# ---- block 1 ----
[config.mk]
export PLATFORM = sky130hd
export DESIGN_NAME = seq_arr_mul
export DESIGN_NICKNAME = d
export VERILOG_FILES = /design/src/rtl/seq_arr_mul.sv
export SDC_FILE = /design/constraint.sdc
export NUM_CORES = 1
export LEC_CHECK = 0
export CORE_UTILIZATION = 51
export CTS_BUF_LIST = sky130_fd_sc_hd__clkbuf_2 sky130_fd_sc_hd__clkbuf_4 sky130_fd_sc_hd__clkbuf_8
export DETAILED_ROUTE_END_ITERATION = 10
export GPL_TIMING_DRIVEN = 1
export HOLD_SLACK_MARGIN = 0.15
export PLACE_DENSITY = 0.78
export SLEW_MARGIN = 20
export SYNTH_ARGS = -nofsm -noshare
export SYNTH_HDL_FRONTEND = slang
export SYNTH_SLANG_ARGS = --single-unit
[constraint.sdc]
create_clock -name clk -period 1.4 [get_ports clk]
set_input_delay 0.35 -clock clk [delete_from_list [all_inputs] [get_ports clk]]
set_output_delay 0.35 -clock clk [all_outputs]
set_load 0.02 [all_outputs]
[src/rtl/seq_arr_mul.sv]
// seq_arr_mul: iterative shift-add WIDTH x WIDTH multiplier, one partial product per clock
// Ports: clk, rst_n (sync active-low); Start/Signed/A/B sampled while Busy=0;
//        Busy high while an operation runs; Done one-cycle pulse; Result 2*WIDTH-bit product held until next Done.
// Option: define SEQ_ARR_MUL_EARLY_TERM_EN to finish as soon as the remaining multiplier bits are all zero.
module seq_arr_mul #(
  parameter int WIDTH = 4,
  parameter int CNT_W = $clog2(WIDTH + 1)
) (
  input  logic               clk,
  input  logic               rst_n,
  input  logic               Start,
  input  logic               Signed,
  input  logic [WIDTH-1:0]   A,
  input  logic [WIDTH-1:0]   B,
  output logic               Busy,
  output logic               Done,
  output logic [2*WIDTH-1:0] Result
);
  typedef enum logic [1:0] {IDLE, RUN, FIN} state_t;
  state_t r_state, w_next;
  logic [2*WIDTH:0] r_acc, w_acc_it, w_acc_nx;
  logic [WIDTH-1:0] r_mcand, r_mplier, w_a_mag, w_b_mag;
  logic [WIDTH:0] w_sum;
  logic [CNT_W-1:0] r_cnt;
  logic [2*WIDTH-1:0] r_result;
  logic r_neg, r_busy, r_done, w_last, w_skip;
  // Signed operands are multiplied as magnitudes; the most negative value maps to 2^(WIDTH-1), which still fits.
  assign w_a_mag = (Signed && A[WIDTH-1]) ? -A : A;
  assign w_b_mag = (Signed && B[WIDTH-1]) ? -B : B;
  // The extra accumulator bit catches the carry of the upper-half add before the right shift.
  assign w_sum = r_acc[2*WIDTH:WIDTH] + (r_mplier[0] ? {1'b0, r_mcand} : '0);
  assign w_acc_it = {w_sum, r_acc[WIDTH-1:0]} >> 1;
  assign w_last = r_cnt == CNT_W'(WIDTH - 1);
`ifdef SEQ_ARR_MUL_EARLY_TERM_EN
  // No set bits left: apply all outstanding shifts at once.
  assign w_skip = r_mplier == '0;
  assign w_acc_nx = w_skip ? r_acc >> (32'(WIDTH) - 32'(r_cnt)) : w_acc_it;
`else
  assign w_skip = 1'b0;
  assign w_acc_nx = w_acc_it;
`endif
  always_comb begin
    w_next = r_state;
    w_next = (r_state == IDLE && Start) ? RUN :
             (r_state == RUN && (w_skip || w_last)) ? FIN :
             (r_state == FIN) ? IDLE : r_state;
  end
  always_ff @(posedge clk) begin
    if (!rst_n) begin
      r_state  <= IDLE;
      r_acc    <= '0;
      r_mcand  <= '0;
      r_mplier <= '0;
      r_cnt    <= '0;
      r_neg    <= 1'b0;
      r_busy   <= 1'b0;
      r_done   <= 1'b0;
      r_result <= '0;
    end else begin
      r_state <= w_next;
      r_done  <= r_state == FIN;
      if (r_state == IDLE && Start) begin
        r_mcand  <= w_a_mag;
        r_mplier <= w_b_mag;
        r_neg    <= Signed && (A[WIDTH-1] ^ B[WIDTH-1]);
        r_acc    <= '0;
        r_cnt    <= '0;
        r_busy   <= 1'b1;
      end
      if (r_state == RUN) begin
        r_acc    <= w_acc_nx;
        r_mplier <= r_mplier >> 1;
        r_cnt    <= r_cnt + 1'b1;
      end
      if (r_state == FIN) begin
        r_result <= r_neg ? -r_acc[2*WIDTH-1:0] : r_acc[2*WIDTH-1:0];
        r_busy   <= 1'b0;
      end
    end
  end
  assign Busy = r_busy;
  assign Done = r_done;
  assign Result = r_result;
endmodule

==> run notes <==
run metrics: outcome complete, but fails checks, violations in the final reports negative setup slack, xor and xnor area share after synthesis 3.82%, number of instances resized during post-cts repair 16, I/O Buffers 21, class of the most critical setup path flop to flop, layout cells sized above 1 about 28%, Worst-Skew Late Latency ~0.35 ns, worst min-delay path class primary input to flop, Nets 260, full die area 0.00338 mm², wire length of the first global-routing pass between 6 and 7 mm, inserted tap cell count 42, count of tool warnings 29, non-clock inverter total of the final layout 14, count of fill cells added during filler insertion 202, depth of the critical timing path with buffers and inverters included 8, least setup slack across all paths after layout -0.175 ns, dominant kind of combinational cell AND-OR/OR-AND gates, share of final layout cell area taken by clock buffers and inverters 2.91%, total global routing track utilization 25.7%, diodes inserted 0, Setup violations, final 3
## cells in the final DEF (no fill, tap or decap), drive strengths merged, types with 2 or more instances in the layout
master and n:
a211oi 4, a21oi 15, a222oi 2, a22oi 6, a311oi 3, and2 4
buf 32, clkbuf 8, clkdlybuf4s15 10, clkdlybuf4s50 5, dfxtp 32, dlygate4sd2 2
dlymetal6s2s 3, ha 9, inv 14, nand2 14, nand2b 2, nand3 6
nor2 26, nor2b 4, nor3 2, o21ai 7, o31ai 3, or3 3
xnor2 5, xor2 2
## where the power goes
| part | switching [µW] | total, µW | internal (µW) |
|---|---|---|---|
| Clock | 314 | 598 | 284 |
| Sequential | 26.1 | 964 | 938 |
| Combinational | 138 | 291 | 153 |
## flip-flops by register name, summed over array words and instances (netlist names)
name and cells:
r_mplier 4, Busy 1, Done 1, r_acc 8
r_cnt 3, r_mcand 4, r_neg 1, r_state 2
Result 8
## routing by layer
layer / track usage, % / up-vias / routed length (µm) / part of all wire (%)
li1: - / 754 / - / -
met3: 7.59 / 14 / 224 / 5.5
met4: 14.3 / 0 / 112 / 2.8
met1: 30.0 / 748 / 1660 / 41
met2: 42.0 / 49 / 2070 / 51
met5: 0 / - / 0 / 0
Figure 1. Where the registers sit (block 1).
The bar under the picture is 20 µm long. Other sequential cells in the stronger gray, the rest of the logic in the fainter gray.
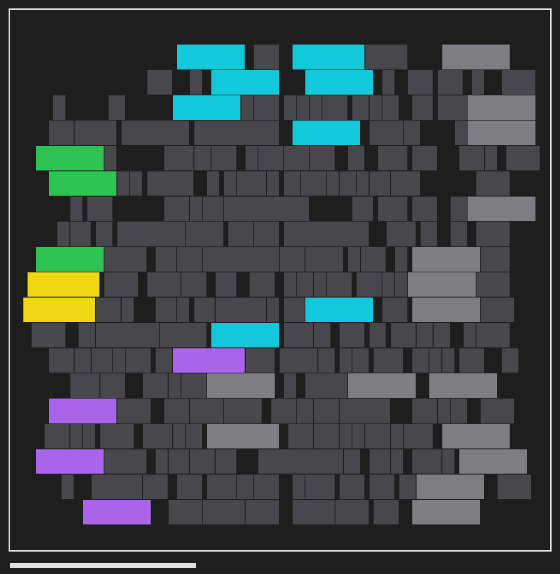
r_acc -> cyan  # flops 8
r_cnt -> green  # flops 3
r_mplier -> purple  # flops 4, where bottom left
r_state -> yellow  # flops 2
not colored = 15

Figure 2. Clock distribution (block 1).
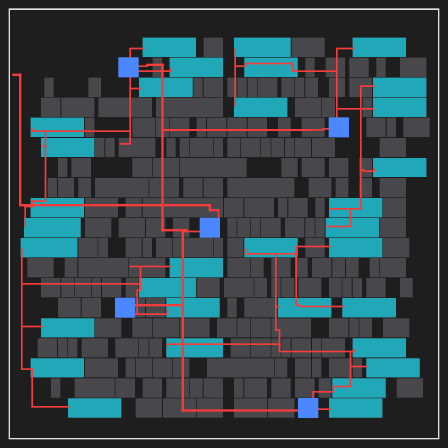
clock wires -> red  # length 431 µm
flip-flops -> cyan  # count 32
clock-net drivers -> blue  # count 5
routed clock nets = 6
flops lie = widely spread


# ---- block 2 ----
<file path="src/rtl/apb_decoder_mux.sv">
// APB fan-out: page decode to a registered one-hot select, slave response muxed back to the master.
// Adds one SETUP cycle, then zero added latency in ACCESS; unmapped and stalled slaves are answered with an error.
module apb_decoder_mux #(
    parameter int N_SLAVES = 4,
    parameter int ADDR_W   = 16,
    parameter int DATA_W   = 8,
    parameter int PAGE_LO  = 8,
    parameter logic [N_SLAVES*(ADDR_W-PAGE_LO)-1:0] BASE_PAGES = {8'h03, 8'h02, 8'h01, 8'h00},
    parameter int TIMEOUT  = 64,
    parameter logic [DATA_W-1:0] DEFAULT_RDATA = 8'hFF
) (
    input  logic                         clk,
    input  logic                         rst,
    input  logic [ADDR_W-1:0]            m_paddr,
    input  logic [DATA_W-1:0]            m_pwdata,
    input  logic                         m_pwrite,
    input  logic                         m_psel,
    input  logic                         m_penable,
    output logic [DATA_W-1:0]            m_prdata,
    output logic                         m_pready,
    output logic                         m_pslverr,
    output logic [ADDR_W-1:0]            s_paddr,
    output logic [DATA_W-1:0]            s_pwdata,
    output logic                         s_pwrite,
    output logic                         s_penable,
    output logic [N_SLAVES-1:0]          s_psel,
    input  logic [N_SLAVES*DATA_W-1:0]   s_prdata,
    input  logic [N_SLAVES-1:0]          s_pready,
    input  logic [N_SLAVES-1:0]          s_pslverr,
    output logic                         timeout_pulse,
    output logic [7:0]                   err_count,
    output logic [ADDR_W-1:0]            err_addr
);

    localparam int PW    = ADDR_W - PAGE_LO;
    localparam int IDX_W = (N_SLAVES > 1) ? $clog2(N_SLAVES) : 1;
    localparam int WD_W  = (TIMEOUT > 1) ? $clog2(TIMEOUT) : 1;
    localparam logic [WD_W-1:0] WD_LAST = WD_W'((TIMEOUT > 0) ? TIMEOUT - 1 : 0);

    typedef enum logic [1:0] {IDLE, SETUP, ACCESS, DONE} state_t;

    state_t             state, next_state;
    logic [IDX_W-1:0]   sel_idx, dec_idx;
    logic               hit, dec_hit, load_sel;
    logic [WD_W-1:0]    wdog;
    logic [ADDR_W-1:0]  xfer_addr;
    logic [PW-1:0]      page;
    logic               sel_ready, sel_err, wd_expire;
    logic [DATA_W-1:0]  sel_rdata;

    assign s_paddr  = m_paddr;
    assign s_pwdata = m_pwdata;
    assign s_pwrite = m_pwrite;

    assign page = m_paddr[ADDR_W-1:PAGE_LO];

    // Descending scan so the lowest matching index is the one left standing.
    always_comb begin
        dec_hit = 1'b0;
        dec_idx = '0;
        for (int i = N_SLAVES - 1; i >= 0; i--) begin
            if (page == BASE_PAGES[i*PW +: PW]) begin
                dec_hit = 1'b1;
                dec_idx = IDX_W'(i);
            end
        end
    end

    assign sel_ready = s_pready[sel_idx];
    assign sel_err   = s_pslverr[sel_idx];
    assign sel_rdata = s_prdata[sel_idx*DATA_W +: DATA_W];
    assign wd_expire = (TIMEOUT != 0) && (wdog == WD_LAST) && !sel_ready;

    always_comb begin
        next_state    = state;
        load_sel      = 1'b0;
        s_psel        = '0;
        s_penable     = 1'b0;
        m_pready      = 1'b0;
        m_pslverr     = 1'b0;
        m_prdata      = '0;
        timeout_pulse = 1'b0;
        case (state)
            IDLE, DONE: begin
                if (m_psel && !m_penable) begin
                    next_state = SETUP;
                    load_sel   = 1'b1;
                end else begin
                    next_state = IDLE;
                end
            end
            SETUP: begin
                if (!m_psel) begin
                    next_state = IDLE;
                end else begin
                    s_psel[sel_idx] = hit;
                    next_state      = ACCESS;
                end
            end
            ACCESS: begin
                // A master dropping psel abandons the transfer without a response.
                if (!m_psel) begin
                    next_state = IDLE;
                end else if (!hit) begin
                    m_pready   = 1'b1;
                    m_pslverr  = 1'b1;
                    m_prdata   = DEFAULT_RDATA;
                    next_state = DONE;
                end else if (wd_expire) begin
                    m_pready      = 1'b1;
                    m_pslverr     = 1'b1;
                    m_prdata      = DEFAULT_RDATA;
                    timeout_pulse = 1'b1;
                    next_state    = DONE;
                end else begin
                    s_psel[sel_idx] = 1'b1;
                    s_penable       = m_penable;
                    m_pready        = sel_ready;
                    m_pslverr       = sel_ready && sel_err;
                    m_prdata        = sel_rdata;
                    if (sel_ready) next_state = DONE;
                end
            end
            default: next_state = IDLE;
        endcase
    end

    always_ff @(posedge clk or posedge rst) begin
        if (rst) begin
            state     <= IDLE;
            sel_idx   <= '0;
            hit       <= 1'b0;
            wdog      <= '0;
            xfer_addr <= '0;
            err_count <= '0;
            err_addr  <= '0;
        end else begin
            state <= next_state;
            if (load_sel) begin
                sel_idx   <= dec_idx;
                hit       <= dec_hit;
                xfer_addr <= m_paddr;
            end
            if (state == ACCESS) wdog <= wdog + 1'b1;
            else                 wdog <= '0;
            if (m_pready && m_pslverr) begin
                if (err_count != 8'hFF) err_count <= err_count + 8'd1;
                err_addr <= xfer_addr;
            end
        end
    end

endmodule

</file>
<file path="config.mk">
export PLATFORM = sky130hd
export DESIGN_NAME = apb_decoder_mux
export DESIGN_NICKNAME = d
export VERILOG_FILES = /design/src/rtl/apb_decoder_mux.sv
export SDC_FILE = /design/constraint.sdc
export NUM_CORES = 1
export LEC_CHECK = 0
export CAP_MARGIN = 10
export CORE_UTILIZATION = 41
export CTS_CLUSTER_DIAMETER = 60
export DETAILED_ROUTE_END_ITERATION = 7
export PLACE_DENSITY = 0.89
export SYNTH_ARGS = -nofsm -noshare
export SYNTH_HDL_FRONTEND = slang
export SYNTH_SLANG_ARGS = --single-unit
export TNS_END_PERCENT = 50
</file>
<file path="constraint.sdc">
create_clock -name clk -period 2.95 [get_ports clk]
set_input_delay 0.4425 -clock clk [delete_from_list [all_inputs] [get_ports clk]]
set_output_delay 0.4425 -clock clk [all_outputs]
set_load 0.02 [all_outputs]
</file>
Figure 3. Cell placement (block 2).
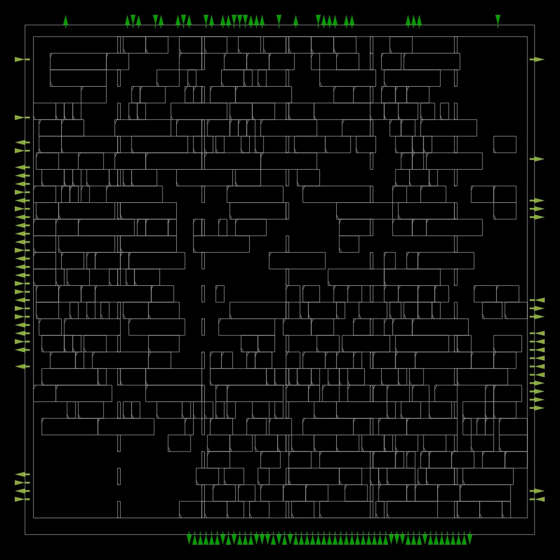
row count: 29
core outline area: 0.00639 mm²
fin cells: 435

Figure 4. Signal metal coverage by tile (block 2).
The die is cut into 17 by 17 equal tiles; dark blue is low, red is high, scaled to the fullest tile. Values are wire area over tile area, all layers added.
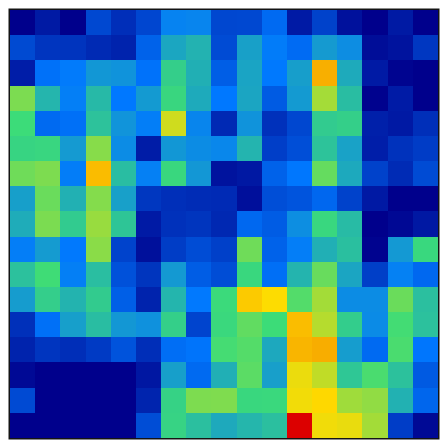
tiles over half the peak = 16%
densest ninth of the die = bottom right
mean over tiles = 0.15
emptiest ninth of the die = bottom left
fullest tile = 0.52
nearly empty tiles = 9.7%
total number of vias: 2,233
total wirelength of the detailed-routed design: 6.62 mm
final routed wire length divided by cell count: 15.2 µm
total global routing track utilization: 19.6%

==> run notes <==
run metrics: number of max-slew violations in the final report 0, Max VDD drop between 0.4 and 0.5 mV, CTS sink cnt 51, Setup Buffers After CTS 0, number of buffers inserted for hold repair after clock tree synthesis 0, WL met3 396 µm, final weighted congestion in routability-driven placement between 0.8 and 0.9, TritonCTS clock tree yes, layout cells sized above 1 13.1%, Nets around 430, detailed placement HPWL 5.05 mm, required time at the worst-slack endpoint around 2.5 ns, combinational gate area 0.00118 mm², portion of the layout cell area used by non-clock buffers between 30% and 40%, root buffer cell sky130_fd_sc_hd__clkbuf_8, growth of design area from synthesis to finish 44.6%, met2 track demand over resource in global routing 33.6%, count of tool warnings 27, FF-to-FF path depth 7, Tightest Pin Transition 0.469 ns, inserted tap cell count 77, R2R Setup Slk around 0.43 ns, outcome completed, Fin. Hold Viols 0, worst min-delay path class primary input to async pin, Reg-to-Reg End err_count[1]$_DFFE_PP0P_, Critical Path, Cell by Cell clkdlybuf4s50_1 > mux4_2 > nand4b_4 > buf_4 > nor3b_1 > clkdlybuf4s50_1, FF/Latch Area 0.00128 mm², Worst setup endpoint s_penable
Figure 5. Clock distribution (block 2).
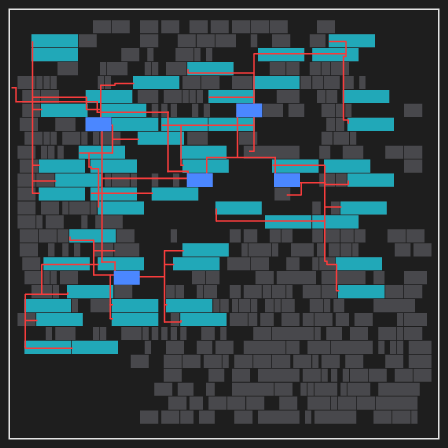
flip-flops -> cyan  # count 51
clock wires -> red  # length 550 µm
clock-net drivers -> blue  # count 5
routed clock nets = 6
power of the clock network: 506 µW
clock skew: 0.00558 ns
part of the total power dissipated in the clock network: 28.5%

-- placed cells by master (no fill, tap or decap), types with 5 or more instances in the layout --
master	count
sky130_fd_sc_hd__clkdlybuf4s50_1	100
sky130_fd_sc_hd__nand2_1	58
sky130_fd_sc_hd__dfrtp_1	51
sky130_fd_sc_hd__nor2_1	21
sky130_fd_sc_hd__mux2_2	13
sky130_fd_sc_hd__buf_4	11
sky130_fd_sc_hd__mux4_2	10
sky130_fd_sc_hd__dlymetal6s2s_1	8
sky130_fd_sc_hd__dlygate4sd2_1	7
sky130_fd_sc_hd__nand3_1	6
sky130_fd_sc_hd__clkbuf_8	6
sky130_fd_sc_hd__mux2_1	5
sky130_fd_sc_hd__inv_1	5
-- power breakdown --
group          internal, µW  switching [µW]  total, µW  leakage [µW]
logic                   241             191        432       0.00120
registers               785            50.1        835      0.000677
clock network           279             227        506     0.0000618
total                  1310             469       1770       0.00194
-- critical path, delay by kind of cell --
kind,cells,cell delay [ns]
buffers and inverters,3,1.13
muxes,1,0.48
and+or+nand+nor,2,0.34
-- registers in the layout (all words and copies together) (netlist names) --
name,count
wdog,6
hit,1
state,2
err_addr,16
sel_idx,2
xfer_addr,16
err_count,8

# ---- block 3 ----
Figure 6. Where the registers sit (block 3).
The bar under the picture is 20 µm long. Other sequential cells in the stronger gray, the rest of the logic in the fainter gray.
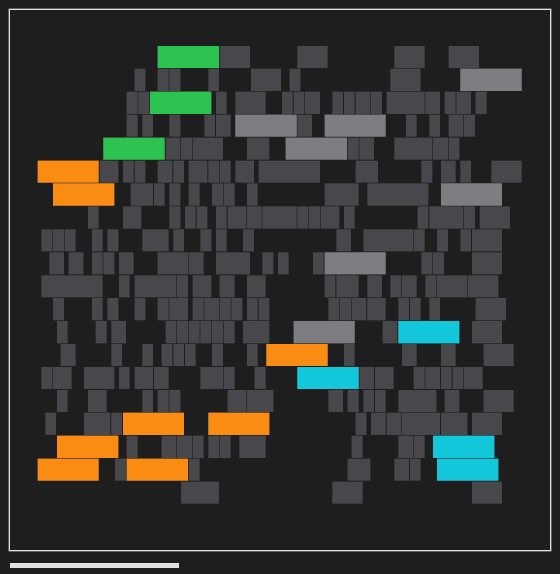
Figure 7. Signal metal coverage by tile (block 3).
The die is cut into 13 by 13 equal tiles; dark blue is low, red is high, scaled to the fullest tile. Values are wire area over tile area, all layers added.
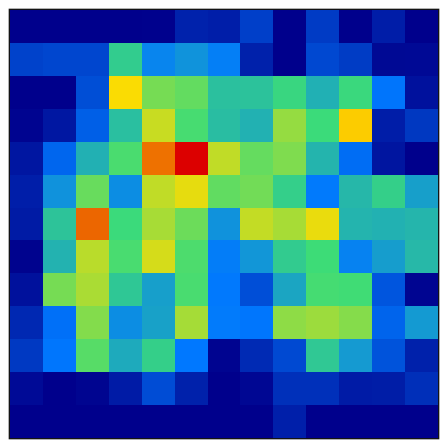
## src/rtl/match_sequencer.sv

```systemverilog
// ============================================================================
// Module   : match_sequencer
// Brief    : Pong match controller: phases, scores, serve direction, ball hold/run.
//            Optional AUTO_SERVE_EN: SERVE also leaves on its own after SERVE_DELAY ticks.
// Revision : 1.0  initial release
// ============================================================================
`default_nettype none

module match_sequencer #(
    parameter int WIN_SCORE   = 5,
    parameter int SCORE_W     = 4,
    parameter int POINT_HOLD  = 60,
    parameter int SERVE_DELAY = 90,
    parameter int CNT_W       = 8
) (
    input  logic               clk,
    input  logic               reset,
    input  logic               tick,
    input  logic               launch,
    input  logic               left_hit,
    input  logic               right_hit,
    output logic [2:0]         state,
    output logic               ball_reset,
    output logic               ball_run,
    output logic               serve_dir,
    output logic [SCORE_W-1:0] score_l,
    output logic [SCORE_W-1:0] score_r,
    output logic               winner
);

    typedef enum logic [2:0] {
        ST_MENU  = 3'd0,
        ST_SET   = 3'd1,
        ST_SERVE = 3'd2,
        ST_PLAY  = 3'd3,
        ST_POINT = 3'd4,
        ST_OVER  = 3'd5
    } state_t;

    localparam logic [SCORE_W-1:0] WIN_VAL    = SCORE_W'(WIN_SCORE);
    localparam logic [CNT_W-1:0]   POINT_LAST = CNT_W'(POINT_HOLD - 1);
    localparam logic [CNT_W-1:0]   SERVE_LAST = CNT_W'(SERVE_DELAY - 1);

    state_t             state_q, state_d;
    logic [SCORE_W-1:0] score_l_q, score_l_d;
    logic [SCORE_W-1:0] score_r_q, score_r_d;
    logic               serve_dir_q, serve_dir_d;
    logic               winner_q, winner_d;
    logic [CNT_W-1:0]   cnt_q, cnt_d;
    logic               prev_launch_q;
    logic               lrel;

`ifndef AUTO_SERVE_EN
    logic unused_serve_last;
    assign unused_serve_last = ^SERVE_LAST;
`endif

    // A launch event is the button release, not the press.
    assign lrel = prev_launch_q & ~launch;

    always_comb begin
        state_d     = state_q;
        score_l_d   = score_l_q;
        score_r_d   = score_r_q;
        serve_dir_d = serve_dir_q;
        winner_d    = winner_q;
        cnt_d       = cnt_q;
        case (state_q)
            ST_MENU: begin
                if (lrel) begin
                    score_l_d   = '0;
                    score_r_d   = '0;
                    serve_dir_d = 1'b1;
                    state_d     = ST_SET;
                end
            end
            ST_SET: begin
                if (lrel) begin
                    cnt_d   = '0;
                    state_d = ST_SERVE;
                end
            end
            ST_SERVE: begin
                if (lrel) begin
                    state_d = ST_PLAY;
                end
`ifdef AUTO_SERVE_EN
                else if (tick) begin
                    if (cnt_q == SERVE_LAST) begin
                        state_d = ST_PLAY;
                    end else begin
                        cnt_d = cnt_q + 1'b1;
                    end
                end
`endif
            end
            ST_PLAY: begin
                if (left_hit || right_hit) begin
                    cnt_d   = '0;
                    state_d = ST_POINT;
                end
                if (left_hit && !right_hit) begin
                    if (score_r_q != WIN_VAL) score_r_d = score_r_q + 1'b1;
                    serve_dir_d = 1'b0;
                end else if (right_hit && !left_hit) begin
                    if (score_l_q != WIN_VAL) score_l_d = score_l_q + 1'b1;
                    serve_dir_d = 1'b1;
                end
            end
            ST_POINT: begin
                if (tick) begin
                    if (cnt_q == POINT_LAST) begin
                        cnt_d = '0;
                        if (score_l_q == WIN_VAL || score_r_q == WIN_VAL) begin
                            winner_d = (score_r_q == WIN_VAL);
                            state_d  = ST_OVER;
                        end else begin
                            state_d = ST_SERVE;
                        end
                    end else begin
                        cnt_d = cnt_q + 1'b1;
                    end
                end
            end
            ST_OVER: begin
                if (lrel) begin
                    state_d = ST_MENU;
                end
            end
            default: begin
                state_d = ST_MENU;
            end
        endcase
    end

    always_ff @(posedge clk) begin
        if (reset) begin
            state_q       <= ST_MENU;
            score_l_q     <= '0;
            score_r_q     <= '0;
            serve_dir_q   <= 1'b1;
            winner_q      <= 1'b0;
            cnt_q         <= '0;
            prev_launch_q <= 1'b0;
        end else begin
            state_q       <= state_d;
            score_l_q     <= score_l_d;
            score_r_q     <= score_r_d;
            serve_dir_q   <= serve_dir_d;
            winner_q      <= winner_d;
            cnt_q         <= cnt_d;
            prev_launch_q <= launch;
        end
    end

    // Ball controls decode from the state register only; codes 6/7 hold the ball.
    assign state      = state_q;
    assign ball_run   = (state_q == ST_PLAY);
    assign ball_reset = !((state_q == ST_PLAY) || (state_q == ST_POINT));
    assign serve_dir  = serve_dir_q;
    assign score_l    = score_l_q;
    assign score_r    = score_r_q;
    assign winner     = winner_q;

endmodule

`default_nettype wire

```

## config.mk

```make
export PLATFORM = sky130hd
export DESIGN_NAME = match_sequencer
export DESIGN_NICKNAME = d
export VERILOG_FILES = /design/src/rtl/match_sequencer.sv
export SDC_FILE = /design/constraint.sdc
export NUM_CORES = 1
export LEC_CHECK = 0
export ABC_AREA = 1
export CORE_MARGIN = 3
export CORE_UTILIZATION = 45
export DETAILED_ROUTE_END_ITERATION = 8
export PLACE_DENSITY = 0.68
export SKIP_LAST_GASP = 1
export SYNTH_ARGS = -nofsm -noshare
export SYNTH_HDL_FRONTEND = slang
export SYNTH_SLANG_ARGS = --single-unit
export TNS_END_PERCENT = 50
```

## constraint.sdc

```tcl
create_clock -name clk -period 2.35 [get_ports clk]
set_clock_uncertainty 0.1 [all_clocks]
set_input_delay 0.235 -clock clk [delete_from_list [all_inputs] [get_ports clk]]
set_output_delay 0.235 -clock clk [all_outputs]
set_load 0.005 [all_outputs]
```

==> run notes <==
run metrics: Cells after Synth ~230, startpoint of the most critical hold path launch, H-tree lvl count 1, total number of vias about 1,400, Reg-to-Reg End score_l[2]$_SDFFE_PP0P_, Max-Slew Margin vs Limit 71.3%, total power of the final layout 1830 µW, full die area 0.00410 mm², WL met3 141 µm, count of nets left with antenna violations after detail routing 0, worst min-delay path class primary input to flop, CTS sink cnt 22, Max VDD drop ~0.62 mV, post-synthesis instance area 0.00152 mm², worst slack at placement ~0.6 ns, total cell area at the placement stage 0.00176 mm², most frequent logic cell in the layout sky130_fd_sc_hd__nand2_1, count of tool warnings 28, final weighted congestion in routability-driven placement 0.885, Post-synth regs 22, outcome completed
About Figure 6:
cnt_q -> orange  # flops 8
score_l -> cyan  # flops 4, where bottom right
state -> green  # flops 3

About Figure 7:
fullest tile = 0.42
mean over tiles = 0.12
densest ninth of the die = middle
tiles over half the peak = 24%
nearly empty tiles = 20%
total wirelength of the detailed-routed design: 3.14 mm
total global routing track utilization: 16.7%
final routed wire length divided by cell count: 10.5 µm

## sequential cells by signal (all words and copies together), names as in the netlist
signal	cells
score_r	4
cnt_q	8
serve_dir	1
score_l	4
winner	1
state	3
prev_launch_q	1
## worst max-delay path, cell delays in order, from the launching register on
cell and delay, ns:
sky130_fd_sc_hd__dfxtp_1 0.48, sky130_fd_sc_hd__nor2_1 0.12, sky130_fd_sc_hd__nand2_2 0.15, sky130_fd_sc_hd__inv_2 0.08, sky130_fd_sc_hd__nor2_1 0.12, sky130_fd_sc_hd__clkdlybuf4s50_1 0.52
## area by class of cell
cell class | instances | area, µm²
Fill cell | 342 | 1330
Multi-Input combinational cell | 177 | 932
Sequential cell | 22 | 440
Timing Repair Buffer | 21 | 208
Inverter | 31 | 129
Tap cell | 44 | 55.1
Clock buffer | 4 | 36.3
## where the power goes
part           internal (µW)  total, µW  switching (µW)  leakage [µW]
registers                444        539            94.3      0.000179
clock network           94.8        219             124     0.0000210
logic                    419       1070             652      0.000586
## routing by layer
layer,vias to the layer above,GRT usage (%)
li1,777,-
met1,614,23.1
met2,20,26.5
met3,5,4.04
met4,0,3.23
met5,-,0

# ---- block 4 ----
Figure 8. Cell sizes after repair (block 4).
The bar under the picture is 50 µm long.
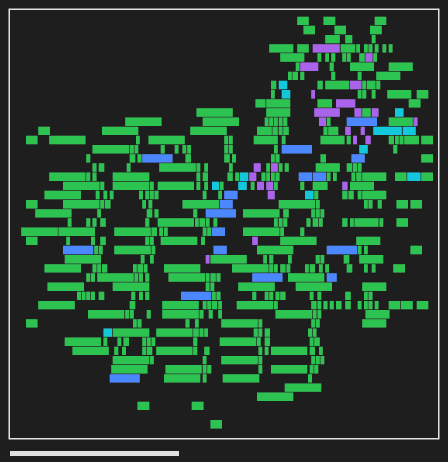
Figure 9. Clock distribution (block 4).
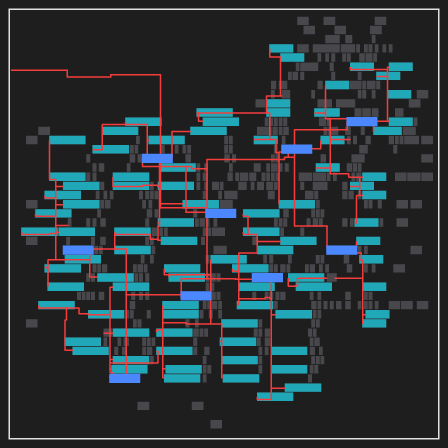
$ cat src/rtl/sync_fifo_pkg.sv
// ----------------------------------------------------------------------------
// sync_fifo_pkg
// Shared helpers for the flagged synchronous FIFO:
//   fifo_flags_t   - bundle of the four count-derived status flags
//   FLAGS_RESET    - flag values for an empty FIFO
//   fifo_addr_w    - address width for a given depth
//   fifo_count_w   - occupancy counter width (must be able to hold DEPTH)
//   fifo_cfg_ok    - parameter legality check used at elaboration
//   fifo_flags     - flag values for a given occupancy
// ----------------------------------------------------------------------------
package sync_fifo_pkg;

    typedef struct packed {
        logic full;
        logic empty;
        logic almostFull;
        logic almostEmpty;
    } fifo_flags_t;

    localparam fifo_flags_t FLAGS_RESET = '{full: 1'b0, empty: 1'b1, almostFull: 1'b0, almostEmpty: 1'b1};

    function automatic int fifo_addr_w(input int depth);
        return $clog2(depth);
    endfunction

    // One extra bit so the counter can represent DEPTH itself.
    function automatic int fifo_count_w(input int depth);
        return $clog2(depth) + 1;
    endfunction

    function automatic bit fifo_cfg_ok(input int width, input int depth, input int af, input int ae);
        return (width >= 1) && (depth >= 2) && ((depth & (depth - 1)) == 0) &&
               (af >= 1) && (af <= depth) && (ae >= 0) && (ae <= depth - 1);
    endfunction

    function automatic fifo_flags_t fifo_flags(input int count, input int depth, input int af, input int ae);
        fifo_flags_t f;
        f.full        = (count == depth);
        f.empty       = (count == 0);
        f.almostFull  = (count >= af);
        f.almostEmpty = (count <= ae);
        return f;
    endfunction

endpackage

$ cat src/rtl/sync_fifo_flags_mem.sv
// ----------------------------------------------------------------------------
// fifo_mem
// Storage array for sync_fifo_flags: one synchronous write port and one
// asynchronous read port. Contents are never reset.
//   i_clk   - clock
//   i_we    - write enable
//   i_waddr - write address
//   i_wdata - write data
//   i_raddr - read address
//   o_rdata - read data (combinational from i_raddr)
// ----------------------------------------------------------------------------
module fifo_mem #(
    parameter int WIDTH  = 8,
    parameter int DEPTH  = 8,
    parameter int ADDR_W = 3
) (
    input  logic              i_clk,
    input  logic              i_we,
    input  logic [ADDR_W-1:0] i_waddr,
    input  logic [WIDTH-1:0]  i_wdata,
    input  logic [ADDR_W-1:0] i_raddr,
    output logic [WIDTH-1:0]  o_rdata
);

    logic [WIDTH-1:0] r_mem [DEPTH];

    // Write port; the array has no reset so it maps onto plain RAM.
    always_ff @(posedge i_clk) begin
        if (i_we) begin
            r_mem[i_waddr] <= i_wdata;
        end
    end

    // Asynchronous read lets FWFT show the head word without a cycle of delay.
    assign o_rdata = r_mem[i_raddr];

endmodule

$ cat src/rtl/sync_fifo_flags.sv
// ----------------------------------------------------------------------------
// sync_fifo_flags
// Single-clock FIFO with occupancy count, programmable almost-full/empty
// thresholds, sticky overflow/underflow flags, synchronous flush and an
// optional first-word-fall-through read mode.
//   clk          - clock, rising edge
//   rst          - synchronous active-high reset
//   flush        - synchronous empty-and-clear (ignores w_en/r_en that cycle)
//   w_en/data_in - write request and data
//   r_en         - read request (FWFT=1: acknowledge the displayed word)
//   data_out     - read data
//   full/empty/almost_full/almost_empty - registered occupancy flags
//   count        - current occupancy 0..DEPTH
//   overflow/underflow - sticky rejected-write / rejected-read flags
// ----------------------------------------------------------------------------
module sync_fifo_flags
    import sync_fifo_pkg::*;
#(
    parameter int WIDTH    = 8,
    parameter int DEPTH    = 8,
    parameter int AF_LEVEL = DEPTH - 2,
    parameter int AE_LEVEL = 1,
    parameter int FWFT     = 0
) (
    input  logic                   clk,
    input  logic                   rst,
    input  logic                   flush,
    input  logic                   w_en,
    input  logic [WIDTH-1:0]       data_in,
    input  logic                   r_en,
    output logic [WIDTH-1:0]       data_out,
    output logic                   full,
    output logic                   empty,
    output logic                   almost_full,
    output logic                   almost_empty,
    output logic [$clog2(DEPTH):0] count,
    output logic                   overflow,
    output logic                   underflow
);

    localparam int ADDR_W = fifo_addr_w(DEPTH);
    localparam int PTR_W  = ADDR_W + 1;
    localparam int CNT_W  = fifo_count_w(DEPTH);

    if (!fifo_cfg_ok(WIDTH, DEPTH, AF_LEVEL, AE_LEVEL)) begin : g_bad_cfg
        $error("sync_fifo_flags: illegal WIDTH/DEPTH/AF_LEVEL/AE_LEVEL combination");
    end

    logic [PTR_W-1:0] r_wrPtr;
    logic [PTR_W-1:0] r_rdPtr;
    logic [CNT_W-1:0] r_count;
    fifo_flags_t      r_flags;
    logic             r_overflow;
    logic             r_underflow;

    logic             w_rdAcc;
    logic             w_wrAcc;
    logic             w_memWe;
    logic [CNT_W-1:0] w_countNext;
    fifo_flags_t      w_flagsNext;
    logic [WIDTH-1:0] w_memRdata;

    // A read is only ever accepted from a non-empty FIFO; a write into a full
    // FIFO is accepted only when a read frees the slot in the same cycle.
    assign w_rdAcc     = r_en && !r_flags.empty;
    assign w_wrAcc     = w_en && (!r_flags.full || w_rdAcc);
    assign w_countNext = r_count + CNT_W'(w_wrAcc) - CNT_W'(w_rdAcc);
    assign w_memWe     = w_wrAcc && !rst && !flush;

    // Flags are computed from the next count so they line up with count.
    always_comb begin
        w_flagsNext = fifo_flags(int'(w_countNext), DEPTH, AF_LEVEL, AE_LEVEL);
    end

    fifo_mem #(
        .WIDTH  (WIDTH),
        .DEPTH  (DEPTH),
        .ADDR_W (ADDR_W)
    ) u_mem (
        .i_clk   (clk),
        .i_we    (w_memWe),
        .i_waddr (r_wrPtr[ADDR_W-1:0]),
        .i_wdata (data_in),
        .i_raddr (r_rdPtr[ADDR_W-1:0]),
        .o_rdata (w_memRdata)
    );

    // Pointer, count and flag state. Reset and flush both return everything
    // to the empty state and drop any request presented in that cycle.
    always_ff @(posedge clk) begin
        if (rst || flush) begin
            r_wrPtr     <= '0;
            r_rdPtr     <= '0;
            r_count     <= '0;
            r_flags     <= FLAGS_RESET;
            r_overflow  <= 1'b0;
            r_underflow <= 1'b0;
        end else begin
            if (w_wrAcc) begin
                r_wrPtr <= r_wrPtr + PTR_W'(1);
            end
            if (w_rdAcc) begin
                r_rdPtr <= r_rdPtr + PTR_W'(1);
            end
            r_count <= w_countNext;
            r_flags <= w_flagsNext;
            if (w_en && !w_wrAcc) begin
                r_overflow <= 1'b1;
            end
            if (r_en && !w_rdAcc) begin
                r_underflow <= 1'b1;
            end
        end
    end

    if (FWFT != 0) begin : g_fwft
        // Head word is shown directly; blanked to zero while empty.
        assign data_out = r_flags.empty ? '0 : w_memRdata;
    end else begin : g_std
        logic [WIDTH-1:0] r_dataOut;

        // Registered read: the head word is captured on an accepted read and
        // held until the next one.
        always_ff @(posedge clk) begin
            if (rst || flush) begin
                r_dataOut <= '0;
            end else if (w_rdAcc) begin
                r_dataOut <= w_memRdata;
            end
        end

        assign data_out = r_dataOut;
    end

    assign full         = r_flags.full;
    assign empty        = r_flags.empty;
    assign almost_full  = r_flags.almostFull;
    assign almost_empty = r_flags.almostEmpty;
    assign count        = r_count;
    assign overflow     = r_overflow;
    assign underflow    = r_underflow;

endmodule

$ cat config.mk
export PLATFORM = sky130hd
export DESIGN_NAME = sync_fifo_flags
export DESIGN_NICKNAME = d
export VERILOG_FILES = /design/src/rtl/sync_fifo_pkg.sv /design/src/rtl/sync_fifo_flags_mem.sv /design/src/rtl/sync_fifo_flags.sv
export SDC_FILE = /design/constraint.sdc
export NUM_CORES = 1
export LEC_CHECK = 0
export ABC_AREA = 1
export CORE_UTILIZATION = 25
export DETAILED_ROUTE_END_ITERATION = 10
export GPL_TIMING_DRIVEN = 0
export PLACE_DENSITY = 0.45
export SLEW_MARGIN = 20
export SYNTH_ARGS = -nofsm -noshare
export SYNTH_HDL_FRONTEND = slang
export SYNTH_HIERARCHICAL = 1
export SYNTH_SLANG_ARGS = --single-unit
$ cat constraint.sdc
create_clock -name clk -period 2.14 [get_ports clk]
set_input_delay 0.321 -clock clk [delete_from_list [all_inputs] [get_ports clk]]
set_output_delay 0.321 -clock clk [all_outputs]
set_load 0.05 [all_outputs]
==> run notes <==
run metrics: internal power of the cells 2760 µW, top post-synthesis cells by area sky130_fd_sc_hd__edfxtp_1 (49%), sky130_fd_sc_hd__dfxtp_1 (12%), sky130_fd_sc_hd__nand2_1 (12%), sky130_fd_sc_hd__inv_1 (8.3%), sky130_fd_sc_hd__nand3_1 (4.6%), floorplan utilization 25.7%, violations in the final reports negative setup slack, worst-path maximum fanout 9, upper clock frequency limit 447 MHz, Power Density 762 mW/mm², Overflow after GRT 0, critical path's most frequent cell sky130_fd_sc_hd__nor2_1, critical register-to-register path startpoint empty$_SDFF_PP1_, CTS buffer count 9, Reg-to-Reg End u_mem/r_mem[5][5]$_DFFE_PP_, Tightest Pin Transition 0.995 ns, fraction of the yosys area taken by sequential cells slightly above 60%, outcome complete, but fails checks, vertical die size 127 µm, least setup slack across all paths after layout -0.0961 ns, largest net degree at the start of global routing 15, cell total in the yosys stat output ~420, Setup violations, final 16, Max-Slew Margin vs Limit 33.5%, depth of the critical timing path with buffers and inverters included 6
Notes on Figure 8 above:
x6 and larger -> blue  # cells 17, most used clkbuf_16
x2 -> purple  # cells 24, most used nor2_2
x3 and x4 -> cyan  # cells 12, most used buf_4
x1 and smaller -> green  # cells 419, most used nand2_1
least setup slack across all paths after layout: -0.0961 ns
buffers outside the clock class: 47
growth of design area from synthesis to finish: 22.3%
final instance area: 0.00478 mm²

Notes on Figure 9 above:
flip-flops -> cyan  # count 88
clock-net drivers -> blue  # count 9
clock wires -> red  # length 1,180 µm
routed clock nets = 10
part of the total power dissipated in the clock network: 39.2%
clock skew: 0.00891 ns
power of the clock network: 1420 µW
Worst-Skew Late Latency: 0.35 ns

final cells by class:
type / instances / share of cell area [%]
Multi-Input combinational cell: 232 / 22.7
Tap cell: 188 / 4.93
Buffer: 14 / 2.54
Sequential cell: 88 / 50.4
Clock inverter: 6 / 0.734
Timing Repair Buffer: 33 / 6.81
Inverter: 89 / 7.05
Clock buffer: 10 / 4.79
registers in the layout, summed over array words and instances, names as in the netlist:
signal        count
u_mem/r_mem      64
data_out          8
count             4
r_rdPtr           3
r_wrPtr           3
almost_empty      1
almost_full       1
empty             1
full              1
overflow          1
underflow         1
power groups by stage:
| stage | logic, µW | registers, µW | clock network (µW) |
|---|---|---|---|
| 2_1_floorplan | 148 | 1970 | 0 |
| 3_3_place_gp | 323 | 1910 | 0 |
| 3_5_place_dp | 327 | 1910 | 0 |
| 4_1_cts | 335 | 1870 | 1470 |
| 5_1_grt | 382 | 1870 | 1530 |
| 6_report | 344 | 1870 | 1420 |
cells by family after synthesis:
kind of cell / after synthesis / synth area share (%)
buffers and inverters: 103 / 11.6
and+or+nand+nor: 205 / 21.4
adders and majority gates: 7 / 2.44
AOI/OAI and AO/OA: 17 / 2.31
xor gates and xnor gates: 3 / 0.673
DFF: 88 / 61.5

# ---- block 5 ----
$ cat config.mk
export PLATFORM = sky130hd
export DESIGN_NAME = rule_aggregator
export DESIGN_NICKNAME = d
export VERILOG_FILES = /design/src/rtl/fuzzy_pkg.sv /design/src/rtl/rule_mac.sv /design/src/rtl/rule_aggregator.sv
export SDC_FILE = /design/constraint.sdc
export NUM_CORES = 1
export LEC_CHECK = 0
export ABC_CLOCK_PERIOD_IN_PS = 8400
export CORE_MARGIN = 2
export CORE_UTILIZATION = 55
export CTS_BUF_LIST = sky130_fd_sc_hd__clkbuf_8
export DETAILED_ROUTE_END_ITERATION = 6
export MAX_ROUTING_LAYER = met4
export PLACE_DENSITY = 0.78
export RECOVER_POWER = 50
export SLEW_MARGIN = 40
export SYNTH_ARGS = -nofsm -noshare
export SYNTH_HDL_FRONTEND = slang
export SYNTH_SLANG_ARGS = --single-unit
$ cat constraint.sdc
create_clock -name clk -period 8.4 [get_ports clk]
set_input_delay 2.1 -clock clk [delete_from_list [all_inputs] [get_ports clk]]
set_output_delay 2.1 -clock clk [all_outputs]
set_load 0.005 [all_outputs]
$ cat src/rtl/fuzzy_pkg.sv
// Shared Q1.15 types and constants for the fuzzy rule evaluator, aggregator and defuzzifier.
package fuzzy_pkg;
  typedef logic [15:0] q15_t;

  localparam q15_t        Q15_ONE         = 16'h8000;
  localparam q15_t        Q15_MAX         = 16'hFFFF;
  localparam logic [31:0] Q15_HALF_LSB    = 32'h4000;
  localparam int          N_RULES_DEFAULT = 9;

  function automatic q15_t q15_clip(input q15_t x);
    return (x > Q15_ONE) ? Q15_ONE : x;
  endfunction
endpackage

$ cat src/rtl/rule_mac.sv
// Combinational per-rule term: clip w and g to 1.0, then w*g rounded half-up back to Q1.15.
module rule_mac
  import fuzzy_pkg::*;
(
  input  q15_t i_w,
  input  q15_t i_g,
  output q15_t o_w,
  output q15_t o_term
);
  q15_t        w_w;
  q15_t        w_g;
  logic [31:0] w_prod;
  logic [31:0] w_rnd;

  assign w_w    = q15_clip(i_w);
  assign w_g    = q15_clip(i_g);
  assign w_prod = {16'h0000, w_w} * {16'h0000, w_g};
  assign w_rnd  = w_prod + Q15_HALF_LSB;
  // With both operands clipped to 0x8000 the shifted result never exceeds 0x8000.
  assign o_term = q15_t'(w_rnd >> 15);
  assign o_w    = w_w;
endmodule

$ cat src/rtl/rule_aggregator.sv
// Sums firing strengths and weighted consequents over one rule frame and hands
// the saturated Q1.15 totals to the defuzzifier over a valid/ready handshake.
module rule_aggregator
  import fuzzy_pkg::*;
#(
  parameter int N_RULES = N_RULES_DEFAULT,
  parameter int ACC_W   = 21
)(
  input  logic        clk,
  input  logic        rst_n,
  input  logic        clr,
  input  logic        in_valid,
  output logic        in_ready,
  input  logic [15:0] in_w,
  input  logic [15:0] in_g,
  input  logic        in_last,
  output logic        out_valid,
  input  logic        out_ready,
  output logic [15:0] S_w,
  output logic [15:0] S_wg,
  output logic        sat,
  output logic        frame_err
);
  localparam int CNT_W = (N_RULES > 1) ? $clog2(N_RULES) : 1;
  localparam logic [CNT_W-1:0] CNT_LAST = CNT_W'(N_RULES - 1);
  localparam logic [ACC_W-1:0] ACC_Q15_MAX = {{(ACC_W-16){1'b0}}, Q15_MAX};

  typedef enum logic {ST_ACC, ST_HOLD} state_t;

  state_t           r_state;
  state_t           w_state_nxt;
  logic [CNT_W-1:0] r_cnt;
  logic [ACC_W-1:0] r_acc_w;
  logic [ACC_W-1:0] r_acc_wg;
  logic [ACC_W-1:0] w_acc_w_nxt;
  logic [ACC_W-1:0] w_acc_wg_nxt;
  logic             r_last_seen;
  q15_t             r_s_w;
  q15_t             r_s_wg;
  logic             r_sat;
  logic             r_frame_err;
  q15_t             w_mac_w;
  q15_t             w_mac_term;
  logic             w_accept;
  logic             w_final;
  logic             w_release;

  rule_mac u_mac (
    .i_w    (in_w),
    .i_g    (in_g),
    .o_w    (w_mac_w),
    .o_term (w_mac_term)
  );

  assign w_acc_w_nxt  = r_acc_w  + {{(ACC_W-16){1'b0}}, w_mac_w};
  assign w_acc_wg_nxt = r_acc_wg + {{(ACC_W-16){1'b0}}, w_mac_term};

  always_comb begin
    w_state_nxt = r_state;
    in_ready    = 1'b0;
    out_valid   = 1'b0;
    w_accept    = 1'b0;
    w_final     = 1'b0;
    w_release   = 1'b0;
    case (r_state)
      ST_ACC: begin
        in_ready = 1'b1;
        w_accept = in_valid;
        if (in_valid && (r_cnt == CNT_LAST)) begin
          w_final     = 1'b1;
          w_state_nxt = ST_HOLD;
        end
      end
      ST_HOLD: begin
        out_valid = 1'b1;
        if (out_ready) begin
          w_release   = 1'b1;
          w_state_nxt = ST_ACC;
        end
      end
      default: w_state_nxt = ST_ACC;
    endcase
    // Abort wins over a beat or a result handshake in the same cycle.
    if (clr) begin
      w_state_nxt = ST_ACC;
      w_accept    = 1'b0;
      w_final     = 1'b0;
      w_release   = 1'b0;
    end
  end

  always_ff @(posedge clk or negedge rst_n) begin
    if (!rst_n) begin
      r_state <= ST_ACC;
    end else begin
      r_state <= w_state_nxt;
    end
  end

  always_ff @(posedge clk or negedge rst_n) begin
    if (!rst_n) begin
      r_cnt       <= '0;
      r_acc_w     <= '0;
      r_acc_wg    <= '0;
      r_last_seen <= 1'b0;
    end else if (clr || w_release) begin
      r_cnt       <= '0;
      r_acc_w     <= '0;
      r_acc_wg    <= '0;
      r_last_seen <= 1'b0;
    end else if (w_accept && !w_final) begin
      r_cnt       <= r_cnt + 1'b1;
      r_acc_w     <= w_acc_w_nxt;
      r_acc_wg    <= w_acc_wg_nxt;
      r_last_seen <= r_last_seen | in_last;
    end
  end

  // Result registers survive acceptance and clr; only the next completed frame replaces them.
  always_ff @(posedge clk or negedge rst_n) begin
    if (!rst_n) begin
      r_s_w       <= '0;
      r_s_wg      <= '0;
      r_sat       <= 1'b0;
      r_frame_err <= 1'b0;
    end else if (w_final) begin
      r_s_w       <= (w_acc_w_nxt  > ACC_Q15_MAX) ? Q15_MAX : q15_t'(w_acc_w_nxt);
      r_s_wg      <= (w_acc_wg_nxt > ACC_Q15_MAX) ? Q15_MAX : q15_t'(w_acc_wg_nxt);
      r_sat       <= (w_acc_w_nxt > ACC_Q15_MAX) || (w_acc_wg_nxt > ACC_Q15_MAX);
      r_frame_err <= r_last_seen || !in_last;
    end
  end

  assign S_w       = r_s_w;
  assign S_wg      = r_s_wg;
  assign sat       = r_sat;
  assign frame_err = r_frame_err;
endmodule

Figure 10. Signal metal coverage by tile (block 5).
The die is cut into 32 by 32 equal tiles; dark blue is low, red is high, scaled to the fullest tile. Values are wire area over tile area, all layers added.
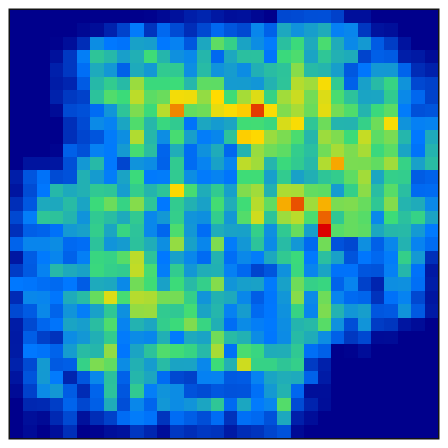
tiles over half the peak = 16%
nearly empty tiles = 13%
mean over tiles = 0.27
fullest tile = 0.91
emptiest ninth of the die = bottom right
total wirelength of the detailed-routed design: 41.0 mm
final routed wire length divided by cell count: 19.1 µm
total global routing track utilization: 32.6%

Figure 11. Clock distribution (block 5).
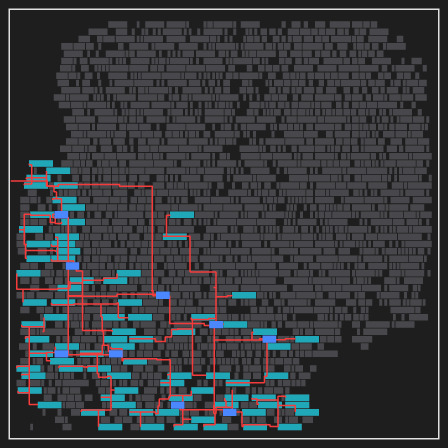
clock wires -> red  # length 1,150 µm
flip-flops -> cyan  # count 82
clock-net drivers -> blue  # count 9
routed clock nets = 10

==> run notes <==
run metrics: outcome complete, but fails checks, violations in the final reports max-capacitance violations, max-slew violations, negative setup slack, number of max-slew violations in the final report 83, Worst-Skew Late Latency 0.38 ns, count of unresolved DRC violations after routing 0, floorplan utilization between 50% and 60%, least setup slack across all paths after layout -1.38 ns, clock skew 0.0204 ns, area share of and-or/or-and cells after synthesis 11.3%, reported max-cap violation count 1, full die area 0.0253 mm², met1 Usage GRT 39.9%, Setup violations, final 36, final instance area ~0.018 mm², root buffer cell sky130_fd_sc_hd__clkbuf_8, dominant cell by count in the synthesized netlist sky130_fd_sc_hd__inv_1, top post-synthesis cells by area sky130_fd_sc_hd__fa_1 (30%), sky130_fd_sc_hd__dfrtp_1 (16%), sky130_fd_sc_hd__ha_1 (13%), sky130_fd_sc_hd__inv_1 (7.4%), sky130_fd_sc_hd__nand2_1 (5.7%)
Figure 12. Cell placement (block 5).
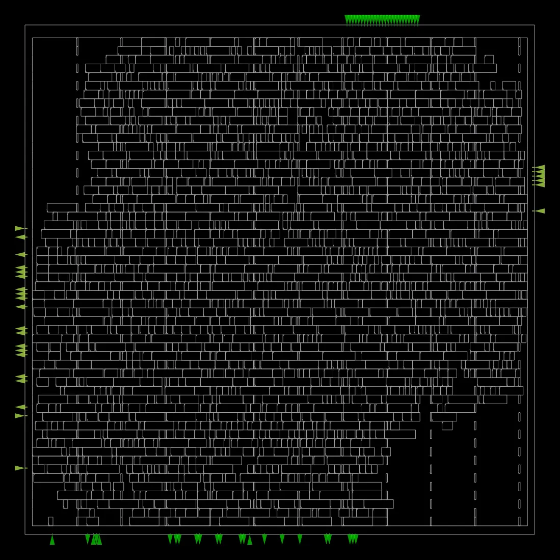
fraction of area in registers: 11.6%
row count: 56
Seq cells: 82
fin cells: 2,149

report_power, final:
part | switching [µW] | internal (µW)
registers | 36.1 | 443
logic | 1500 | 1370
clock network | 159 | 168
total | 1700 | 1980
cell usage in the layout (no fill, tap or decap), drive strengths merged, types with 26 or more instances in the layout:
master / netlist / routed
a21o: 26 / 26
a21oi: 50 / 50
buf: 6 / 296
clkdlybuf4s50: 0 / 40
dfrtp: 82 / 82
fa: 195 / 195
ha: 141 / 141
inv: 261 / 262
nand2: 199 / 199
nand3: 50 / 50
nor2: 158 / 158
o21ai: 51 / 51
xnor2: 35 / 35
state kept, by name (all words and copies together) (netlist names):
| name | flops |
|---|---|
| r_state | 1 |
| S_w | 16 |
| r_cnt | 4 |
| r_last_seen | 1 |
| frame_err | 1 |
| sat | 1 |
| r_acc_wg | 21 |
| r_acc_w | 21 |
| S_wg | 16 |
cell type report:
type	count	area [µm²]	area share, %
inverter	268	1050	5.94
timing repair buffer	350	2970	16.8
clock buffer	9	124	0.701
multi-input combinational	1114	11000	62.1
sequential	82	2050	11.6
tap	319	399	2.26
clock inverter	7	93.8	0.531

# ---- block 6 ----
Figure 13. Clock distribution (block 6).
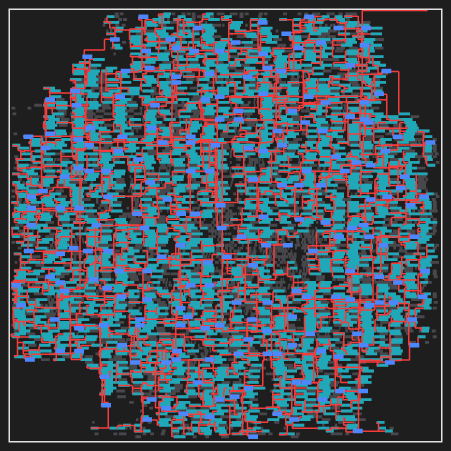
Figure 14. Where the registers sit (block 6).
The bar under the picture is 100 µm long. Other sequential cells in the stronger gray, the rest of the logic in the fainter gray.
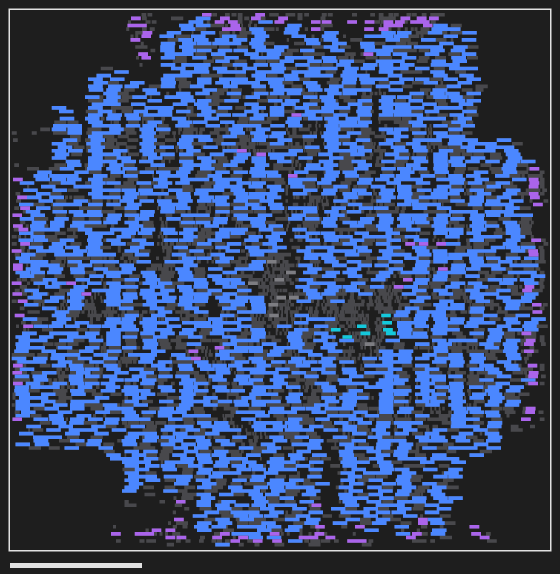
Figure 15. Signal metal coverage by tile (block 6).
The die is cut into 21 by 21 equal tiles; dark blue is low, red is high, scaled to the fullest tile. Values are wire area over tile area, all layers added.
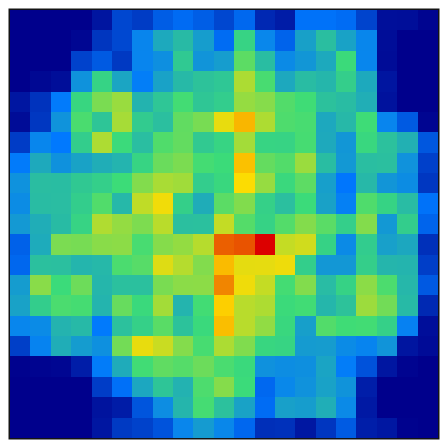
$ cat config.mk
export PLATFORM = sky130hd
export DESIGN_NAME = matrix_row_server
export DESIGN_NICKNAME = d
export VERILOG_FILES = /design/src/rtl/matrix_row_server.sv
export SDC_FILE = /design/constraint.sdc
export NUM_CORES = 2
export LEC_CHECK = 0
export CAP_MARGIN = 10
export CORE_UTILIZATION = 50
export CTS_CLUSTER_DIAMETER = 80
export DETAILED_ROUTE_END_ITERATION = 16
export PLACE_DENSITY = 0.67
export RECOVER_POWER = 50
export SLEW_MARGIN = 20
export SYNTH_ARGS = -nofsm -noshare
export SYNTH_HDL_FRONTEND = slang
export SYNTH_SLANG_ARGS = --single-unit
$ cat constraint.sdc
create_clock -name CLK -period 3.1 [get_ports CLK]
set_input_delay 0.465 -clock CLK [delete_from_list [all_inputs] [get_ports CLK]]
set_output_delay 0.465 -clock CLK [all_outputs]
set_load 0.01 [all_outputs]
$ cat src/rtl/matrix_row_server.sv
// 16x16 byte matrix loaded as a byte stream, then served one 128-bit row per cycle.
// LOAD fills the matrix and accumulates a checksum; SERVE returns row[A] with one cycle of latency.
module matrix_row_server (
  input  logic         CLK,
  input  logic         RST,
  input  logic         load_valid,
  input  logic [7:0]   load_data,
  output logic         load_ready,
  input  logic         reload,
  input  logic [3:0]   A,
  output logic [127:0] Q,
  output logic         mem_ready,
  output logic [7:0]   checksum
);

  typedef enum logic [0:0] {
    ST_LOAD  = 1'b0,
    ST_SERVE = 1'b1
  } state_t;

  state_t       state_r;
  state_t       state_nxt_s;
  logic [7:0]   k_r;
  logic [7:0]   k_nxt_s;
  logic [7:0]   checksum_r;
  logic [7:0]   checksum_nxt_s;
  logic [127:0] q_r;
  logic [127:0] q_nxt_s;
  logic         wr_en_s;
  logic [127:0] row_r [16];

  // Next-state, counter, checksum and read-data selection
  always_comb begin
    state_nxt_s    = state_r;
    k_nxt_s        = k_r;
    checksum_nxt_s = checksum_r;
    q_nxt_s        = 128'h0;
    wr_en_s        = 1'b0;
    case (state_r)
      ST_LOAD: begin
        if (load_valid) begin
          // A reset cycle must not disturb storage either
          wr_en_s        = RST;
          k_nxt_s        = k_r + 8'd1;
          checksum_nxt_s = checksum_r + load_data;
          if (k_r == 8'd255) begin
            state_nxt_s = ST_SERVE;
          end else begin
            state_nxt_s = ST_LOAD;
          end
        end else begin
          state_nxt_s = ST_LOAD;
        end
      end
      ST_SERVE: begin
        q_nxt_s = row_r[A];
        if (reload) begin
          state_nxt_s    = ST_LOAD;
          k_nxt_s        = 8'd0;
          checksum_nxt_s = 8'd0;
        end else begin
          state_nxt_s = ST_SERVE;
        end
      end
      default: begin
        state_nxt_s    = ST_LOAD;
        k_nxt_s        = 8'd0;
        checksum_nxt_s = 8'd0;
      end
    endcase
  end

  // Control and output registers with synchronous active-low reset
  always_ff @(posedge CLK) begin
    if (!RST) begin
      state_r    <= ST_LOAD;
      k_r        <= 8'd0;
      checksum_r <= 8'd0;
      q_r        <= 128'h0;
    end else begin
      state_r    <= state_nxt_s;
      k_r        <= k_nxt_s;
      checksum_r <= checksum_nxt_s;
      q_r        <= q_nxt_s;
    end
  end

  // Matrix storage is deliberately not reset; byte k lands in row k[7:4], lane k[3:0]
  always_ff @(posedge CLK) begin
    if (wr_en_s) begin
      row_r[k_r[7:4]][{k_r[3:0], 3'b000} +: 8] <= load_data;
    end
  end

  assign load_ready = (state_r == ST_LOAD);
  assign mem_ready  = (state_r == ST_SERVE);
  assign Q          = q_r;
  assign checksum   = checksum_r;

endmodule

==> run notes <==
run metrics: outcome complete, but fails checks, least setup slack across all paths after layout -0.0192 ns, violations in the final reports design-rule violations, max-capacitance violations, negative setup slack, Setup TNS -0.0269 ns, count of unresolved DRC violations after routing 3, most frequent logic cell in the layout sky130_fd_sc_hd__edfxtp_1, Nets 4,458, cell total in the yosys stat output ~3,800, Setup crit start kind flop, I/O Buffers roughly 150, count of fill cells added during filler insertion 11,800, met1 Usage GRT between 30 and 40%, leading area contributor after synthesis sky130_fd_sc_hd__edfxtp_1, Setup violations, final 4, Yosys cell types ~44, reported max-cap violation count 1, post-synthesis instance area roughly 0.083 mm², RSZ-0062 raised after global routing false
## Picture notes: Figure 13
flip-flops -> cyan  # count 2,193
clock-net drivers -> blue  # count 213
clock wires -> red  # length 23.7 mm
routed clock nets = 214
flops lie = widely spread

## Picture notes: Figure 14
Q -> purple  # flops 128, where widely spread
row_r -> blue  # flops 2,048, where widely spread
k_r -> cyan  # flops 8
not colored = 9

## Picture notes: Figure 15
fullest tile = 0.53
nearly empty tiles = 11%
tiles over half the peak = 28%
total global routing track utilization: 23.8%
final routed wire length divided by cell count: 29.0 µm
total number of vias: 40,500
total wirelength of the detailed-routed design: 198 mm

[power by group]
part           total (µW)  switching [µW]  internal, µW
Combinational        1770            1000           767
Sequential          32000            26.7         32000
Clock               25700           11100         14600
[registers in the layout (all words and copies together), names as in the netlist]
signal,cells
checksum,8
Q,128
row_r,2048
mem_ready,1
k_r,8
[logic make-up after synthesis]
kind of cell               Yosys count  synth area share, %
AOI/OAI and AO/OA                   48                0.372
buffers and inverters              223                 1.16
and+or+nand+nor                    647                 3.64
xor gates and xnor gates             7               0.0736
adders and majority gates           11                0.174
muxes                              641                 17.3
DFF                               2193                 77.3
[path summary, 6_finish.rpt]
check | depth (start not counted) | slack, ns | endpoint
worst min-delay path | 3 | 0.23 | Q[56]$_SDFF_PN0_
worst max register to register | 5 | -0.02 | row_r[14][87]$_DFFE_PP_
worst max-delay path | 5 | -0.02 | row_r[14][87]$_DFFE_PP_
worst min register to register | 2 | 0.49 | checksum[5]$_SDFFE_PN0P_
[final cells by class]
class,count,share of cell area (%)
flip-flops and latches,2193,65.9
multi-input cells,1354,18.4
clock buffers,280,5.99
repair buffers,661,5.59
well taps,2189,2.80
clock inverters,123,1.20
inverters,8,0.0307
diodes,7,0.0179

# ---- block 7 ----
Figure 16. Cell sizes after repair (block 7).
The bar under the picture is 10 µm long.
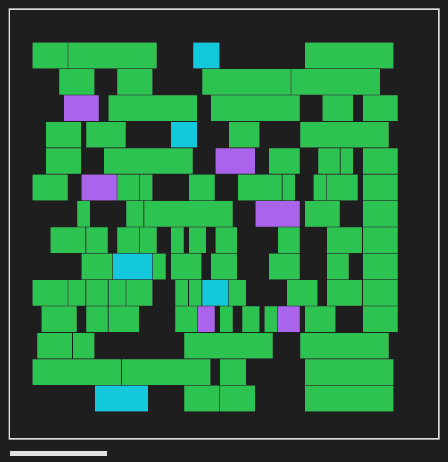
Figure 17. Signal metal coverage by tile (block 7).
The die is cut into 9 by 9 equal tiles; dark blue is low, red is high, scaled to the fullest tile. Values are wire area over tile area, all layers added.
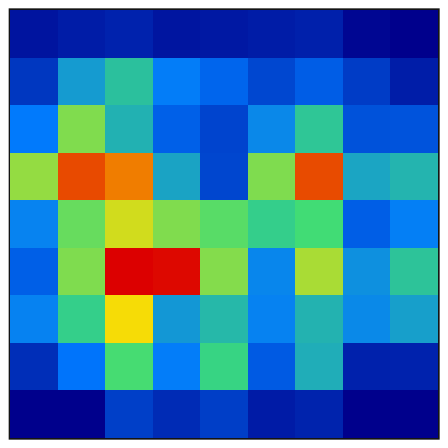
Figure 18. Clock distribution (block 7).
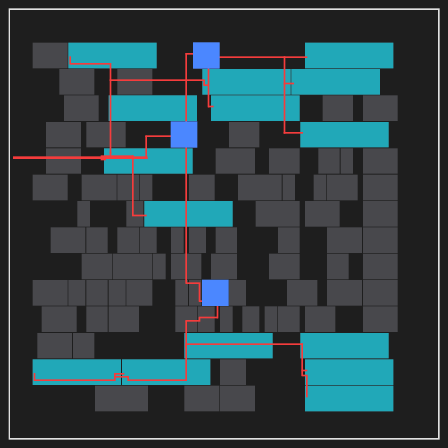
<file path="config.mk">
export PLATFORM = sky130hd
export DESIGN_NAME = instr_phase_ctrl
export DESIGN_NICKNAME = d
export VERILOG_FILES = /design/src/rtl/cn1_ctrl_pkg.sv /design/src/rtl/retire_counter.sv /design/src/rtl/instr_phase_ctrl.sv
export SDC_FILE = /design/constraint.sdc
export NUM_CORES = 1
export LEC_CHECK = 0
export CORE_MARGIN = 2
export CORE_UTILIZATION = 47
export DETAILED_ROUTE_END_ITERATION = 6
export PLACE_DENSITY = 0.92
export SKIP_CTS_REPAIR_TIMING = 1
export SYNTH_ARGS = -nofsm -noshare
export SYNTH_HDL_FRONTEND = slang
export SYNTH_HIERARCHICAL = 1
export SYNTH_SLANG_ARGS = --single-unit
</file>
<file path="constraint.sdc">
create_clock -name clk -period 3.91 [get_ports clk]
set_input_delay 0.782 -clock clk [delete_from_list [all_inputs] [get_ports clk]]
set_output_delay 0.782 -clock clk [all_outputs]
set_load 0.005 [all_outputs]
</file>
<file path="src/rtl/cn1_ctrl_pkg.sv">
// Shared CN1 control definitions.
// The phase encoding is one-hot, and IDLE is the all-zero value. Datapath decoders use the
// same constants to derive their register, ALU and memory enables.
package cn1_ctrl_pkg;

  localparam int unsigned PHASE_W = 5;

  typedef enum logic [PHASE_W-1:0] {
    PH_IDLE   = 5'b00000,
    PH_FETCH  = 5'b00001,
    PH_DECODE = 5'b00010,
    PH_EXEC   = 5'b00100,
    PH_MEM    = 5'b01000,
    PH_WB     = 5'b10000
  } phase_e;

endpackage

</file>
<file path="src/rtl/retire_counter.sv">
// Wrap-around counter of retired instructions.
// Ports:
//   clk   - rising-edge clock
//   reset - asynchronous, active-low reset; clears the count
//   en    - increment enable, one per retirement
//   count - current count, wraps modulo 2^Width
module retire_counter #(
  parameter int unsigned Width = 8
) (
  input  logic             clk,
  input  logic             reset,
  input  logic             en,
  output logic [Width-1:0] count
);

  logic [Width-1:0] count_q, count_d;

  always_comb begin
    count_d = count_q;
    if (en) begin
      count_d = count_q + Width'(1);
    end
  end

  always_ff @(posedge clk or negedge reset) begin
    if (!reset) begin
      count_q <= '0;
    end else begin
      count_q <= count_d;
    end
  end

  assign count = count_q;

endmodule

</file>
<file path="src/rtl/instr_phase_ctrl.sv">
// Multi-cycle instruction phase controller for the CN1 datapath.
// Each instruction moves through these one-hot phases: FETCH, DECODE, EXEC, optional MEM, then WB.
// The FETCH and MEM phases stretch until the memory handshake completes. A halt request takes
// effect once the current instruction retires.
// Ports:
//   clk         - rising-edge clock
//   reset       - asynchronous, active-low reset
//   start       - begin execution; honoured only in IDLE
//   halt        - stop after the current instruction retires
//   mem_ready   - memory handshake; completes FETCH and MEM
//   is_mem_op   - decode result, sampled on the last cycle of DECODE
//   cycle       - one-hot phase (00000 in IDLE)
//   busy        - high whenever cycle is not IDLE
//   mem_req     - memory request in FETCH and MEM
//   stall       - memory request not yet acknowledged
//   pc_inc      - single pulse per completed fetch
//   wb_en       - register write-back enable
//   instr_count - retired instructions, wrapping
module instr_phase_ctrl
  import cn1_ctrl_pkg::*;
#(
  parameter int unsigned NUM_INSTR_W = 8
) (
  input  logic                   clk,
  input  logic                   reset,
  input  logic                   start,
  input  logic                   halt,
  input  logic                   mem_ready,
  input  logic                   is_mem_op,
  output logic [PHASE_W-1:0]     cycle,
  output logic                   busy,
  output logic                   mem_req,
  output logic                   stall,
  output logic                   pc_inc,
  output logic                   wb_en,
  output logic [NUM_INSTR_W-1:0] instr_count
);

  phase_e phase_q, phase_d;
  logic   halt_pending_q, halt_pending_d;
  logic   mem_op_q, mem_op_d;

  always_comb begin
    phase_d        = phase_q;
    halt_pending_d = halt_pending_q;
    mem_op_d       = mem_op_q;
    unique case (phase_q)
      PH_IDLE: begin
        // start has priority over halt in IDLE; a fresh run never carries a stale halt.
        halt_pending_d = 1'b0;
        if (start) begin
          phase_d = PH_FETCH;
        end
      end
      PH_FETCH: begin
        halt_pending_d = halt_pending_q | halt;
        if (mem_ready) begin
          phase_d = PH_DECODE;
        end
      end
      PH_DECODE: begin
        halt_pending_d = halt_pending_q | halt;
        mem_op_d       = is_mem_op;
        phase_d        = PH_EXEC;
      end
      PH_EXEC: begin
        halt_pending_d = halt_pending_q | halt;
        phase_d        = mem_op_q ? PH_MEM : PH_WB;
      end
      PH_MEM: begin
        halt_pending_d = halt_pending_q | halt;
        if (mem_ready) begin
          phase_d = PH_WB;
        end
      end
      PH_WB: begin
        // WB always exits, so the pending halt is consumed here.
        halt_pending_d = 1'b0;
        phase_d        = (halt_pending_q | halt) ? PH_IDLE : PH_FETCH;
      end
      default: begin
        // A corrupted (non-one-hot) phase recovers to IDLE.
        halt_pending_d = 1'b0;
        phase_d        = PH_IDLE;
      end
    endcase
  end

  always_ff @(posedge clk or negedge reset) begin
    if (!reset) begin
      phase_q        <= PH_IDLE;
      halt_pending_q <= 1'b0;
      mem_op_q       <= 1'b0;
    end else begin
      phase_q        <= phase_d;
      halt_pending_q <= halt_pending_d;
      mem_op_q       <= mem_op_d;
    end
  end

  assign cycle   = phase_q;
  assign busy    = (phase_q != PH_IDLE);
  assign mem_req = (phase_q == PH_FETCH) | (phase_q == PH_MEM);
  assign stall   = mem_req & ~mem_ready;
  assign pc_inc  = (phase_q == PH_FETCH) & mem_ready;
  assign wb_en   = (phase_q == PH_WB);

  retire_counter #(
    .Width(NUM_INSTR_W)
  ) u_retire_counter (
    .clk  (clk),
    .reset(reset),
    .en   (wb_en),
    .count(instr_count)
  );

endmodule

</file>
==> run notes <==
run metrics: Fin. Hold Viols 0, top routing layer in use met3, starting DRC count in detailed routing 5, dominant cell by count in the synthesized netlist sky130_fd_sc_hd__dfrtp_1, floorplan utilization 50.2%, most frequent logic cell in the layout sky130_fd_sc_hd__clkdlybuf4s50_1, Comb power 275 µW, Power Density 601 mW/mm², sequential share of power between 40% and 50%, final weighted congestion in routability-driven placement 0.820, diodes inserted 0, detailed placement HPWL 1.18 mm, root buffer cell sky130_fd_sc_hd__clkbuf_4, I/O pins 24, Cells after Synth 69, final core utilization between 60% and 70%, R2R Setup Slk 2.20 ns, wire length of the first global-routing pass approximately 2.7 mm, die boundary width around 44 µm, outcome completed, Nets 102, count of nets left with antenna violations after detail routing 0, Tightest Pin Transition between 0.6 and 0.7 ns
About Figure 16:
x3 and x4 -> cyan  # cells 5, most used clkbuf_4
x2 -> purple  # cells 6, most used and4_2
x1 and smaller -> green  # cells 83, most used clkdlybuf4s50_1

About Figure 17:
emptiest ninth of the die = top right
tiles over half the peak = 22%
fullest tile = 0.42
mean over tiles = 0.13
densest ninth of the die = left middle
final routed wire length divided by cell count: 14.5 µm
total wirelength of the detailed-routed design: 1.59 mm
total number of vias: 627

About Figure 18:
flip-flops -> cyan  # count 15
clock wires -> red  # length 161 µm
clock-net drivers -> blue  # count 3
routed clock nets = 4
power of the clock network: 85.7 µW
Worst-Skew Late Latency: 0.28 ns
clock skew: 0.00418 ns

[worst max-delay path, stage by stage]
cell and delay, ns:
sky130_fd_sc_hd__clkdlybuf4s50_1 0.46, sky130_fd_sc_hd__nor4_1 0.25, sky130_fd_sc_hd__and2_1 0.19, sky130_fd_sc_hd__clkdlybuf4s50_1 0.50
[layout make-up]
cell class	count	area, µm²
Clock buffer	3	22.5
Clock inverter	1	5.00
Fill cell	132	490
Inverter	2	7.51
Multi-Input combinational cell	50	355
Sequential cell	15	375
Tap cell	16	20.0
Timing Repair Buffer	23	230
[stage by stage]
stage	instance area, µm²	instances
after floorplan	757	69
final	1020	110
after global placement	988	106
after CTS	1020	110
after detailed placement	988	106
after global routing	1020	110
[routing by layer]
layer / track usage (%) / up-vias
met2: 32.9 / 27
met5: 0 / -
li1: - / 296
met4: 5.45 / 0
met3: 3.27 / 0
met1: 22.6 / 304
[registers in the layout (all words and copies together), names as in the netlist]
name                    count
halt_pending_q              1
mem_op_q                    1
u_retire_counter/count      8
cycle                       5
[kinds of logic after synthesis]
logic type	share of synthesized area, %
mux	4.96
buf+inv	3.47
xor+xnor	10.4
simple gates	24.1
fa+ha+maj	1.65
flops	49.6
compound gates	5.79

# ---- block 8 ----
Figure 19. Signal metal coverage by tile (block 8).
The die is cut into 20 by 20 equal tiles; dark blue is low, red is high, scaled to the fullest tile. Values are wire area over tile area, all layers added.
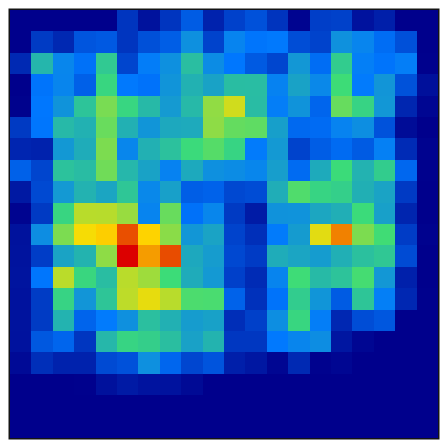
Figure 20. Clock distribution (block 8).
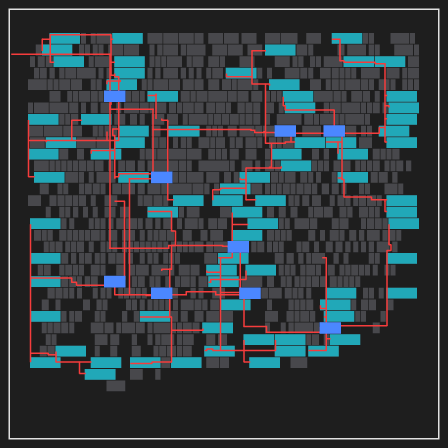
`src/rtl/score_controller.sv`:
```
// Two-player match score keeper: serve delay, point counting, win detection
// and a blinking seven-segment digit for the winner.
module score_controller #(
    parameter int WIN_SCORE    = 9,
    parameter int SERVE_DELAY  = 50_000_000,
    parameter int BLINK_CYCLES = 25_000_000
) (
    input  logic       clk,
    input  logic       reset,
    input  logic       point_p1,
    input  logic       point_p2,
    input  logic       new_game,
    output logic [3:0] score1,
    output logic [3:0] score2,
    output logic [6:0] seg1,
    output logic [6:0] seg2,
    output logic       serve_ready,
    output logic       game_over,
    output logic [1:0] winner,
    output logic [1:0] fsm_state
);

    localparam int DW = (SERVE_DELAY > 1) ? $clog2(SERVE_DELAY) : 1;
    localparam int BW = (BLINK_CYCLES > 1) ? $clog2(BLINK_CYCLES) : 1;
    localparam logic [DW-1:0] DELAY_LAST = DW'(SERVE_DELAY - 1);
    localparam logic [BW-1:0] BLINK_LAST = BW'(BLINK_CYCLES - 1);
    localparam logic [3:0]    WIN        = 4'(WIN_SCORE);

    typedef enum logic [1:0] {SERVE = 2'd0, PLAY = 2'd1, OVER = 2'd2} state_t;

    state_t        state, state_n;
    logic [DW-1:0] delay_cnt, delay_cnt_n;
    logic [BW-1:0] blink_cnt, blink_cnt_n;
    logic          blink, blink_n;
    logic [3:0]    score1_n, score2_n, hit;
    logic [1:0]    winner_n;

    function automatic logic [6:0] decode(input logic [3:0] v);
        case (v)
            4'd0:    decode = 7'h3F;
            4'd1:    decode = 7'h06;
            4'd2:    decode = 7'h5B;
            4'd3:    decode = 7'h4F;
            4'd4:    decode = 7'h66;
            4'd5:    decode = 7'h6D;
            4'd6:    decode = 7'h7D;
            4'd7:    decode = 7'h07;
            4'd8:    decode = 7'h7F;
            4'd9:    decode = 7'h6F;
            default: decode = 7'h00;
        endcase
    endfunction

    always_ff @(posedge clk) begin
        if (reset) begin
            state     <= SERVE;
            delay_cnt <= '0;
            blink_cnt <= '0;
            blink     <= 1'b0;
            score1    <= 4'd0;
            score2    <= 4'd0;
            winner    <= 2'b00;
        end else begin
            state     <= state_n;
            delay_cnt <= delay_cnt_n;
            blink_cnt <= blink_cnt_n;
            blink     <= blink_n;
            score1    <= score1_n;
            score2    <= score2_n;
            winner    <= winner_n;
        end
    end

    // Score the pulsing player would reach; only used when exactly one pulses.
    assign hit = point_p1 ? score1 + 4'd1 : score2 + 4'd1;

    always_comb begin
        state_n     = state;
        delay_cnt_n = delay_cnt;
        blink_cnt_n = blink_cnt;
        blink_n     = blink;
        score1_n    = score1;
        score2_n    = score2;
        winner_n    = winner;
        if (new_game) begin
            state_n     = SERVE;
            delay_cnt_n = '0;
            blink_cnt_n = '0;
            blink_n     = 1'b0;
            score1_n    = 4'd0;
            score2_n    = 4'd0;
            winner_n    = 2'b00;
        end else begin
            case (state)
                SERVE: begin
                    blink_cnt_n = '0;
                    blink_n     = 1'b0;
                    if (delay_cnt == DELAY_LAST) begin
                        state_n     = PLAY;
                        delay_cnt_n = '0;
                    end else begin
                        delay_cnt_n = delay_cnt + 1'b1;
                    end
                end
                PLAY: begin
                    blink_cnt_n = '0;
                    blink_n     = 1'b0;
                    if (point_p1 != point_p2) begin
                        if (point_p1) score1_n = hit;
                        else          score2_n = hit;
                        if (hit == WIN) begin
                            state_n  = OVER;
                            winner_n = point_p1 ? 2'b01 : 2'b10;
                        end else begin
                            state_n     = SERVE;
                            delay_cnt_n = '0;
                        end
                    end
                end
                OVER: begin
                    if (blink_cnt == BLINK_LAST) begin
                        blink_cnt_n = '0;
                        blink_n     = ~blink;
                    end else begin
                        blink_cnt_n = blink_cnt + 1'b1;
                    end
                end
                default: begin
                    state_n     = SERVE;
                    delay_cnt_n = '0;
                    blink_cnt_n = '0;
                    blink_n     = 1'b0;
                end
            endcase
        end
    end

    // The winner's digit goes dark during the blink-on half period.
    always_comb begin
        serve_ready = (state == PLAY);
        game_over   = (state == OVER);
        fsm_state   = state;
        seg1        = decode(score1);
        seg2        = decode(score2);
        if (state == OVER && blink) begin
            if (winner == 2'b01) seg1 = 7'h00;
            if (winner == 2'b10) seg2 = 7'h00;
        end
    end

endmodule

```
`config.mk`:
```
export PLATFORM = sky130hd
export DESIGN_NAME = score_controller
export DESIGN_NICKNAME = d
export VERILOG_FILES = /design/src/rtl/score_controller.sv
export SDC_FILE = /design/constraint.sdc
export NUM_CORES = 1
export LEC_CHECK = 0
export ABC_AREA = 1
export ABC_CLOCK_PERIOD_IN_PS = 2300
export CAP_MARGIN = 5
export CORE_MARGIN = 4
export CORE_UTILIZATION = 55
export DETAILED_ROUTE_END_ITERATION = 10
export PLACE_DENSITY = 0.83
export SYNTH_ARGS = -nofsm -noshare
export SYNTH_HDL_FRONTEND = slang
export SYNTH_SLANG_ARGS = --single-unit
```
`constraint.sdc`:
```
create_clock -name clk -period 2.3 [get_ports clk]
set_input_delay 0.46 -clock clk [delete_from_list [all_inputs] [get_ports clk]]
set_output_delay 0.46 -clock clk [all_outputs]
set_load 0.005 [all_outputs]
```
==> run notes <==
run metrics: outcome completed, count of nets left with antenna violations after detail routing 0, Setup violations, final 0, Max-Slew Margin vs Limit 72.1%, number of logic gates between 500 and 600, cell total in the yosys stat output between 700 and 800, number of max-slew violations in the final report 0, delay of the slowest critical-path stage 0.46 ns, layer with the highest usage after global routing met2, share of final layout cell area taken by clock buffers and inverters 3.34%, post-synthesis instance area 0.00471 mm², Slowest cell on crit path sky130_fd_sc_hd__clkdlybuf4s50_1, top routing layer in use met4, Setup crit start fsm_state[1]$_SDFFE_PP0P_, Switching Power 584 µW, end of the worst hold path blink_cnt[23]$_SDFF_PP0_, final weighted congestion in routability-driven placement ~1, Overflow after GRT 0, Setup crit start kind flop, post-synthesis area per instance about 6.6 µm²
## Picture notes: Figure 19
emptiest ninth of the die = bottom right
tiles over half the peak = 10%
mean over tiles = 0.18
nearly empty tiles = 23%
fullest tile = 0.73
densest ninth of the die = left middle

## Picture notes: Figure 20
clock-net drivers -> blue  # count 9
flip-flops -> cyan  # count 78
clock wires -> red  # length 970 µm
flops lie = widely spread
routed clock nets = 10
part of the total power dissipated in the clock network: 41.2%
power of the clock network: 987 µW
clock skew: 0.0112 ns
Worst-Skew Late Latency: 0.36 ns

==> cells in the final DEF, fill, tap and decap left out, types with 20 or more instances in the layout <==
master,netlist,routed
sky130_fd_sc_hd__nand2_1,165,164
sky130_fd_sc_hd__nor2_1,101,99
sky130_fd_sc_hd__inv_1,96,96
sky130_fd_sc_hd__dfxtp_1,78,77
sky130_fd_sc_hd__nand3_1,52,52
sky130_fd_sc_hd__buf_4,2,38
sky130_fd_sc_hd__nand2_2,32,33
sky130_fd_sc_hd__clkdlybuf4s50_1,0,26
sky130_fd_sc_hd__a21oi_1,25,25
sky130_fd_sc_hd__nor3_1,25,25
sky130_fd_sc_hd__a21oi_2,20,20
==> repair_timing <==
action,4_1_cts,5_1_grt
gates cloned,0,0
buffers inserted,0,3
endpoints found under the hold margin,0,0
pin swaps,0,2
setup endpoints to repair,14,26
resized,4,8
==> through the flow <==
stage / hold WS, ns / instances / total power (µW)
2_1_floorplan: 0.439 / 713 / 1410
3_3_place_gp: 0.449 / 876 / 1440
3_5_place_dp: 0.470 / 876 / 1440
4_1_cts: 0.480 / 892 / 2420
5_1_grt: 0.507 / 895 / 2480
6_report: 0.476 / 895 / 2390

# ---- block 9 ----
Figure 21. Signal metal coverage by tile (block 9).
The die is cut into 17 by 17 equal tiles; dark blue is low, red is high, scaled to the fullest tile. Values are wire area over tile area, all layers added.
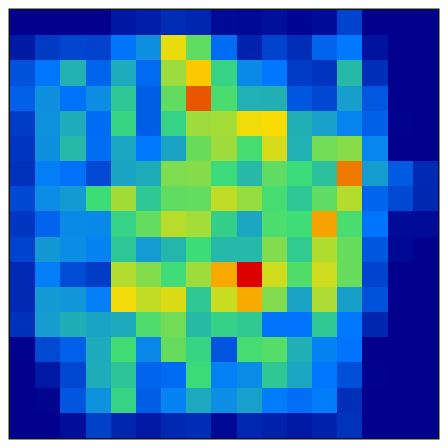
Figure 22. Where the registers sit (block 9).
The bar under the picture is 20 µm long. Other sequential cells in the stronger gray, the rest of the logic in the fainter gray.
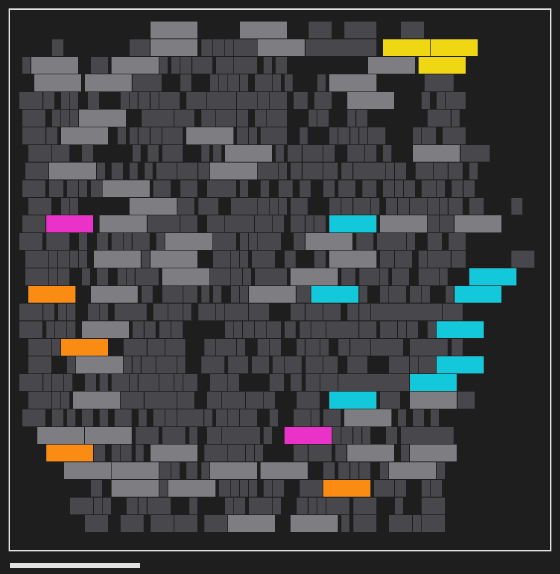
===== src/rtl/uart_cmd_enc_pkg.sv =====
// Shared definitions for the UART command encoder: frame opcodes, command types,
// frame/bit FSM state encodings and the frame-length table.
package uart_cmd_enc_pkg;

   localparam logic [7:0] OP_REG_WR  = 8'hAA;
   localparam logic [7:0] OP_REG_RD  = 8'hBB;
   localparam logic [7:0] OP_ALU_OP  = 8'hCC;
   localparam logic [7:0] OP_ALU_NOP = 8'hDD;

   typedef enum logic [1:0] {
      CMD_REG_WR  = 2'd0,
      CMD_REG_RD  = 2'd1,
      CMD_ALU_OP  = 2'd2,
      CMD_ALU_NOP = 2'd3
   } cmd_type_t;

   typedef enum logic [2:0] {
      F_IDLE,
      F_LOAD,
      F_SEND,
      F_GAP,
      F_DONE
   } frame_state_t;

   typedef enum logic [2:0] {
      B_IDLE,
      B_START,
      B_DATA,
      B_PARITY,
      B_STOP
   } bit_state_t;

   // Index of the last byte of a frame (frame length minus one).
   function automatic logic [1:0] frame_last(cmd_type_t t);
      case (t)
         CMD_REG_WR: return 2'd2;
         CMD_REG_RD: return 2'd1;
         CMD_ALU_OP: return 2'd3;
         default:    return 2'd1;
      endcase
   endfunction

endpackage


===== src/rtl/uart_char_tx.sv =====
// One-character UART shifter: start bit, DATA_WIDTH bits LSB first, optional parity, stop bit.
// A load in the last stop-bit cycle chains the next character with no idle time.
//  state    | meaning
//  B_IDLE   | line high, waiting for load
//  B_START  | start bit (0)
//  B_DATA   | data bits, LSB first
//  B_PARITY | parity bit
//  B_STOP   | stop bit (1); char_end on its last cycle
module uart_char_tx
   import uart_cmd_enc_pkg::*;
#(
   parameter int DATA_WIDTH = 8,
   parameter int TICK_WIDTH = 8
) (
   input  logic                  CLK,
   input  logic                  RST,
   input  logic                  load,
   input  logic [DATA_WIDTH-1:0] data,
   input  logic                  par_en,
   input  logic                  par_typ,
   input  logic [TICK_WIDTH-1:0] ticks,
   output logic                  tx,
   output logic                  char_end
);

   localparam int CNT_W = (DATA_WIDTH > 1) ? $clog2(DATA_WIDTH) : 1;
   localparam logic [CNT_W-1:0] BIT_LAST = CNT_W'(DATA_WIDTH - 1);

   bit_state_t            state;
   logic [TICK_WIDTH-1:0] tick_cnt;
   logic [CNT_W-1:0]      bit_cnt;
   logic [DATA_WIDTH-1:0] shift;
   logic                  par_bit;
   logic                  tick_done;
   logic                  load_ok;

   assign tick_done = (tick_cnt == '0);
   assign char_end  = (state == B_STOP) && tick_done;
   assign load_ok   = load && ((state == B_IDLE) || char_end);

   always_ff @(posedge CLK) begin
      if (RST) begin
         state    <= B_IDLE;
         tx       <= 1'b1;
         tick_cnt <= '0;
         bit_cnt  <= '0;
         shift    <= '0;
         par_bit  <= 1'b0;
      end else if (load_ok) begin
         state    <= B_START;
         tx       <= 1'b0;
         tick_cnt <= ticks - 1'b1;
         bit_cnt  <= '0;
         shift    <= data;
         par_bit  <= (^data) ^ par_typ;
      end else if (state != B_IDLE) begin
         if (!tick_done) begin
            tick_cnt <= tick_cnt - 1'b1;
         end else begin
            tick_cnt <= ticks - 1'b1;
            case (state)
               B_START: begin
                  state <= B_DATA;
                  tx    <= shift[0];
                  shift <= shift >> 1;
               end
               B_DATA: begin
                  if (bit_cnt == BIT_LAST) begin
                     if (par_en) begin
                        state <= B_PARITY;
                        tx    <= par_bit;
                     end else begin
                        state <= B_STOP;
                        tx    <= 1'b1;
                     end
                  end else begin
                     bit_cnt <= bit_cnt + 1'b1;
                     tx      <= shift[0];
                     shift   <= shift >> 1;
                  end
               end
               B_PARITY: begin
                  state <= B_STOP;
                  tx    <= 1'b1;
               end
               default: begin
                  state    <= B_IDLE;
                  tx       <= 1'b1;
                  tick_cnt <= '0;
               end
            endcase
         end
      end
   end

endmodule


===== src/rtl/uart_cmd_encoder.sv =====
// Command-to-UART frame encoder: builds opcode + operand bytes and sends them via uart_char_tx.
// Build option UART_CMD_ENC_IDLE_GAP_EN inserts GAP_BITS idle bit-times between characters.
//  state  | meaning
//  F_IDLE | ready for a command
//  F_LOAD | first byte handed to the character shifter
//  F_SEND | character in flight; chain next byte or finish
//  F_GAP  | idle gap between characters (gap build only)
//  F_DONE | one-cycle FRAME_DONE, ready for the next command
module uart_cmd_encoder
   import uart_cmd_enc_pkg::*;
#(
   parameter int DATA_WIDTH = 8,
   parameter int ADDR_WIDTH = 4,
   parameter int FUNC_WIDTH = 4,
   parameter int TICK_WIDTH = 8,
   parameter int GAP_BITS   = 2
) (
   input  logic                  CLK,
   input  logic                  RST,
   input  logic                  CMD_VALID,
   output logic                  CMD_READY,
   input  logic [1:0]            CMD_TYPE,
   input  logic [ADDR_WIDTH-1:0] CMD_ADDR,
   input  logic [DATA_WIDTH-1:0] CMD_DATA0,
   input  logic [DATA_WIDTH-1:0] CMD_DATA1,
   input  logic [FUNC_WIDTH-1:0] CMD_FUNC,
   input  logic                  PAR_EN,
   input  logic                  PAR_TYP,
   input  logic [TICK_WIDTH-1:0] BIT_TICKS,
   output logic                  TX_OUT,
   output logic                  BUSY,
   output logic                  FRAME_DONE
);

   frame_state_t          state;
   cmd_type_t             type_q;
   logic [ADDR_WIDTH-1:0] addr_q;
   logic [DATA_WIDTH-1:0] d0_q;
   logic [DATA_WIDTH-1:0] d1_q;
   logic [FUNC_WIDTH-1:0] func_q;
   logic                  par_en_q;
   logic                  par_typ_q;
   logic [TICK_WIDTH-1:0] ticks_q;
   logic [1:0]            byte_cnt;
   logic                  accept;
   logic                  last_byte;
   logic                  load;
   logic [1:0]            load_idx;
   logic [DATA_WIDTH-1:0] load_byte;
   logic                  char_end;

`ifdef UART_CMD_ENC_IDLE_GAP_EN
   localparam int GAP_W = TICK_WIDTH + $clog2(GAP_BITS + 1);
   logic [GAP_W-1:0] gap_cnt;
   logic [GAP_W-1:0] gap_len;
   assign gap_len = GAP_W'(GAP_BITS) * GAP_W'(ticks_q);
`endif

   assign accept    = CMD_VALID && CMD_READY;
   assign last_byte = (byte_cnt == frame_last(type_q));

   always_comb begin
      load     = 1'b0;
      load_idx = byte_cnt + 2'd1;
      case (state)
         F_LOAD: begin
            load     = 1'b1;
            load_idx = 2'd0;
         end
`ifdef UART_CMD_ENC_IDLE_GAP_EN
         F_GAP:  load = (gap_cnt == '0);
`else
         F_SEND: load = char_end && !last_byte;
`endif
         default: load = 1'b0;
      endcase
   end

   always_comb begin
      load_byte = '0;
      case (type_q)
         CMD_REG_WR:
            case (load_idx)
               2'd0:    load_byte = DATA_WIDTH'(OP_REG_WR);
               2'd1:    load_byte = DATA_WIDTH'(addr_q);
               default: load_byte = d0_q;
            endcase
         CMD_REG_RD:
            load_byte = (load_idx == 2'd0) ? DATA_WIDTH'(OP_REG_RD) : DATA_WIDTH'(addr_q);
         CMD_ALU_OP:
            case (load_idx)
               2'd0:    load_byte = DATA_WIDTH'(OP_ALU_OP);
               2'd1:    load_byte = d0_q;
               2'd2:    load_byte = d1_q;
               default: load_byte = DATA_WIDTH'(func_q);
            endcase
         default:
            load_byte = (load_idx == 2'd0) ? DATA_WIDTH'(OP_ALU_NOP) : DATA_WIDTH'(func_q);
      endcase
   end

   always_ff @(posedge CLK) begin
      if (RST) begin
         state      <= F_IDLE;
         CMD_READY  <= 1'b1;
         BUSY       <= 1'b0;
         FRAME_DONE <= 1'b0;
         type_q     <= CMD_REG_WR;
         addr_q     <= '0;
         d0_q       <= '0;
         d1_q       <= '0;
         func_q     <= '0;
         par_en_q   <= 1'b0;
         par_typ_q  <= 1'b0;
         ticks_q    <= '0;
         byte_cnt   <= '0;
`ifdef UART_CMD_ENC_IDLE_GAP_EN
         gap_cnt    <= '0;
`endif
      end else begin
         FRAME_DONE <= 1'b0;
         case (state)
            F_IDLE, F_DONE: begin
               if (accept) begin
                  state     <= F_LOAD;
                  CMD_READY <= 1'b0;
                  BUSY      <= 1'b1;
                  type_q    <= cmd_type_t'(CMD_TYPE);
                  addr_q    <= CMD_ADDR;
                  d0_q      <= CMD_DATA0;
                  d1_q      <= CMD_DATA1;
                  func_q    <= CMD_FUNC;
                  par_en_q  <= PAR_EN;
                  par_typ_q <= PAR_TYP;
                  ticks_q   <= (BIT_TICKS == '0) ? TICK_WIDTH'(1) : BIT_TICKS;
                  byte_cnt  <= '0;
               end else begin
                  state <= F_IDLE;
               end
            end
            F_LOAD: state <= F_SEND;
            F_SEND: begin
               if (char_end) begin
                  if (last_byte) begin
                     state      <= F_DONE;
                     FRAME_DONE <= 1'b1;
                     CMD_READY  <= 1'b1;
                     BUSY       <= 1'b0;
                  end else begin
`ifdef UART_CMD_ENC_IDLE_GAP_EN
                     state   <= F_GAP;
                     gap_cnt <= gap_len - 1'b1;
`else
                     byte_cnt <= byte_cnt + 2'd1;
`endif
                  end
               end
            end
`ifdef UART_CMD_ENC_IDLE_GAP_EN
            F_GAP: begin
               if (gap_cnt == '0) begin
                  state    <= F_SEND;
                  byte_cnt <= byte_cnt + 2'd1;
               end else begin
                  gap_cnt <= gap_cnt - 1'b1;
               end
            end
`endif
            default: state <= F_IDLE;
         endcase
      end
   end

   uart_char_tx #(
      .DATA_WIDTH (DATA_WIDTH),
      .TICK_WIDTH (TICK_WIDTH)
   ) u_char_tx (
      .CLK      (CLK),
      .RST      (RST),
      .load     (load),
      .data     (load_byte),
      .par_en   (par_en_q),
      .par_typ  (par_typ_q),
      .ticks    (ticks_q),
      .tx       (TX_OUT),
      .char_end (char_end)
   );

endmodule

===== config.mk =====
export PLATFORM = sky130hd
export DESIGN_NAME = uart_cmd_encoder
export DESIGN_NICKNAME = d
export VERILOG_FILES = /design/src/rtl/uart_cmd_enc_pkg.sv /design/src/rtl/uart_char_tx.sv /design/src/rtl/uart_cmd_encoder.sv
export SDC_FILE = /design/constraint.sdc
export NUM_CORES = 1
export LEC_CHECK = 0
export ABC_CLOCK_PERIOD_IN_PS = 3170
export CORE_UTILIZATION = 56
export DETAILED_ROUTE_END_ITERATION = 8
export PLACE_DENSITY = 0.9
export SYNTH_ARGS = -nofsm -noshare
export SYNTH_HDL_FRONTEND = slang
export SYNTH_SLANG_ARGS = --single-unit

===== constraint.sdc =====
create_clock -name CLK -period 3.17 [get_ports CLK]
set_input_delay 0.4755 -clock CLK [delete_from_list [all_inputs] [get_ports CLK]]
set_output_delay 0.4755 -clock CLK [all_outputs]
set_load 0.01 [all_outputs]

==> run notes <==
run metrics: met2 wirelength from detailed routing 4.06 mm, count of unresolved DRC violations after routing 0, clock buffer count 9, CTS buffer count 9, growth of design area from synthesis to finish 18.2%, floorplan utilization 58.3%, WL met3 523 µm, post-synthesis area per instance 7.57 µm², root buffer cell sky130_fd_sc_hd__clkbuf_8, final weighted congestion in routability-driven placement 0.926, wire length of the first global-routing pass 15.3 mm, final routed wire length divided by cell count 14.9 µm, Slowest cell on crit path sky130_fd_sc_hd__dfxtp_1, Power Density between 600 and 700 mW/mm², non-clock inverter total of the final layout 12, H-tree lvl count 3, TritonCTS clock tree yes, Syn Nets 532, met2 track demand over resource in global routing between 40% and 50%, outcome completed, buffers outside the clock class 52, required time at the worst-slack endpoint approximately 3.4 ns, arrival time of data at the critical path endpoint 3.16 ns
## Picture notes: Figure 21
mean over tiles = 0.21
nearly empty tiles = 16%
densest ninth of the die = middle
fullest tile = 0.71
tiles over half the peak = 22%

## Picture notes: Figure 22
func_q -> orange  # flops 4
u_char_tx.shift -> cyan  # flops 8, where right middle
u_char_tx.bit_cnt -> yellow  # flops 3
type_q -> magenta  # flops 2

==> cell families (layout without fill, tap and decap cells) <==
kind of cell	count (synthesis)	count (layout)	share of synthesized area (%)
and+or+nand+nor	199	199	24.8
AOI/OAI and AO/OA	146	146	24.7
DFF	68	68	36.8
buffers and inverters	46	80	5.27
xor gates and xnor gates	13	13	3.65
muxes	12	12	3.28
adders and majority gates	5	5	1.62
==> power by group <==
| group | switching (µW) | total, µW | internal, µW |
|---|---|---|---|
| Combinational | 536 | 922 | 386 |
| Clock | 336 | 855 | 519 |
| Sequential | 92.8 | 1040 | 942 |
| Total | 965 | 2810 | 1850 |
==> metrics by stage <==
stage | std cells | hold slack [ns] | total power [µW]
2_1_floorplan | 489 | 0.427 | 1690
3_3_place_gp | 584 | 0.444 | 1910
3_5_place_dp | 584 | 0.448 | 1940
4_1_cts | 600 | 0.458 | 2800
5_1_grt | 600 | 0.482 | 2970
6_report | 600 | 0.459 | 2810
==> worst max-delay path: cells and delay by family (launching register included) <==
family	cells	cell delay, ns
fa+ha+maj	1	0.39
xor+xnor	4	0.80
flops	1	0.87
compound gates	2	0.61
simple gates	1	0.15

# ---- block 10 ----
### src/rtl/malzeme_dagitici_if.sv
// malzeme_dagitici_if: request and dispense handshake bundle for the ingredient dispenser
interface malzeme_dagitici_if;
  logic       bitti;
  logic       secilen_malzeme;
  logic [3:0] malzeme_miktari;
  logic       cikis_tuzlu;
  logic       dagit_onay;
  logic       hazir;
  logic       dagit_gecerli;
  logic       dagit_malzeme;
  logic [3:0] kalan;
  logic       tamam;
  logic       reddedildi;
  logic       hata;
  modport slave (
    input  bitti, secilen_malzeme, malzeme_miktari, cikis_tuzlu, dagit_onay,
    output hazir, dagit_gecerli, dagit_malzeme, kalan, tamam, reddedildi, hata
  );
  modport master (
    output bitti, secilen_malzeme, malzeme_miktari, cikis_tuzlu, dagit_onay,
    input  hazir, dagit_gecerli, dagit_malzeme, kalan, tamam, reddedildi, hata
  );
endinterface

### src/rtl/malzeme_dagitici.sv
// malzeme_dagitici: dispenses a requested number of ingredient units with idle gaps and an ack timeout
module malzeme_dagitici #(
  parameter int ARA         = 2,
  parameter int ZAMAN_ASIMI = 8
) (
  input logic             saat,
  input logic             reset,
  malzeme_dagitici_if.slave bus
);
  typedef enum logic [1:0] {BOS, DAGIT, ARA_BEKLE, SON} durum_t;
  durum_t     durum;
  logic [3:0] ara_say;
  logic [3:0] bekle_say;
  // control FSM with every output registered alongside the state
  always_ff @(posedge saat) begin
    if (reset) begin
      durum             <= BOS;
      ara_say           <= '0;
      bekle_say         <= '0;
      bus.hazir         <= 1'b1;
      bus.dagit_gecerli <= 1'b0;
      bus.dagit_malzeme <= 1'b0;
      bus.kalan         <= '0;
      bus.tamam         <= 1'b0;
      bus.reddedildi    <= 1'b0;
      bus.hata          <= 1'b0;
    end else begin
      bus.tamam      <= 1'b0;
      bus.reddedildi <= 1'b0;
      case (durum)
        BOS: if (bus.bitti) begin
          if (bus.cikis_tuzlu) begin
            bus.reddedildi <= 1'b1;
            bus.kalan      <= '0;
          end else if (bus.malzeme_miktari == 4'd0) begin
            bus.tamam <= 1'b1;
            bus.kalan <= '0;
          end else begin
            durum             <= DAGIT;
            bus.kalan         <= bus.malzeme_miktari;
            bus.dagit_malzeme <= bus.secilen_malzeme;
            bus.dagit_gecerli <= 1'b1;
            bus.hazir         <= 1'b0;
            bekle_say         <= '0;
          end
        end
        DAGIT: if (bus.dagit_onay) begin
          bus.kalan         <= bus.kalan - 4'd1;
          bus.dagit_gecerli <= 1'b0;
          ara_say           <= '0;
          if (bus.kalan == 4'd1) begin
            durum     <= SON;
            bus.tamam <= 1'b1;
          end else begin
            durum <= ARA_BEKLE;
          end
        end else if (bekle_say == 4'(ZAMAN_ASIMI - 1)) begin
          durum             <= BOS;
          bus.hata          <= 1'b1;
          bus.dagit_gecerli <= 1'b0;
          bus.hazir         <= 1'b1;
        end else begin
          bekle_say <= bekle_say + 4'd1;
        end
        ARA_BEKLE: if (ara_say == 4'(ARA - 1)) begin
          durum             <= DAGIT;
          bus.dagit_gecerli <= 1'b1;
          bekle_say         <= '0;
        end else begin
          ara_say <= ara_say + 4'd1;
        end
        SON: begin
          durum     <= BOS;
          bus.hazir <= 1'b1;
        end
        default: durum <= BOS;
      endcase
    end
  end
endmodule
### src/flat_wrapper.sv
// flat-port wrapper written by rule: the top's interface ports become plain ports
module malzeme_dagitici_flat 
#(
  parameter int ARA         = 2,
  parameter int ZAMAN_ASIMI = 8
)
  (saat, reset, bus_bitti, bus_secilen_malzeme, bus_malzeme_miktari, bus_cikis_tuzlu, bus_dagit_onay, bus_hazir, bus_dagit_gecerli, bus_dagit_malzeme, bus_kalan, bus_tamam, bus_reddedildi, bus_hata);
  malzeme_dagitici_if bus_i ();
  input logic saat;
  input logic reset;
  input wire logic [$bits(bus_i.bitti)-1:0] bus_bitti;
  input wire logic [$bits(bus_i.secilen_malzeme)-1:0] bus_secilen_malzeme;
  input wire logic [$bits(bus_i.malzeme_miktari)-1:0] bus_malzeme_miktari;
  input wire logic [$bits(bus_i.cikis_tuzlu)-1:0] bus_cikis_tuzlu;
  input wire logic [$bits(bus_i.dagit_onay)-1:0] bus_dagit_onay;
  output wire logic [$bits(bus_i.hazir)-1:0] bus_hazir;
  output wire logic [$bits(bus_i.dagit_gecerli)-1:0] bus_dagit_gecerli;
  output wire logic [$bits(bus_i.dagit_malzeme)-1:0] bus_dagit_malzeme;
  output wire logic [$bits(bus_i.kalan)-1:0] bus_kalan;
  output wire logic [$bits(bus_i.tamam)-1:0] bus_tamam;
  output wire logic [$bits(bus_i.reddedildi)-1:0] bus_reddedildi;
  output wire logic [$bits(bus_i.hata)-1:0] bus_hata;
  assign bus_i.bitti = bus_bitti;
  assign bus_i.secilen_malzeme = bus_secilen_malzeme;
  assign bus_i.malzeme_miktari = bus_malzeme_miktari;
  assign bus_i.cikis_tuzlu = bus_cikis_tuzlu;
  assign bus_i.dagit_onay = bus_dagit_onay;
  assign bus_hazir = bus_i.hazir;
  assign bus_dagit_gecerli = bus_i.dagit_gecerli;
  assign bus_dagit_malzeme = bus_i.dagit_malzeme;
  assign bus_kalan = bus_i.kalan;
  assign bus_tamam = bus_i.tamam;
  assign bus_reddedildi = bus_i.reddedildi;
  assign bus_hata = bus_i.hata;
  malzeme_dagitici #(.ARA(ARA), .ZAMAN_ASIMI(ZAMAN_ASIMI)) u_core (.saat(saat), .reset(reset), .bus(bus_i));
endmodule
### config.mk
export PLATFORM = sky130hd
export DESIGN_NAME = malzeme_dagitici_flat
export DESIGN_NICKNAME = d
export VERILOG_FILES = /design/src/rtl/malzeme_dagitici_if.sv /design/src/rtl/malzeme_dagitici.sv /design/src/flat_wrapper.sv
export SDC_FILE = /design/constraint.sdc
export NUM_CORES = 1
export LEC_CHECK = 0
export CAP_MARGIN = 15
export CORE_UTILIZATION = 30
export DETAILED_ROUTE_END_ITERATION = 10
export GPL_TIMING_DRIVEN = 1
export PLACE_DENSITY = 0.51
export SLEW_MARGIN = 15
export SYNTH_ARGS = -nofsm -noshare
export SYNTH_HDL_FRONTEND = slang
export SYNTH_SLANG_ARGS = --single-unit
### constraint.sdc
create_clock -name saat -period 4.4 [get_ports saat]
set_clock_uncertainty 0.05 [all_clocks]
set_input_delay 0.44 -clock saat [delete_from_list [all_inputs] [get_ports saat]]
set_output_delay 0.44 -clock saat [all_outputs]
set_load 0.1 [all_outputs]
Figure 23. Signal metal coverage by tile (block 10).
The die is cut into 12 by 12 equal tiles; dark blue is low, red is high, scaled to the fullest tile. Values are wire area over tile area, all layers added.
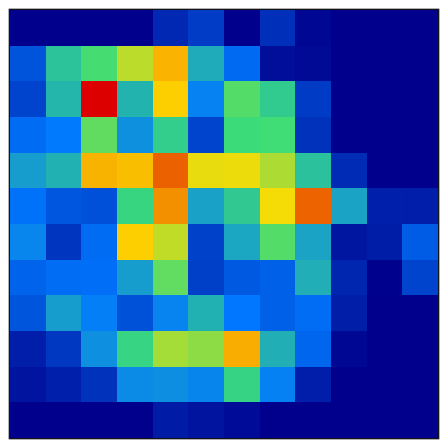
mean over tiles = 0.10
emptiest ninth of the die = top right
fullest tile = 0.41

Figure 24. Cell sizes after repair (block 10).
The bar under the picture is 20 µm long.
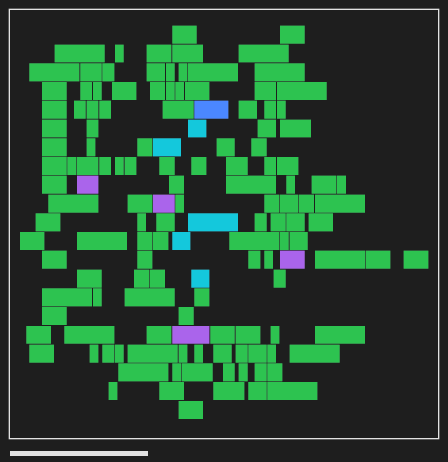
x6 and larger -> blue  # cells 1, most used clkbuf_8
x1 and smaller -> green  # cells 129, most used dfxtp_1
x2 -> purple  # cells 4
x3 and x4 -> cyan  # cells 5, most used clkbuf_4
growth of design area from synthesis to finish: 22.5%
buffers outside the clock class: 19
final instance area: 0.00133 mm²
least setup slack across all paths after layout: 2.00 ns

==> run notes <==
run metrics: wire length of the first global-routing pass 4.21 mm, required time at the worst-slack endpoint 3.91 ns, number of max-slew violations in the final report 0, Critical Path, Cell by Cell clkdlybuf4s50_1, delay of the slowest critical-path stage 1.17 ns, outcome completed, sequential share of power 45.6%, Overflow after GRT 0, Setup crit start kind flop, CTS Buffer Depth 2, number of flops mapped to enable cells by yosys 0, area share of the leading cell type in the synthesized netlist 37.0%, part of the power in combinational logic 29.7%, row count 21, kind of cell with the highest combined delay on the critical path buffers and inverters, I/O pins 20, worst min-delay path class flop to flop
[final timing paths]
| path | slack [ns] | from | depth (start not counted) | endpoint |
|---|---|---|---|---|
| worst max-delay path | 2.00 | u_core.bus.kalan[0]$_SDFFE_PP0P_ | 1 | bus_kalan[0] |
| worst min-delay path | 0.44 | u_core.bus.hata$_SDFFE_PP0P_ | 2 | u_core.bus.hata$_SDFFE_PP0P_ |
| worst max register to register | 2.19 | u_core.durum[0]$_SDFFE_PP0P_ | 4 | u_core.ara_say[2]$_SDFFE_PP0P_ |
| worst min register to register | 0.44 | u_core.bus.hata$_SDFFE_PP0P_ | 2 | u_core.bus.hata$_SDFFE_PP0P_ |
[stage by stage]
step                setup slack [ns]  cell area, µm²  power (µW)  hold slack (ns)  instances
global placement                2.08            1290         337            0.417        181
floorplan                       2.52            1080         304            0.418        122
CTS                             1.98            1330         449            0.453        185
detailed placement              2.11            1290         338            0.413        181
global route                    1.94            1330         466            0.500        185
finish                          2.00            1330         444            0.445        185
[layout make-up]
class / instances / area share (%)
Clock buffer: 4 / 2.74
Inverter: 10 / 2.83
Multi-Input combinational cell: 86 / 45.6
Sequential cell: 20 / 30.2
Tap cell: 46 / 4.34
Timing Repair Buffer: 19 / 14.3

# ---- block 11 ----
Figure 25. Clock distribution (block 11).
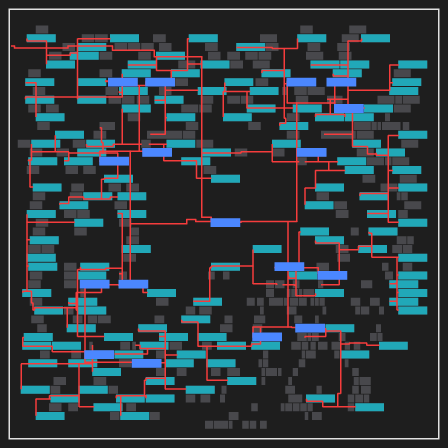
Figure 26. Where the registers sit (block 11).
The bar under the picture is 50 µm long. Other sequential cells in the stronger gray, the rest of the logic in the fainter gray.
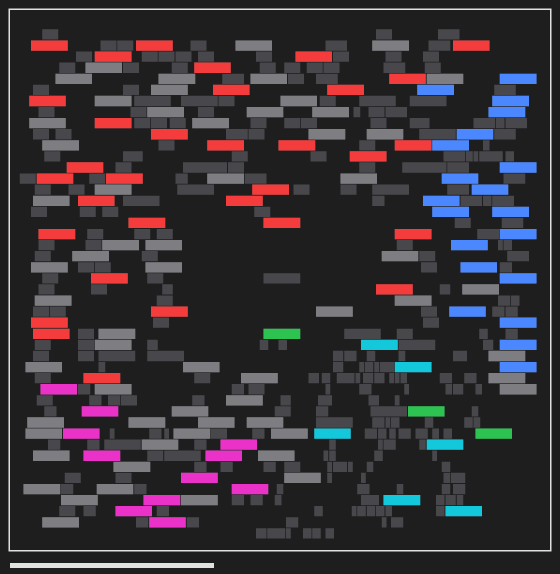
==> src/rtl/centroid_pkg.sv <==
// Shared types and width constants for the centroid datapath: the moment
// accumulators, the divider wrapper and the division scheduler.
package centroid_pkg;

  localparam int COORD_W = 11;
  localparam int MOM_W   = 32;
  localparam int M00_W   = 20;

  typedef enum logic [2:0] {
    ST_IDLE    = 3'd0,
    ST_START_X = 3'd1,
    ST_WAIT_X  = 3'd2,
    ST_START_Y = 3'd3,
    ST_WAIT_Y  = 3'd4
  } cds_state_t;

endpackage

==> src/rtl/centroid_div_sched.sv <==
// Centroid division scheduler: snapshots the moment sums at end-of-frame and
// runs x = m10/m00 then y = m01/m00 on one shared divider, publishing x/y
// together with a one-cycle valid pulse. A watchdog aborts a sequence when
// the divider never answers.
//
// state      | meaning
// -----------+---------------------------------------------------
// ST_IDLE    | waiting for eof; x/y hold the last published centroid
// ST_START_X | div_start pulse for m10_r / m00_r
// ST_WAIT_X  | waiting for the x quotient (watchdog running)
// ST_START_Y | div_start pulse for m01_r / m00_r
// ST_WAIT_Y  | waiting for the y quotient (watchdog running)
module centroid_div_sched
  import centroid_pkg::*;
#(
  parameter int COORD_W = centroid_pkg::COORD_W,
  parameter int MOM_W   = centroid_pkg::MOM_W,
  parameter int M00_W   = centroid_pkg::M00_W,
  parameter int TIMEOUT = 64
) (
  input  logic               clk,
  input  logic               rst,
  input  logic               eof,
  input  logic [MOM_W-1:0]   m10,
  input  logic [MOM_W-1:0]   m01,
  input  logic [M00_W-1:0]   m00,
  output logic               div_start,
  output logic [MOM_W-1:0]   div_dividend,
  output logic [M00_W-1:0]   div_divisor,
  input  logic [MOM_W-1:0]   div_quotient,
  input  logic               div_qv,
  output logic [COORD_W-1:0] x,
  output logic [COORD_W-1:0] y,
  output logic               valid,
  output logic               busy,
  output logic               empty,
  output logic               overrun,
  output logic               err
);

  localparam int CNT_W = (TIMEOUT > 1) ? $clog2(TIMEOUT) : 1;

  cds_state_t state, state_nxt;

  logic [MOM_W-1:0]   m10_r, m01_r;
  logic [M00_W-1:0]   m00_r;
  logic [COORD_W-1:0] x_tmp;
  logic [CNT_W-1:0]   wd_cnt;
  logic               wd_last;
  logic [COORD_W-1:0] q_sat;

  logic start_nxt, valid_nxt, empty_nxt, overrun_nxt, err_nxt, busy_nxt;
  logic load_snap, cap_x, cap_y;

  // Quotients above the coordinate range clamp to all-ones instead of wrapping.
  function automatic logic [COORD_W-1:0] sat(input logic [MOM_W-1:0] q);
    if (|q[MOM_W-1:COORD_W]) return '1;
    else return q[COORD_W-1:0];
  endfunction

  assign q_sat   = sat(div_quotient);
  assign wd_last = (wd_cnt == CNT_W'(TIMEOUT - 1));

  // Divider operands come straight from the snapshots so they stay stable
  // from the start pulse until the matching quotient.
  always_comb begin
    div_divisor  = m00_r;
    div_dividend = m10_r;
    if (state == ST_START_Y || state == ST_WAIT_Y) div_dividend = m01_r;
  end

  // Next-state logic; a quotient outranks a watchdog expiry in the same cycle.
  always_comb begin
    state_nxt = state;
    case (state)
      ST_IDLE:    if (eof && m00 != '0) state_nxt = ST_START_X;
      ST_START_X: state_nxt = ST_WAIT_X;
      ST_WAIT_X: begin
        if (div_qv)       state_nxt = ST_START_Y;
        else if (wd_last) state_nxt = ST_IDLE;
      end
      ST_START_Y: state_nxt = ST_WAIT_Y;
      ST_WAIT_Y: begin
        if (div_qv)       state_nxt = ST_IDLE;
        else if (wd_last) state_nxt = ST_IDLE;
      end
      default:    state_nxt = ST_IDLE;
    endcase
  end

  // Output decode: next values of the registered pulses and capture enables.
  always_comb begin
    load_snap   = (state == ST_IDLE) && eof && (m00 != '0);
    cap_x       = (state == ST_WAIT_X) && div_qv;
    cap_y       = (state == ST_WAIT_Y) && div_qv;
    start_nxt   = (state_nxt == ST_START_X) || (state_nxt == ST_START_Y);
    valid_nxt   = cap_y;
    empty_nxt   = (state == ST_IDLE) && eof && (m00 == '0);
    overrun_nxt = (state != ST_IDLE) && eof;
    err_nxt     = (state == ST_WAIT_X || state == ST_WAIT_Y) && !div_qv && wd_last;
    busy_nxt    = (state_nxt != ST_IDLE);
  end

  // State register plus registered outputs, snapshots and watchdog.
  always_ff @(posedge clk or posedge rst) begin
    if (rst) begin
      state     <= ST_IDLE;
      div_start <= 1'b0;
      valid     <= 1'b0;
      empty     <= 1'b0;
      overrun   <= 1'b0;
      err       <= 1'b0;
      busy      <= 1'b0;
      m10_r     <= '0;
      m01_r     <= '0;
      m00_r     <= '0;
      x_tmp     <= '0;
      x         <= '0;
      y         <= '0;
      wd_cnt    <= '0;
    end else begin
      state     <= state_nxt;
      div_start <= start_nxt;
      valid     <= valid_nxt;
      empty     <= empty_nxt;
      overrun   <= overrun_nxt;
      err       <= err_nxt;
      busy      <= busy_nxt;
      if (load_snap) begin
        m10_r <= m10;
        m01_r <= m01;
        m00_r <= m00;
      end
      if (cap_x) x_tmp <= q_sat;
      if (cap_y) begin
        x <= x_tmp;
        y <= q_sat;
      end
      // Clearing in the START states means every WAIT begins at zero.
      if (state == ST_START_X || state == ST_START_Y) wd_cnt <= '0;
      else if ((state == ST_WAIT_X || state == ST_WAIT_Y) && !wd_last)
        wd_cnt <= wd_cnt + CNT_W'(1);
    end
  end

endmodule

==> config.mk <==
export PLATFORM = sky130hd
export DESIGN_NAME = centroid_div_sched
export DESIGN_NICKNAME = d
export VERILOG_FILES = /design/src/rtl/centroid_pkg.sv /design/src/rtl/centroid_div_sched.sv
export SDC_FILE = /design/constraint.sdc
export NUM_CORES = 1
export LEC_CHECK = 0
export CAP_MARGIN = 25
export CELL_PAD_IN_SITES_DETAIL_PLACEMENT = 0
export CELL_PAD_IN_SITES_GLOBAL_PLACEMENT = 1
export CORE_MARGIN = 2
export CORE_UTILIZATION = 35
export CTS_CLUSTER_DIAMETER = 80
export DETAILED_ROUTE_END_ITERATION = 8
export DONT_BUFFER_PORTS = 1
export GPL_ROUTABILITY_DRIVEN = 0
export PLACE_DENSITY_LB_ADDON = 0.1
export SLEW_MARGIN = 20
export SYNTH_ARGS = -nofsm -noshare
export SYNTH_HDL_FRONTEND = slang
export SYNTH_SLANG_ARGS = --single-unit
==> constraint.sdc <==
create_clock -name clk -period 7.15 [get_ports clk]
set_input_delay 0.715 -clock clk [delete_from_list [all_inputs] [get_ports clk]]
set_output_delay 0.715 -clock clk [all_outputs]
set_load 0.1 [all_outputs]
==> run notes <==
run metrics: Setup Buffers After CTS 0, Seq cells about 130, die boundary width 132 µm, wire length of the first global-routing pass 20.7 mm, count of fill cells added during filler insertion 1,591, cell types with the highest counts after synthesis sky130_fd_sc_hd__dfrtp_1 (132), sky130_fd_sc_hd__mux2_2 (100), sky130_fd_sc_hd__mux2_4 (22), sky130_fd_sc_hd__o22a_1 (22), sky130_fd_sc_hd__nand2_1 (13), first drt pass iteration count 4, reported max-cap violation count 0, post-CTS clock slew at the launch and capture registers of the worst setup and hold paths 0.06 ns, number of buffers inserted for hold repair after clock tree synthesis 0, worst min-delay path class primary input to async pin, leading area contributor after synthesis sky130_fd_sc_hd__dfrtp_1, period utilisation layout 49.7%, Fin. Hold Viols 0, Yosys cell types 46, combinational gate area 0.00228 mm², diodes inserted 1, number of instances resized during post-cts repair 0, vertical die size 132 µm, layer with the highest usage after global routing met2, buffering stage count on the worst path with inverters included 2, outcome completed, upper clock frequency limit 282 MHz, RSZ-0062 raised after global routing false, final instance area 0.00650 mm², number of max-slew violations in the final report 0, I/O pins 200, non-clock inverter total of the final layout 5
About Figure 25:
clock wires -> red  # length 1,800 µm
clock-net drivers -> blue  # count 17
flip-flops -> cyan  # count 132
routed clock nets = 18
flops lie = widely spread
clock skew: 0.00573 ns
Worst-Skew Late Latency: 0.41 ns

About Figure 26:
state -> green  # flops 3
y -> magenta  # flops 11
m01_r -> red  # flops 32
wd_cnt -> cyan  # flops 6, where bottom right
div_divisor -> blue  # flops 20
fraction of area in registers: 50.8%
final core utilization: 40.6%
FF/Latch Area: 0.00330 mm²

-- kinds of logic (layout without fill, tap and decap cells) --
logic type                 after synthesis  count (layout)  share of synthesized area (%)
muxes                                  124             124                           25.6
DFF                                    132             132                           57.2
adders and majority gates                1               1                          0.217
xor gates and xnor gates                 1               1                          0.152
buffers and inverters                   31              42                           3.44
AOI/OAI and AO/OA                       54              54                           7.47
and+or+nand+nor                         60              60                           6.00
other                                    0               1                              0
-- state kept, by name (all words and copies together) (netlist names) --
| signal | flops |
|---|---|
| overrun | 1 |
| wd_cnt | 6 |
| m01_r | 32 |
| div_start | 1 |
| err | 1 |
| y | 11 |
| busy | 1 |
| state | 3 |
| x_tmp | 11 |
| x | 11 |
| empty | 1 |
| m10_r | 32 |
| div_divisor | 20 |
| valid | 1 |
-- through the flow --
stage / cells / hold slack (ns)
global placement: 598 / 0.482
detailed placement: 598 / 0.489
finish: 631 / 0.341
CTS: 630 / 0.365
global route: 631 / 0.397
floorplan: 403 / 0.474

# ---- block 12 ----
==> config.mk <==
export PLATFORM = sky130hd
export DESIGN_NAME = button_conditioner
export DESIGN_NICKNAME = d
export VERILOG_FILES = /design/src/rtl/button_conditioner.sv
export SDC_FILE = /design/constraint.sdc
export NUM_CORES = 1
export LEC_CHECK = 0
export CORE_MARGIN = 5
export CORE_UTILIZATION = 60
export DETAILED_ROUTE_END_ITERATION = 6
export PLACE_DENSITY = 0.82
export SETUP_SLACK_MARGIN = 0.3
export SLEW_MARGIN = 20
export SYNTH_ARGS = -nofsm -noshare
export SYNTH_HDL_FRONTEND = slang
export SYNTH_SLANG_ARGS = --single-unit
==> constraint.sdc <==
create_clock -name clock -period 2.36 [get_ports clock]
set_clock_uncertainty 0.1 [all_clocks]
set_input_delay 0.472 -clock clock [delete_from_list [all_inputs] [get_ports clock]]
set_output_delay 0.472 -clock clock [all_outputs]
set_load 0.05 [all_outputs]
==> src/rtl/button_conditioner.sv <==
// Two-channel push-button conditioner: synchronize, debounce, one shift pulse per press.
// Define BUTTON_REPEAT_EN to build the hold-to-repeat pulse generator in each channel.
module button_conditioner #(
   parameter int DEBOUNCE_CYCLES = 250000,
   parameter int REPEAT_DELAY    = 12500000,
   parameter int REPEAT_PERIOD   = 2500000
) (
   input  logic clock,
   input  logic reset,
   input  logic btn_left,
   input  logic btn_right,
   output logic shift_left,
   output logic shift_right,
   output logic left_level,
   output logic right_level
);

   localparam int CW = $clog2(DEBOUNCE_CYCLES);
   localparam logic [CW-1:0] DB_LAST = CW'(DEBOUNCE_CYCLES - 1);

   if (DEBOUNCE_CYCLES < 2) begin : g_bad_debounce
      $error("button_conditioner: DEBOUNCE_CYCLES must be >= 2");
   end
   if (REPEAT_DELAY < 2) begin : g_bad_delay
      $error("button_conditioner: REPEAT_DELAY must be >= 2");
   end
   if (REPEAT_PERIOD < 2) begin : g_bad_period
      $error("button_conditioner: REPEAT_PERIOD must be >= 2");
   end

   // Channel 0 is left, channel 1 is right.
   logic [1:0] btn_raw;
   logic [1:0] level_vec;
   logic [1:0] evt_vec;
   logic [1:0] shift_q;
   logic [1:0] shift_d;

   assign btn_raw = {btn_right, btn_left};

   for (genvar gi = 0; gi < 2; gi++) begin : g_ch
      logic          s1_q;
      logic          s2_q;
      logic          level_q;
      logic          level_d;
      logic [CW-1:0] cnt_q;
      logic [CW-1:0] cnt_d;
      logic          disagree;
      logic          expire;
      logic          press;
      logic          fall;

      always_comb begin
         disagree = s2_q ^ level_q;
         expire   = disagree && (cnt_q == DB_LAST);
         press    = expire && s2_q;
         fall     = expire && !s2_q;
         level_d  = level_q;
         cnt_d    = '0;
         if (expire) begin
            level_d = s2_q;
         end else if (disagree) begin
            cnt_d = cnt_q + 1'b1;
         end
      end

      always_ff @(posedge clock or negedge reset) begin
         if (!reset) begin
            s1_q    <= 1'b0;
            s2_q    <= 1'b0;
            cnt_q   <= '0;
            level_q <= 1'b0;
         end else begin
            s1_q    <= btn_raw[gi];
            s2_q    <= s1_q;
            cnt_q   <= cnt_d;
            level_q <= level_d;
         end
      end

      assign level_vec[gi] = level_q;

`ifdef BUTTON_REPEAT_EN
      localparam int RMAX = (REPEAT_DELAY > REPEAT_PERIOD) ? REPEAT_DELAY : REPEAT_PERIOD;
      localparam int RW   = $clog2(RMAX);
      localparam logic [RW-1:0] RD_LOAD = RW'(REPEAT_DELAY - 1);
      localparam logic [RW-1:0] RP_LOAD = RW'(REPEAT_PERIOD - 1);

      logic [RW-1:0] rep_q;
      logic [RW-1:0] rep_d;
      logic          rep_fire;

      // Counter reaching zero marks a repeat edge; the edge that drops the level never repeats.
      always_comb begin
         rep_d    = rep_q;
         rep_fire = 1'b0;
         if (press) begin
            rep_d = RD_LOAD;
         end else if (!level_q) begin
            rep_d = '0;
         end else if (rep_q == '0) begin
            rep_fire = !fall;
            rep_d    = RP_LOAD;
         end else begin
            rep_d = rep_q - 1'b1;
         end
      end

      always_ff @(posedge clock or negedge reset) begin
         if (!reset) begin
            rep_q <= '0;
         end else begin
            rep_q <= rep_d;
         end
      end

      assign evt_vec[gi] = press | rep_fire;
`else
      assign evt_vec[gi] = press;
`endif
   end

   // Simultaneous events on both channels are ambiguous, so both are dropped.
   always_comb begin
      shift_d[0] = evt_vec[0] & ~evt_vec[1];
      shift_d[1] = evt_vec[1] & ~evt_vec[0];
   end

   always_ff @(posedge clock or negedge reset) begin
      if (!reset) begin
         shift_q <= 2'b00;
      end else begin
         shift_q <= shift_d;
      end
   end

   assign shift_left  = shift_q[0];
   assign shift_right = shift_q[1];
   assign left_level  = level_vec[0];
   assign right_level = level_vec[1];

endmodule
==> run notes <==
run metrics: Worst-Skew Late Latency 0.36 ns, final routed wire length divided by cell count 15.6 µm, dominant cell by count in the synthesized netlist sky130_fd_sc_hd__dfrtp_1, met2 track demand over resource in global routing 30.1%, part of the total power dissipated in the clock network 35.1%, floorplan utilization a little over three fifths, outcome completed, total number of vias 1,600, I/O Buffers 7, area share of and-or/or-and cells after synthesis 7.86%, Yosys cell types 38, total cell area at the placement stage roughly 0.0023 mm², number of instances resized during post-cts repair 9, CTS buffer count 5, Worst setup endpoint g_ch[1].cnt_q[16]$_DFF_PN0_, RSZ-0062 raised after global routing true, top routing layer in use met4, minimum clock period after layout 2.04 ns, cell types with the highest counts after synthesis sky130_fd_sc_hd__dfrtp_1 (44), sky130_fd_sc_hd__nor2_1 (31), sky130_fd_sc_hd__xnor2_1 (15), post-synthesis instance area 0.00212 mm², CP endpoint kind flop, worst min-delay path class flop to flop, Post-synth regs 44, Critical Path, Cell by Cell ha_4 > nand3_4 > or4_4 > or4_4 > a21oi_2, Yosys warnings 0
[layout make-up]
cell class | count | area (µm²)
repair buffers | 19 | 165
inverters | 8 | 30.0
clock inverters | 2 | 35.0
fillers | 225 | 926
clock buffers | 6 | 41.3
flip-flops and latches | 44 | 1110
multi-input cells | 148 | 1030
well taps | 46 | 57.6
[sequential cells by signal (all words and copies together) (netlist names)]
name and cells:
shift_q 2, g_ch.s2_q 2, left_level 1, right_level 1
g_ch.cnt_q 36, g_ch.s1_q 2
[through the flow]
step / cells / power, µW / util [%]
after global routing: 273 / 1370 / 72.7
after global placement: 259 / 844 / 67.3
after floorplan: 204 / 813 / -
after CTS: 271 / 1310 / 71.3
after detailed placement: 259 / 849 / 67.3
final: 273 / 1300 / 72.7
[kinds of logic after synthesis]
logic type | Yosys count
xor+xnor | 25
flops | 44
simple gates | 97
mux | 2
compound gates | 22
fa+ha+maj | 2
buf+inv | 12
[power groups by stage]
stage	registers (µW)	logic, µW	clock network (µW)
2_1_floorplan	788	25.0	0
3_3_place_gp	789	54.3	0
3_5_place_dp	791	57.3	0
4_1_cts	778	66.0	469
5_1_grt	780	76.6	509
6_report	779	67.8	457
Figure 27. Where the registers sit (block 12).
The bar under the picture is 20 µm long. Other sequential cells in the stronger gray, the rest of the logic in the fainter gray.
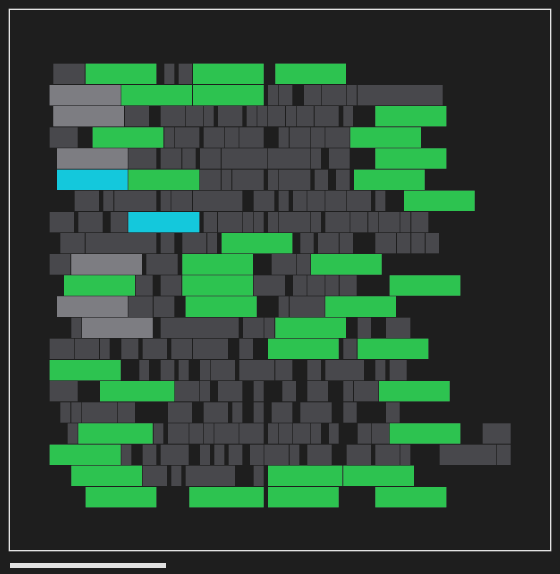
g_ch.cnt_q -> green  # flops 36
shift_q -> cyan  # flops 2
not colored = 6
FF/Latch Area: 0.00111 mm²
power consumed by sequential cells: 779 µW
fraction of area in registers: 44.9%

Figure 28. Signal metal coverage by tile (block 12).
The die is cut into 14 by 14 equal tiles; dark blue is low, red is high, scaled to the fullest tile. Values are wire area over tile area, all layers added.
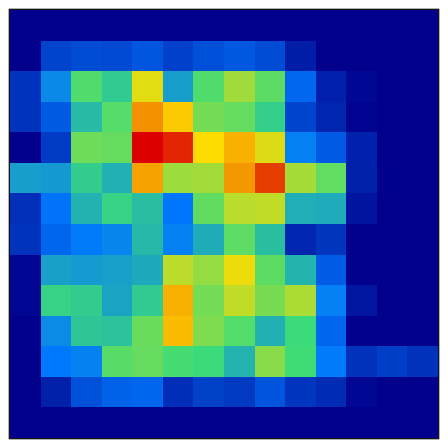
nearly empty tiles = 33%
densest ninth of the die = middle
tiles over half the peak = 24%
mean over tiles = 0.14
fullest tile = 0.53
emptiest ninth of the die = top right



==> screenshots <==
Where the registers sit.
Plate I
The bar under the picture is 20 µm long. Other sequential cells in the stronger gray, the rest of the logic in the fainter gray.
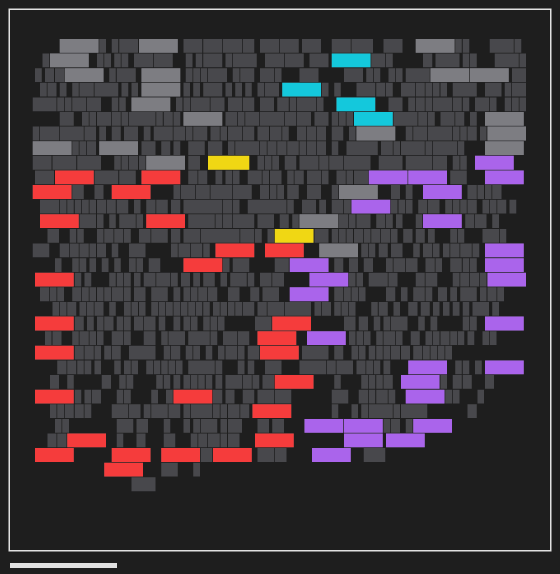
Plate II
The bar under the picture is 10 µm long. Other sequential cells in the stronger gray, the rest of the logic in the fainter gray.
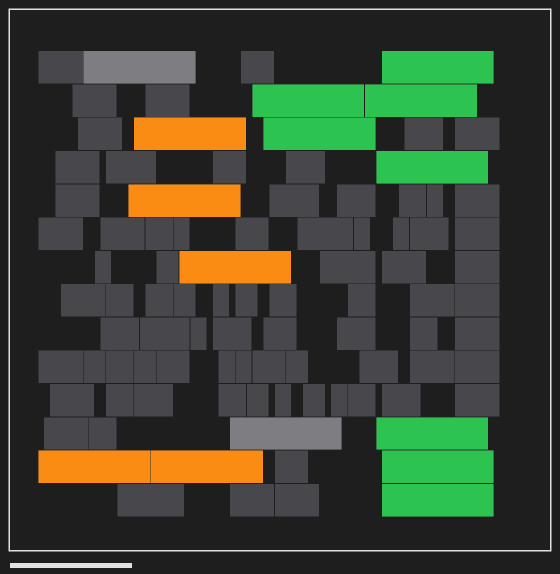
Plate III
The bar under the picture is 50 µm long. Other sequential cells in the stronger gray, the rest of the logic in the fainter gray.
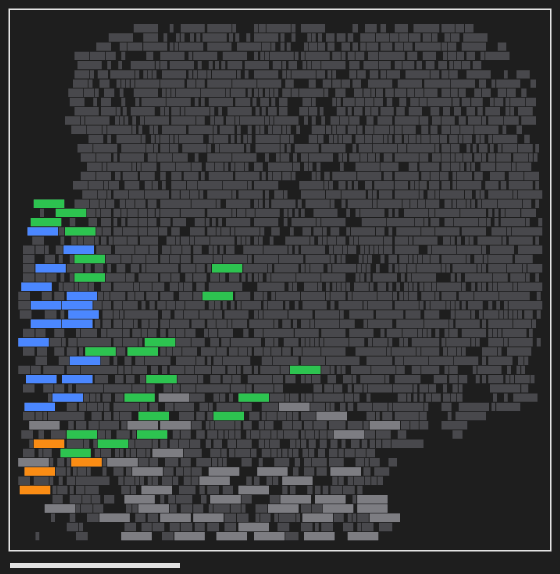
Plate IV
The bar under the picture is 20 µm long. Other sequential cells in the stronger gray, the rest of the logic in the fainter gray.
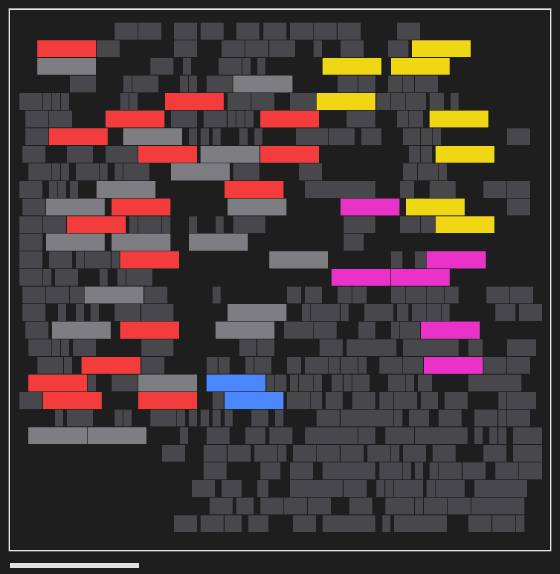
Plate V
The bar under the picture is 20 µm long. Other sequential cells in the stronger gray, the rest of the logic in the fainter gray.
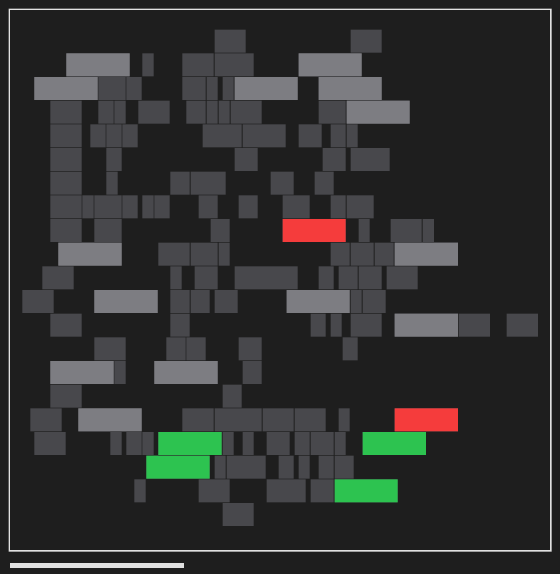
Plate VI
The bar under the picture is 50 µm long. Other sequential cells in the stronger gray, the rest of the logic in the fainter gray.
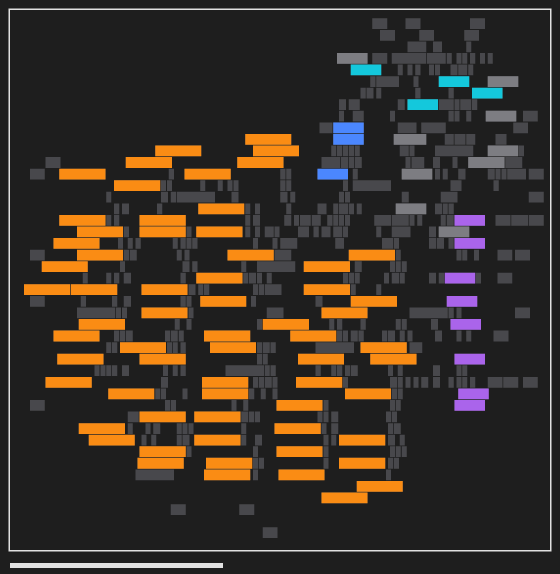
- Plate IV = block 2
- Plate III = block 5
- Plate I = block 8
- Plate V = block 10
- Plate II = block 7
- Plate VI = block 4
Of these, largest die: Plate III

Key to Plate III:
S_wg -> blue  # flops 16, where left middle
r_acc_wg -> green  # flops 21
r_cnt -> orange  # flops 4, where bottom left


## Gallery

Clock distribution.
panel A
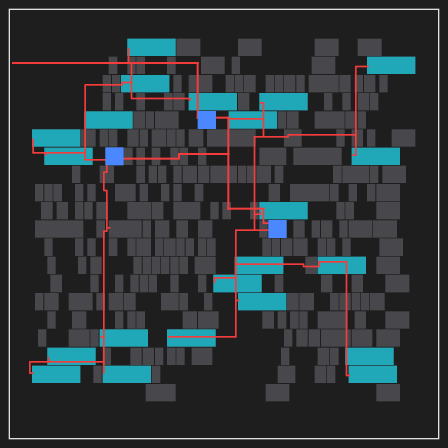
panel B
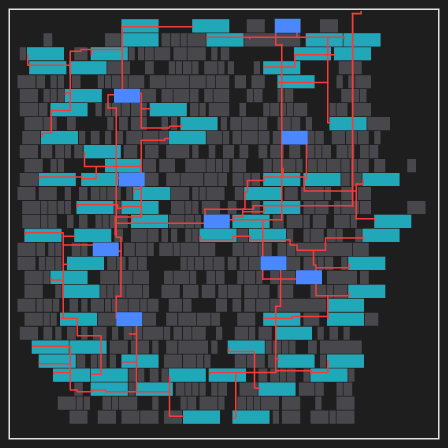
panel C
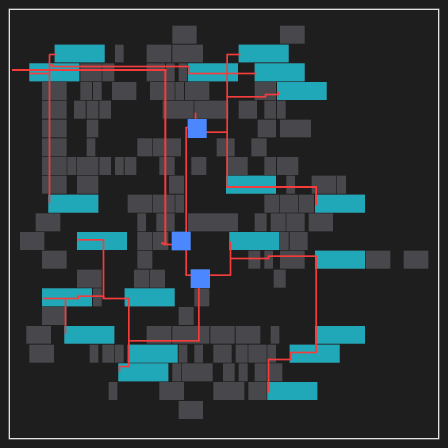
For block 9, see panel B.
For block 10, see panel C.
For block 3, see panel A.
Of these, most sequential cells: panel B

Power figures rest on the tool's default switching activity, not on a simulated workload.
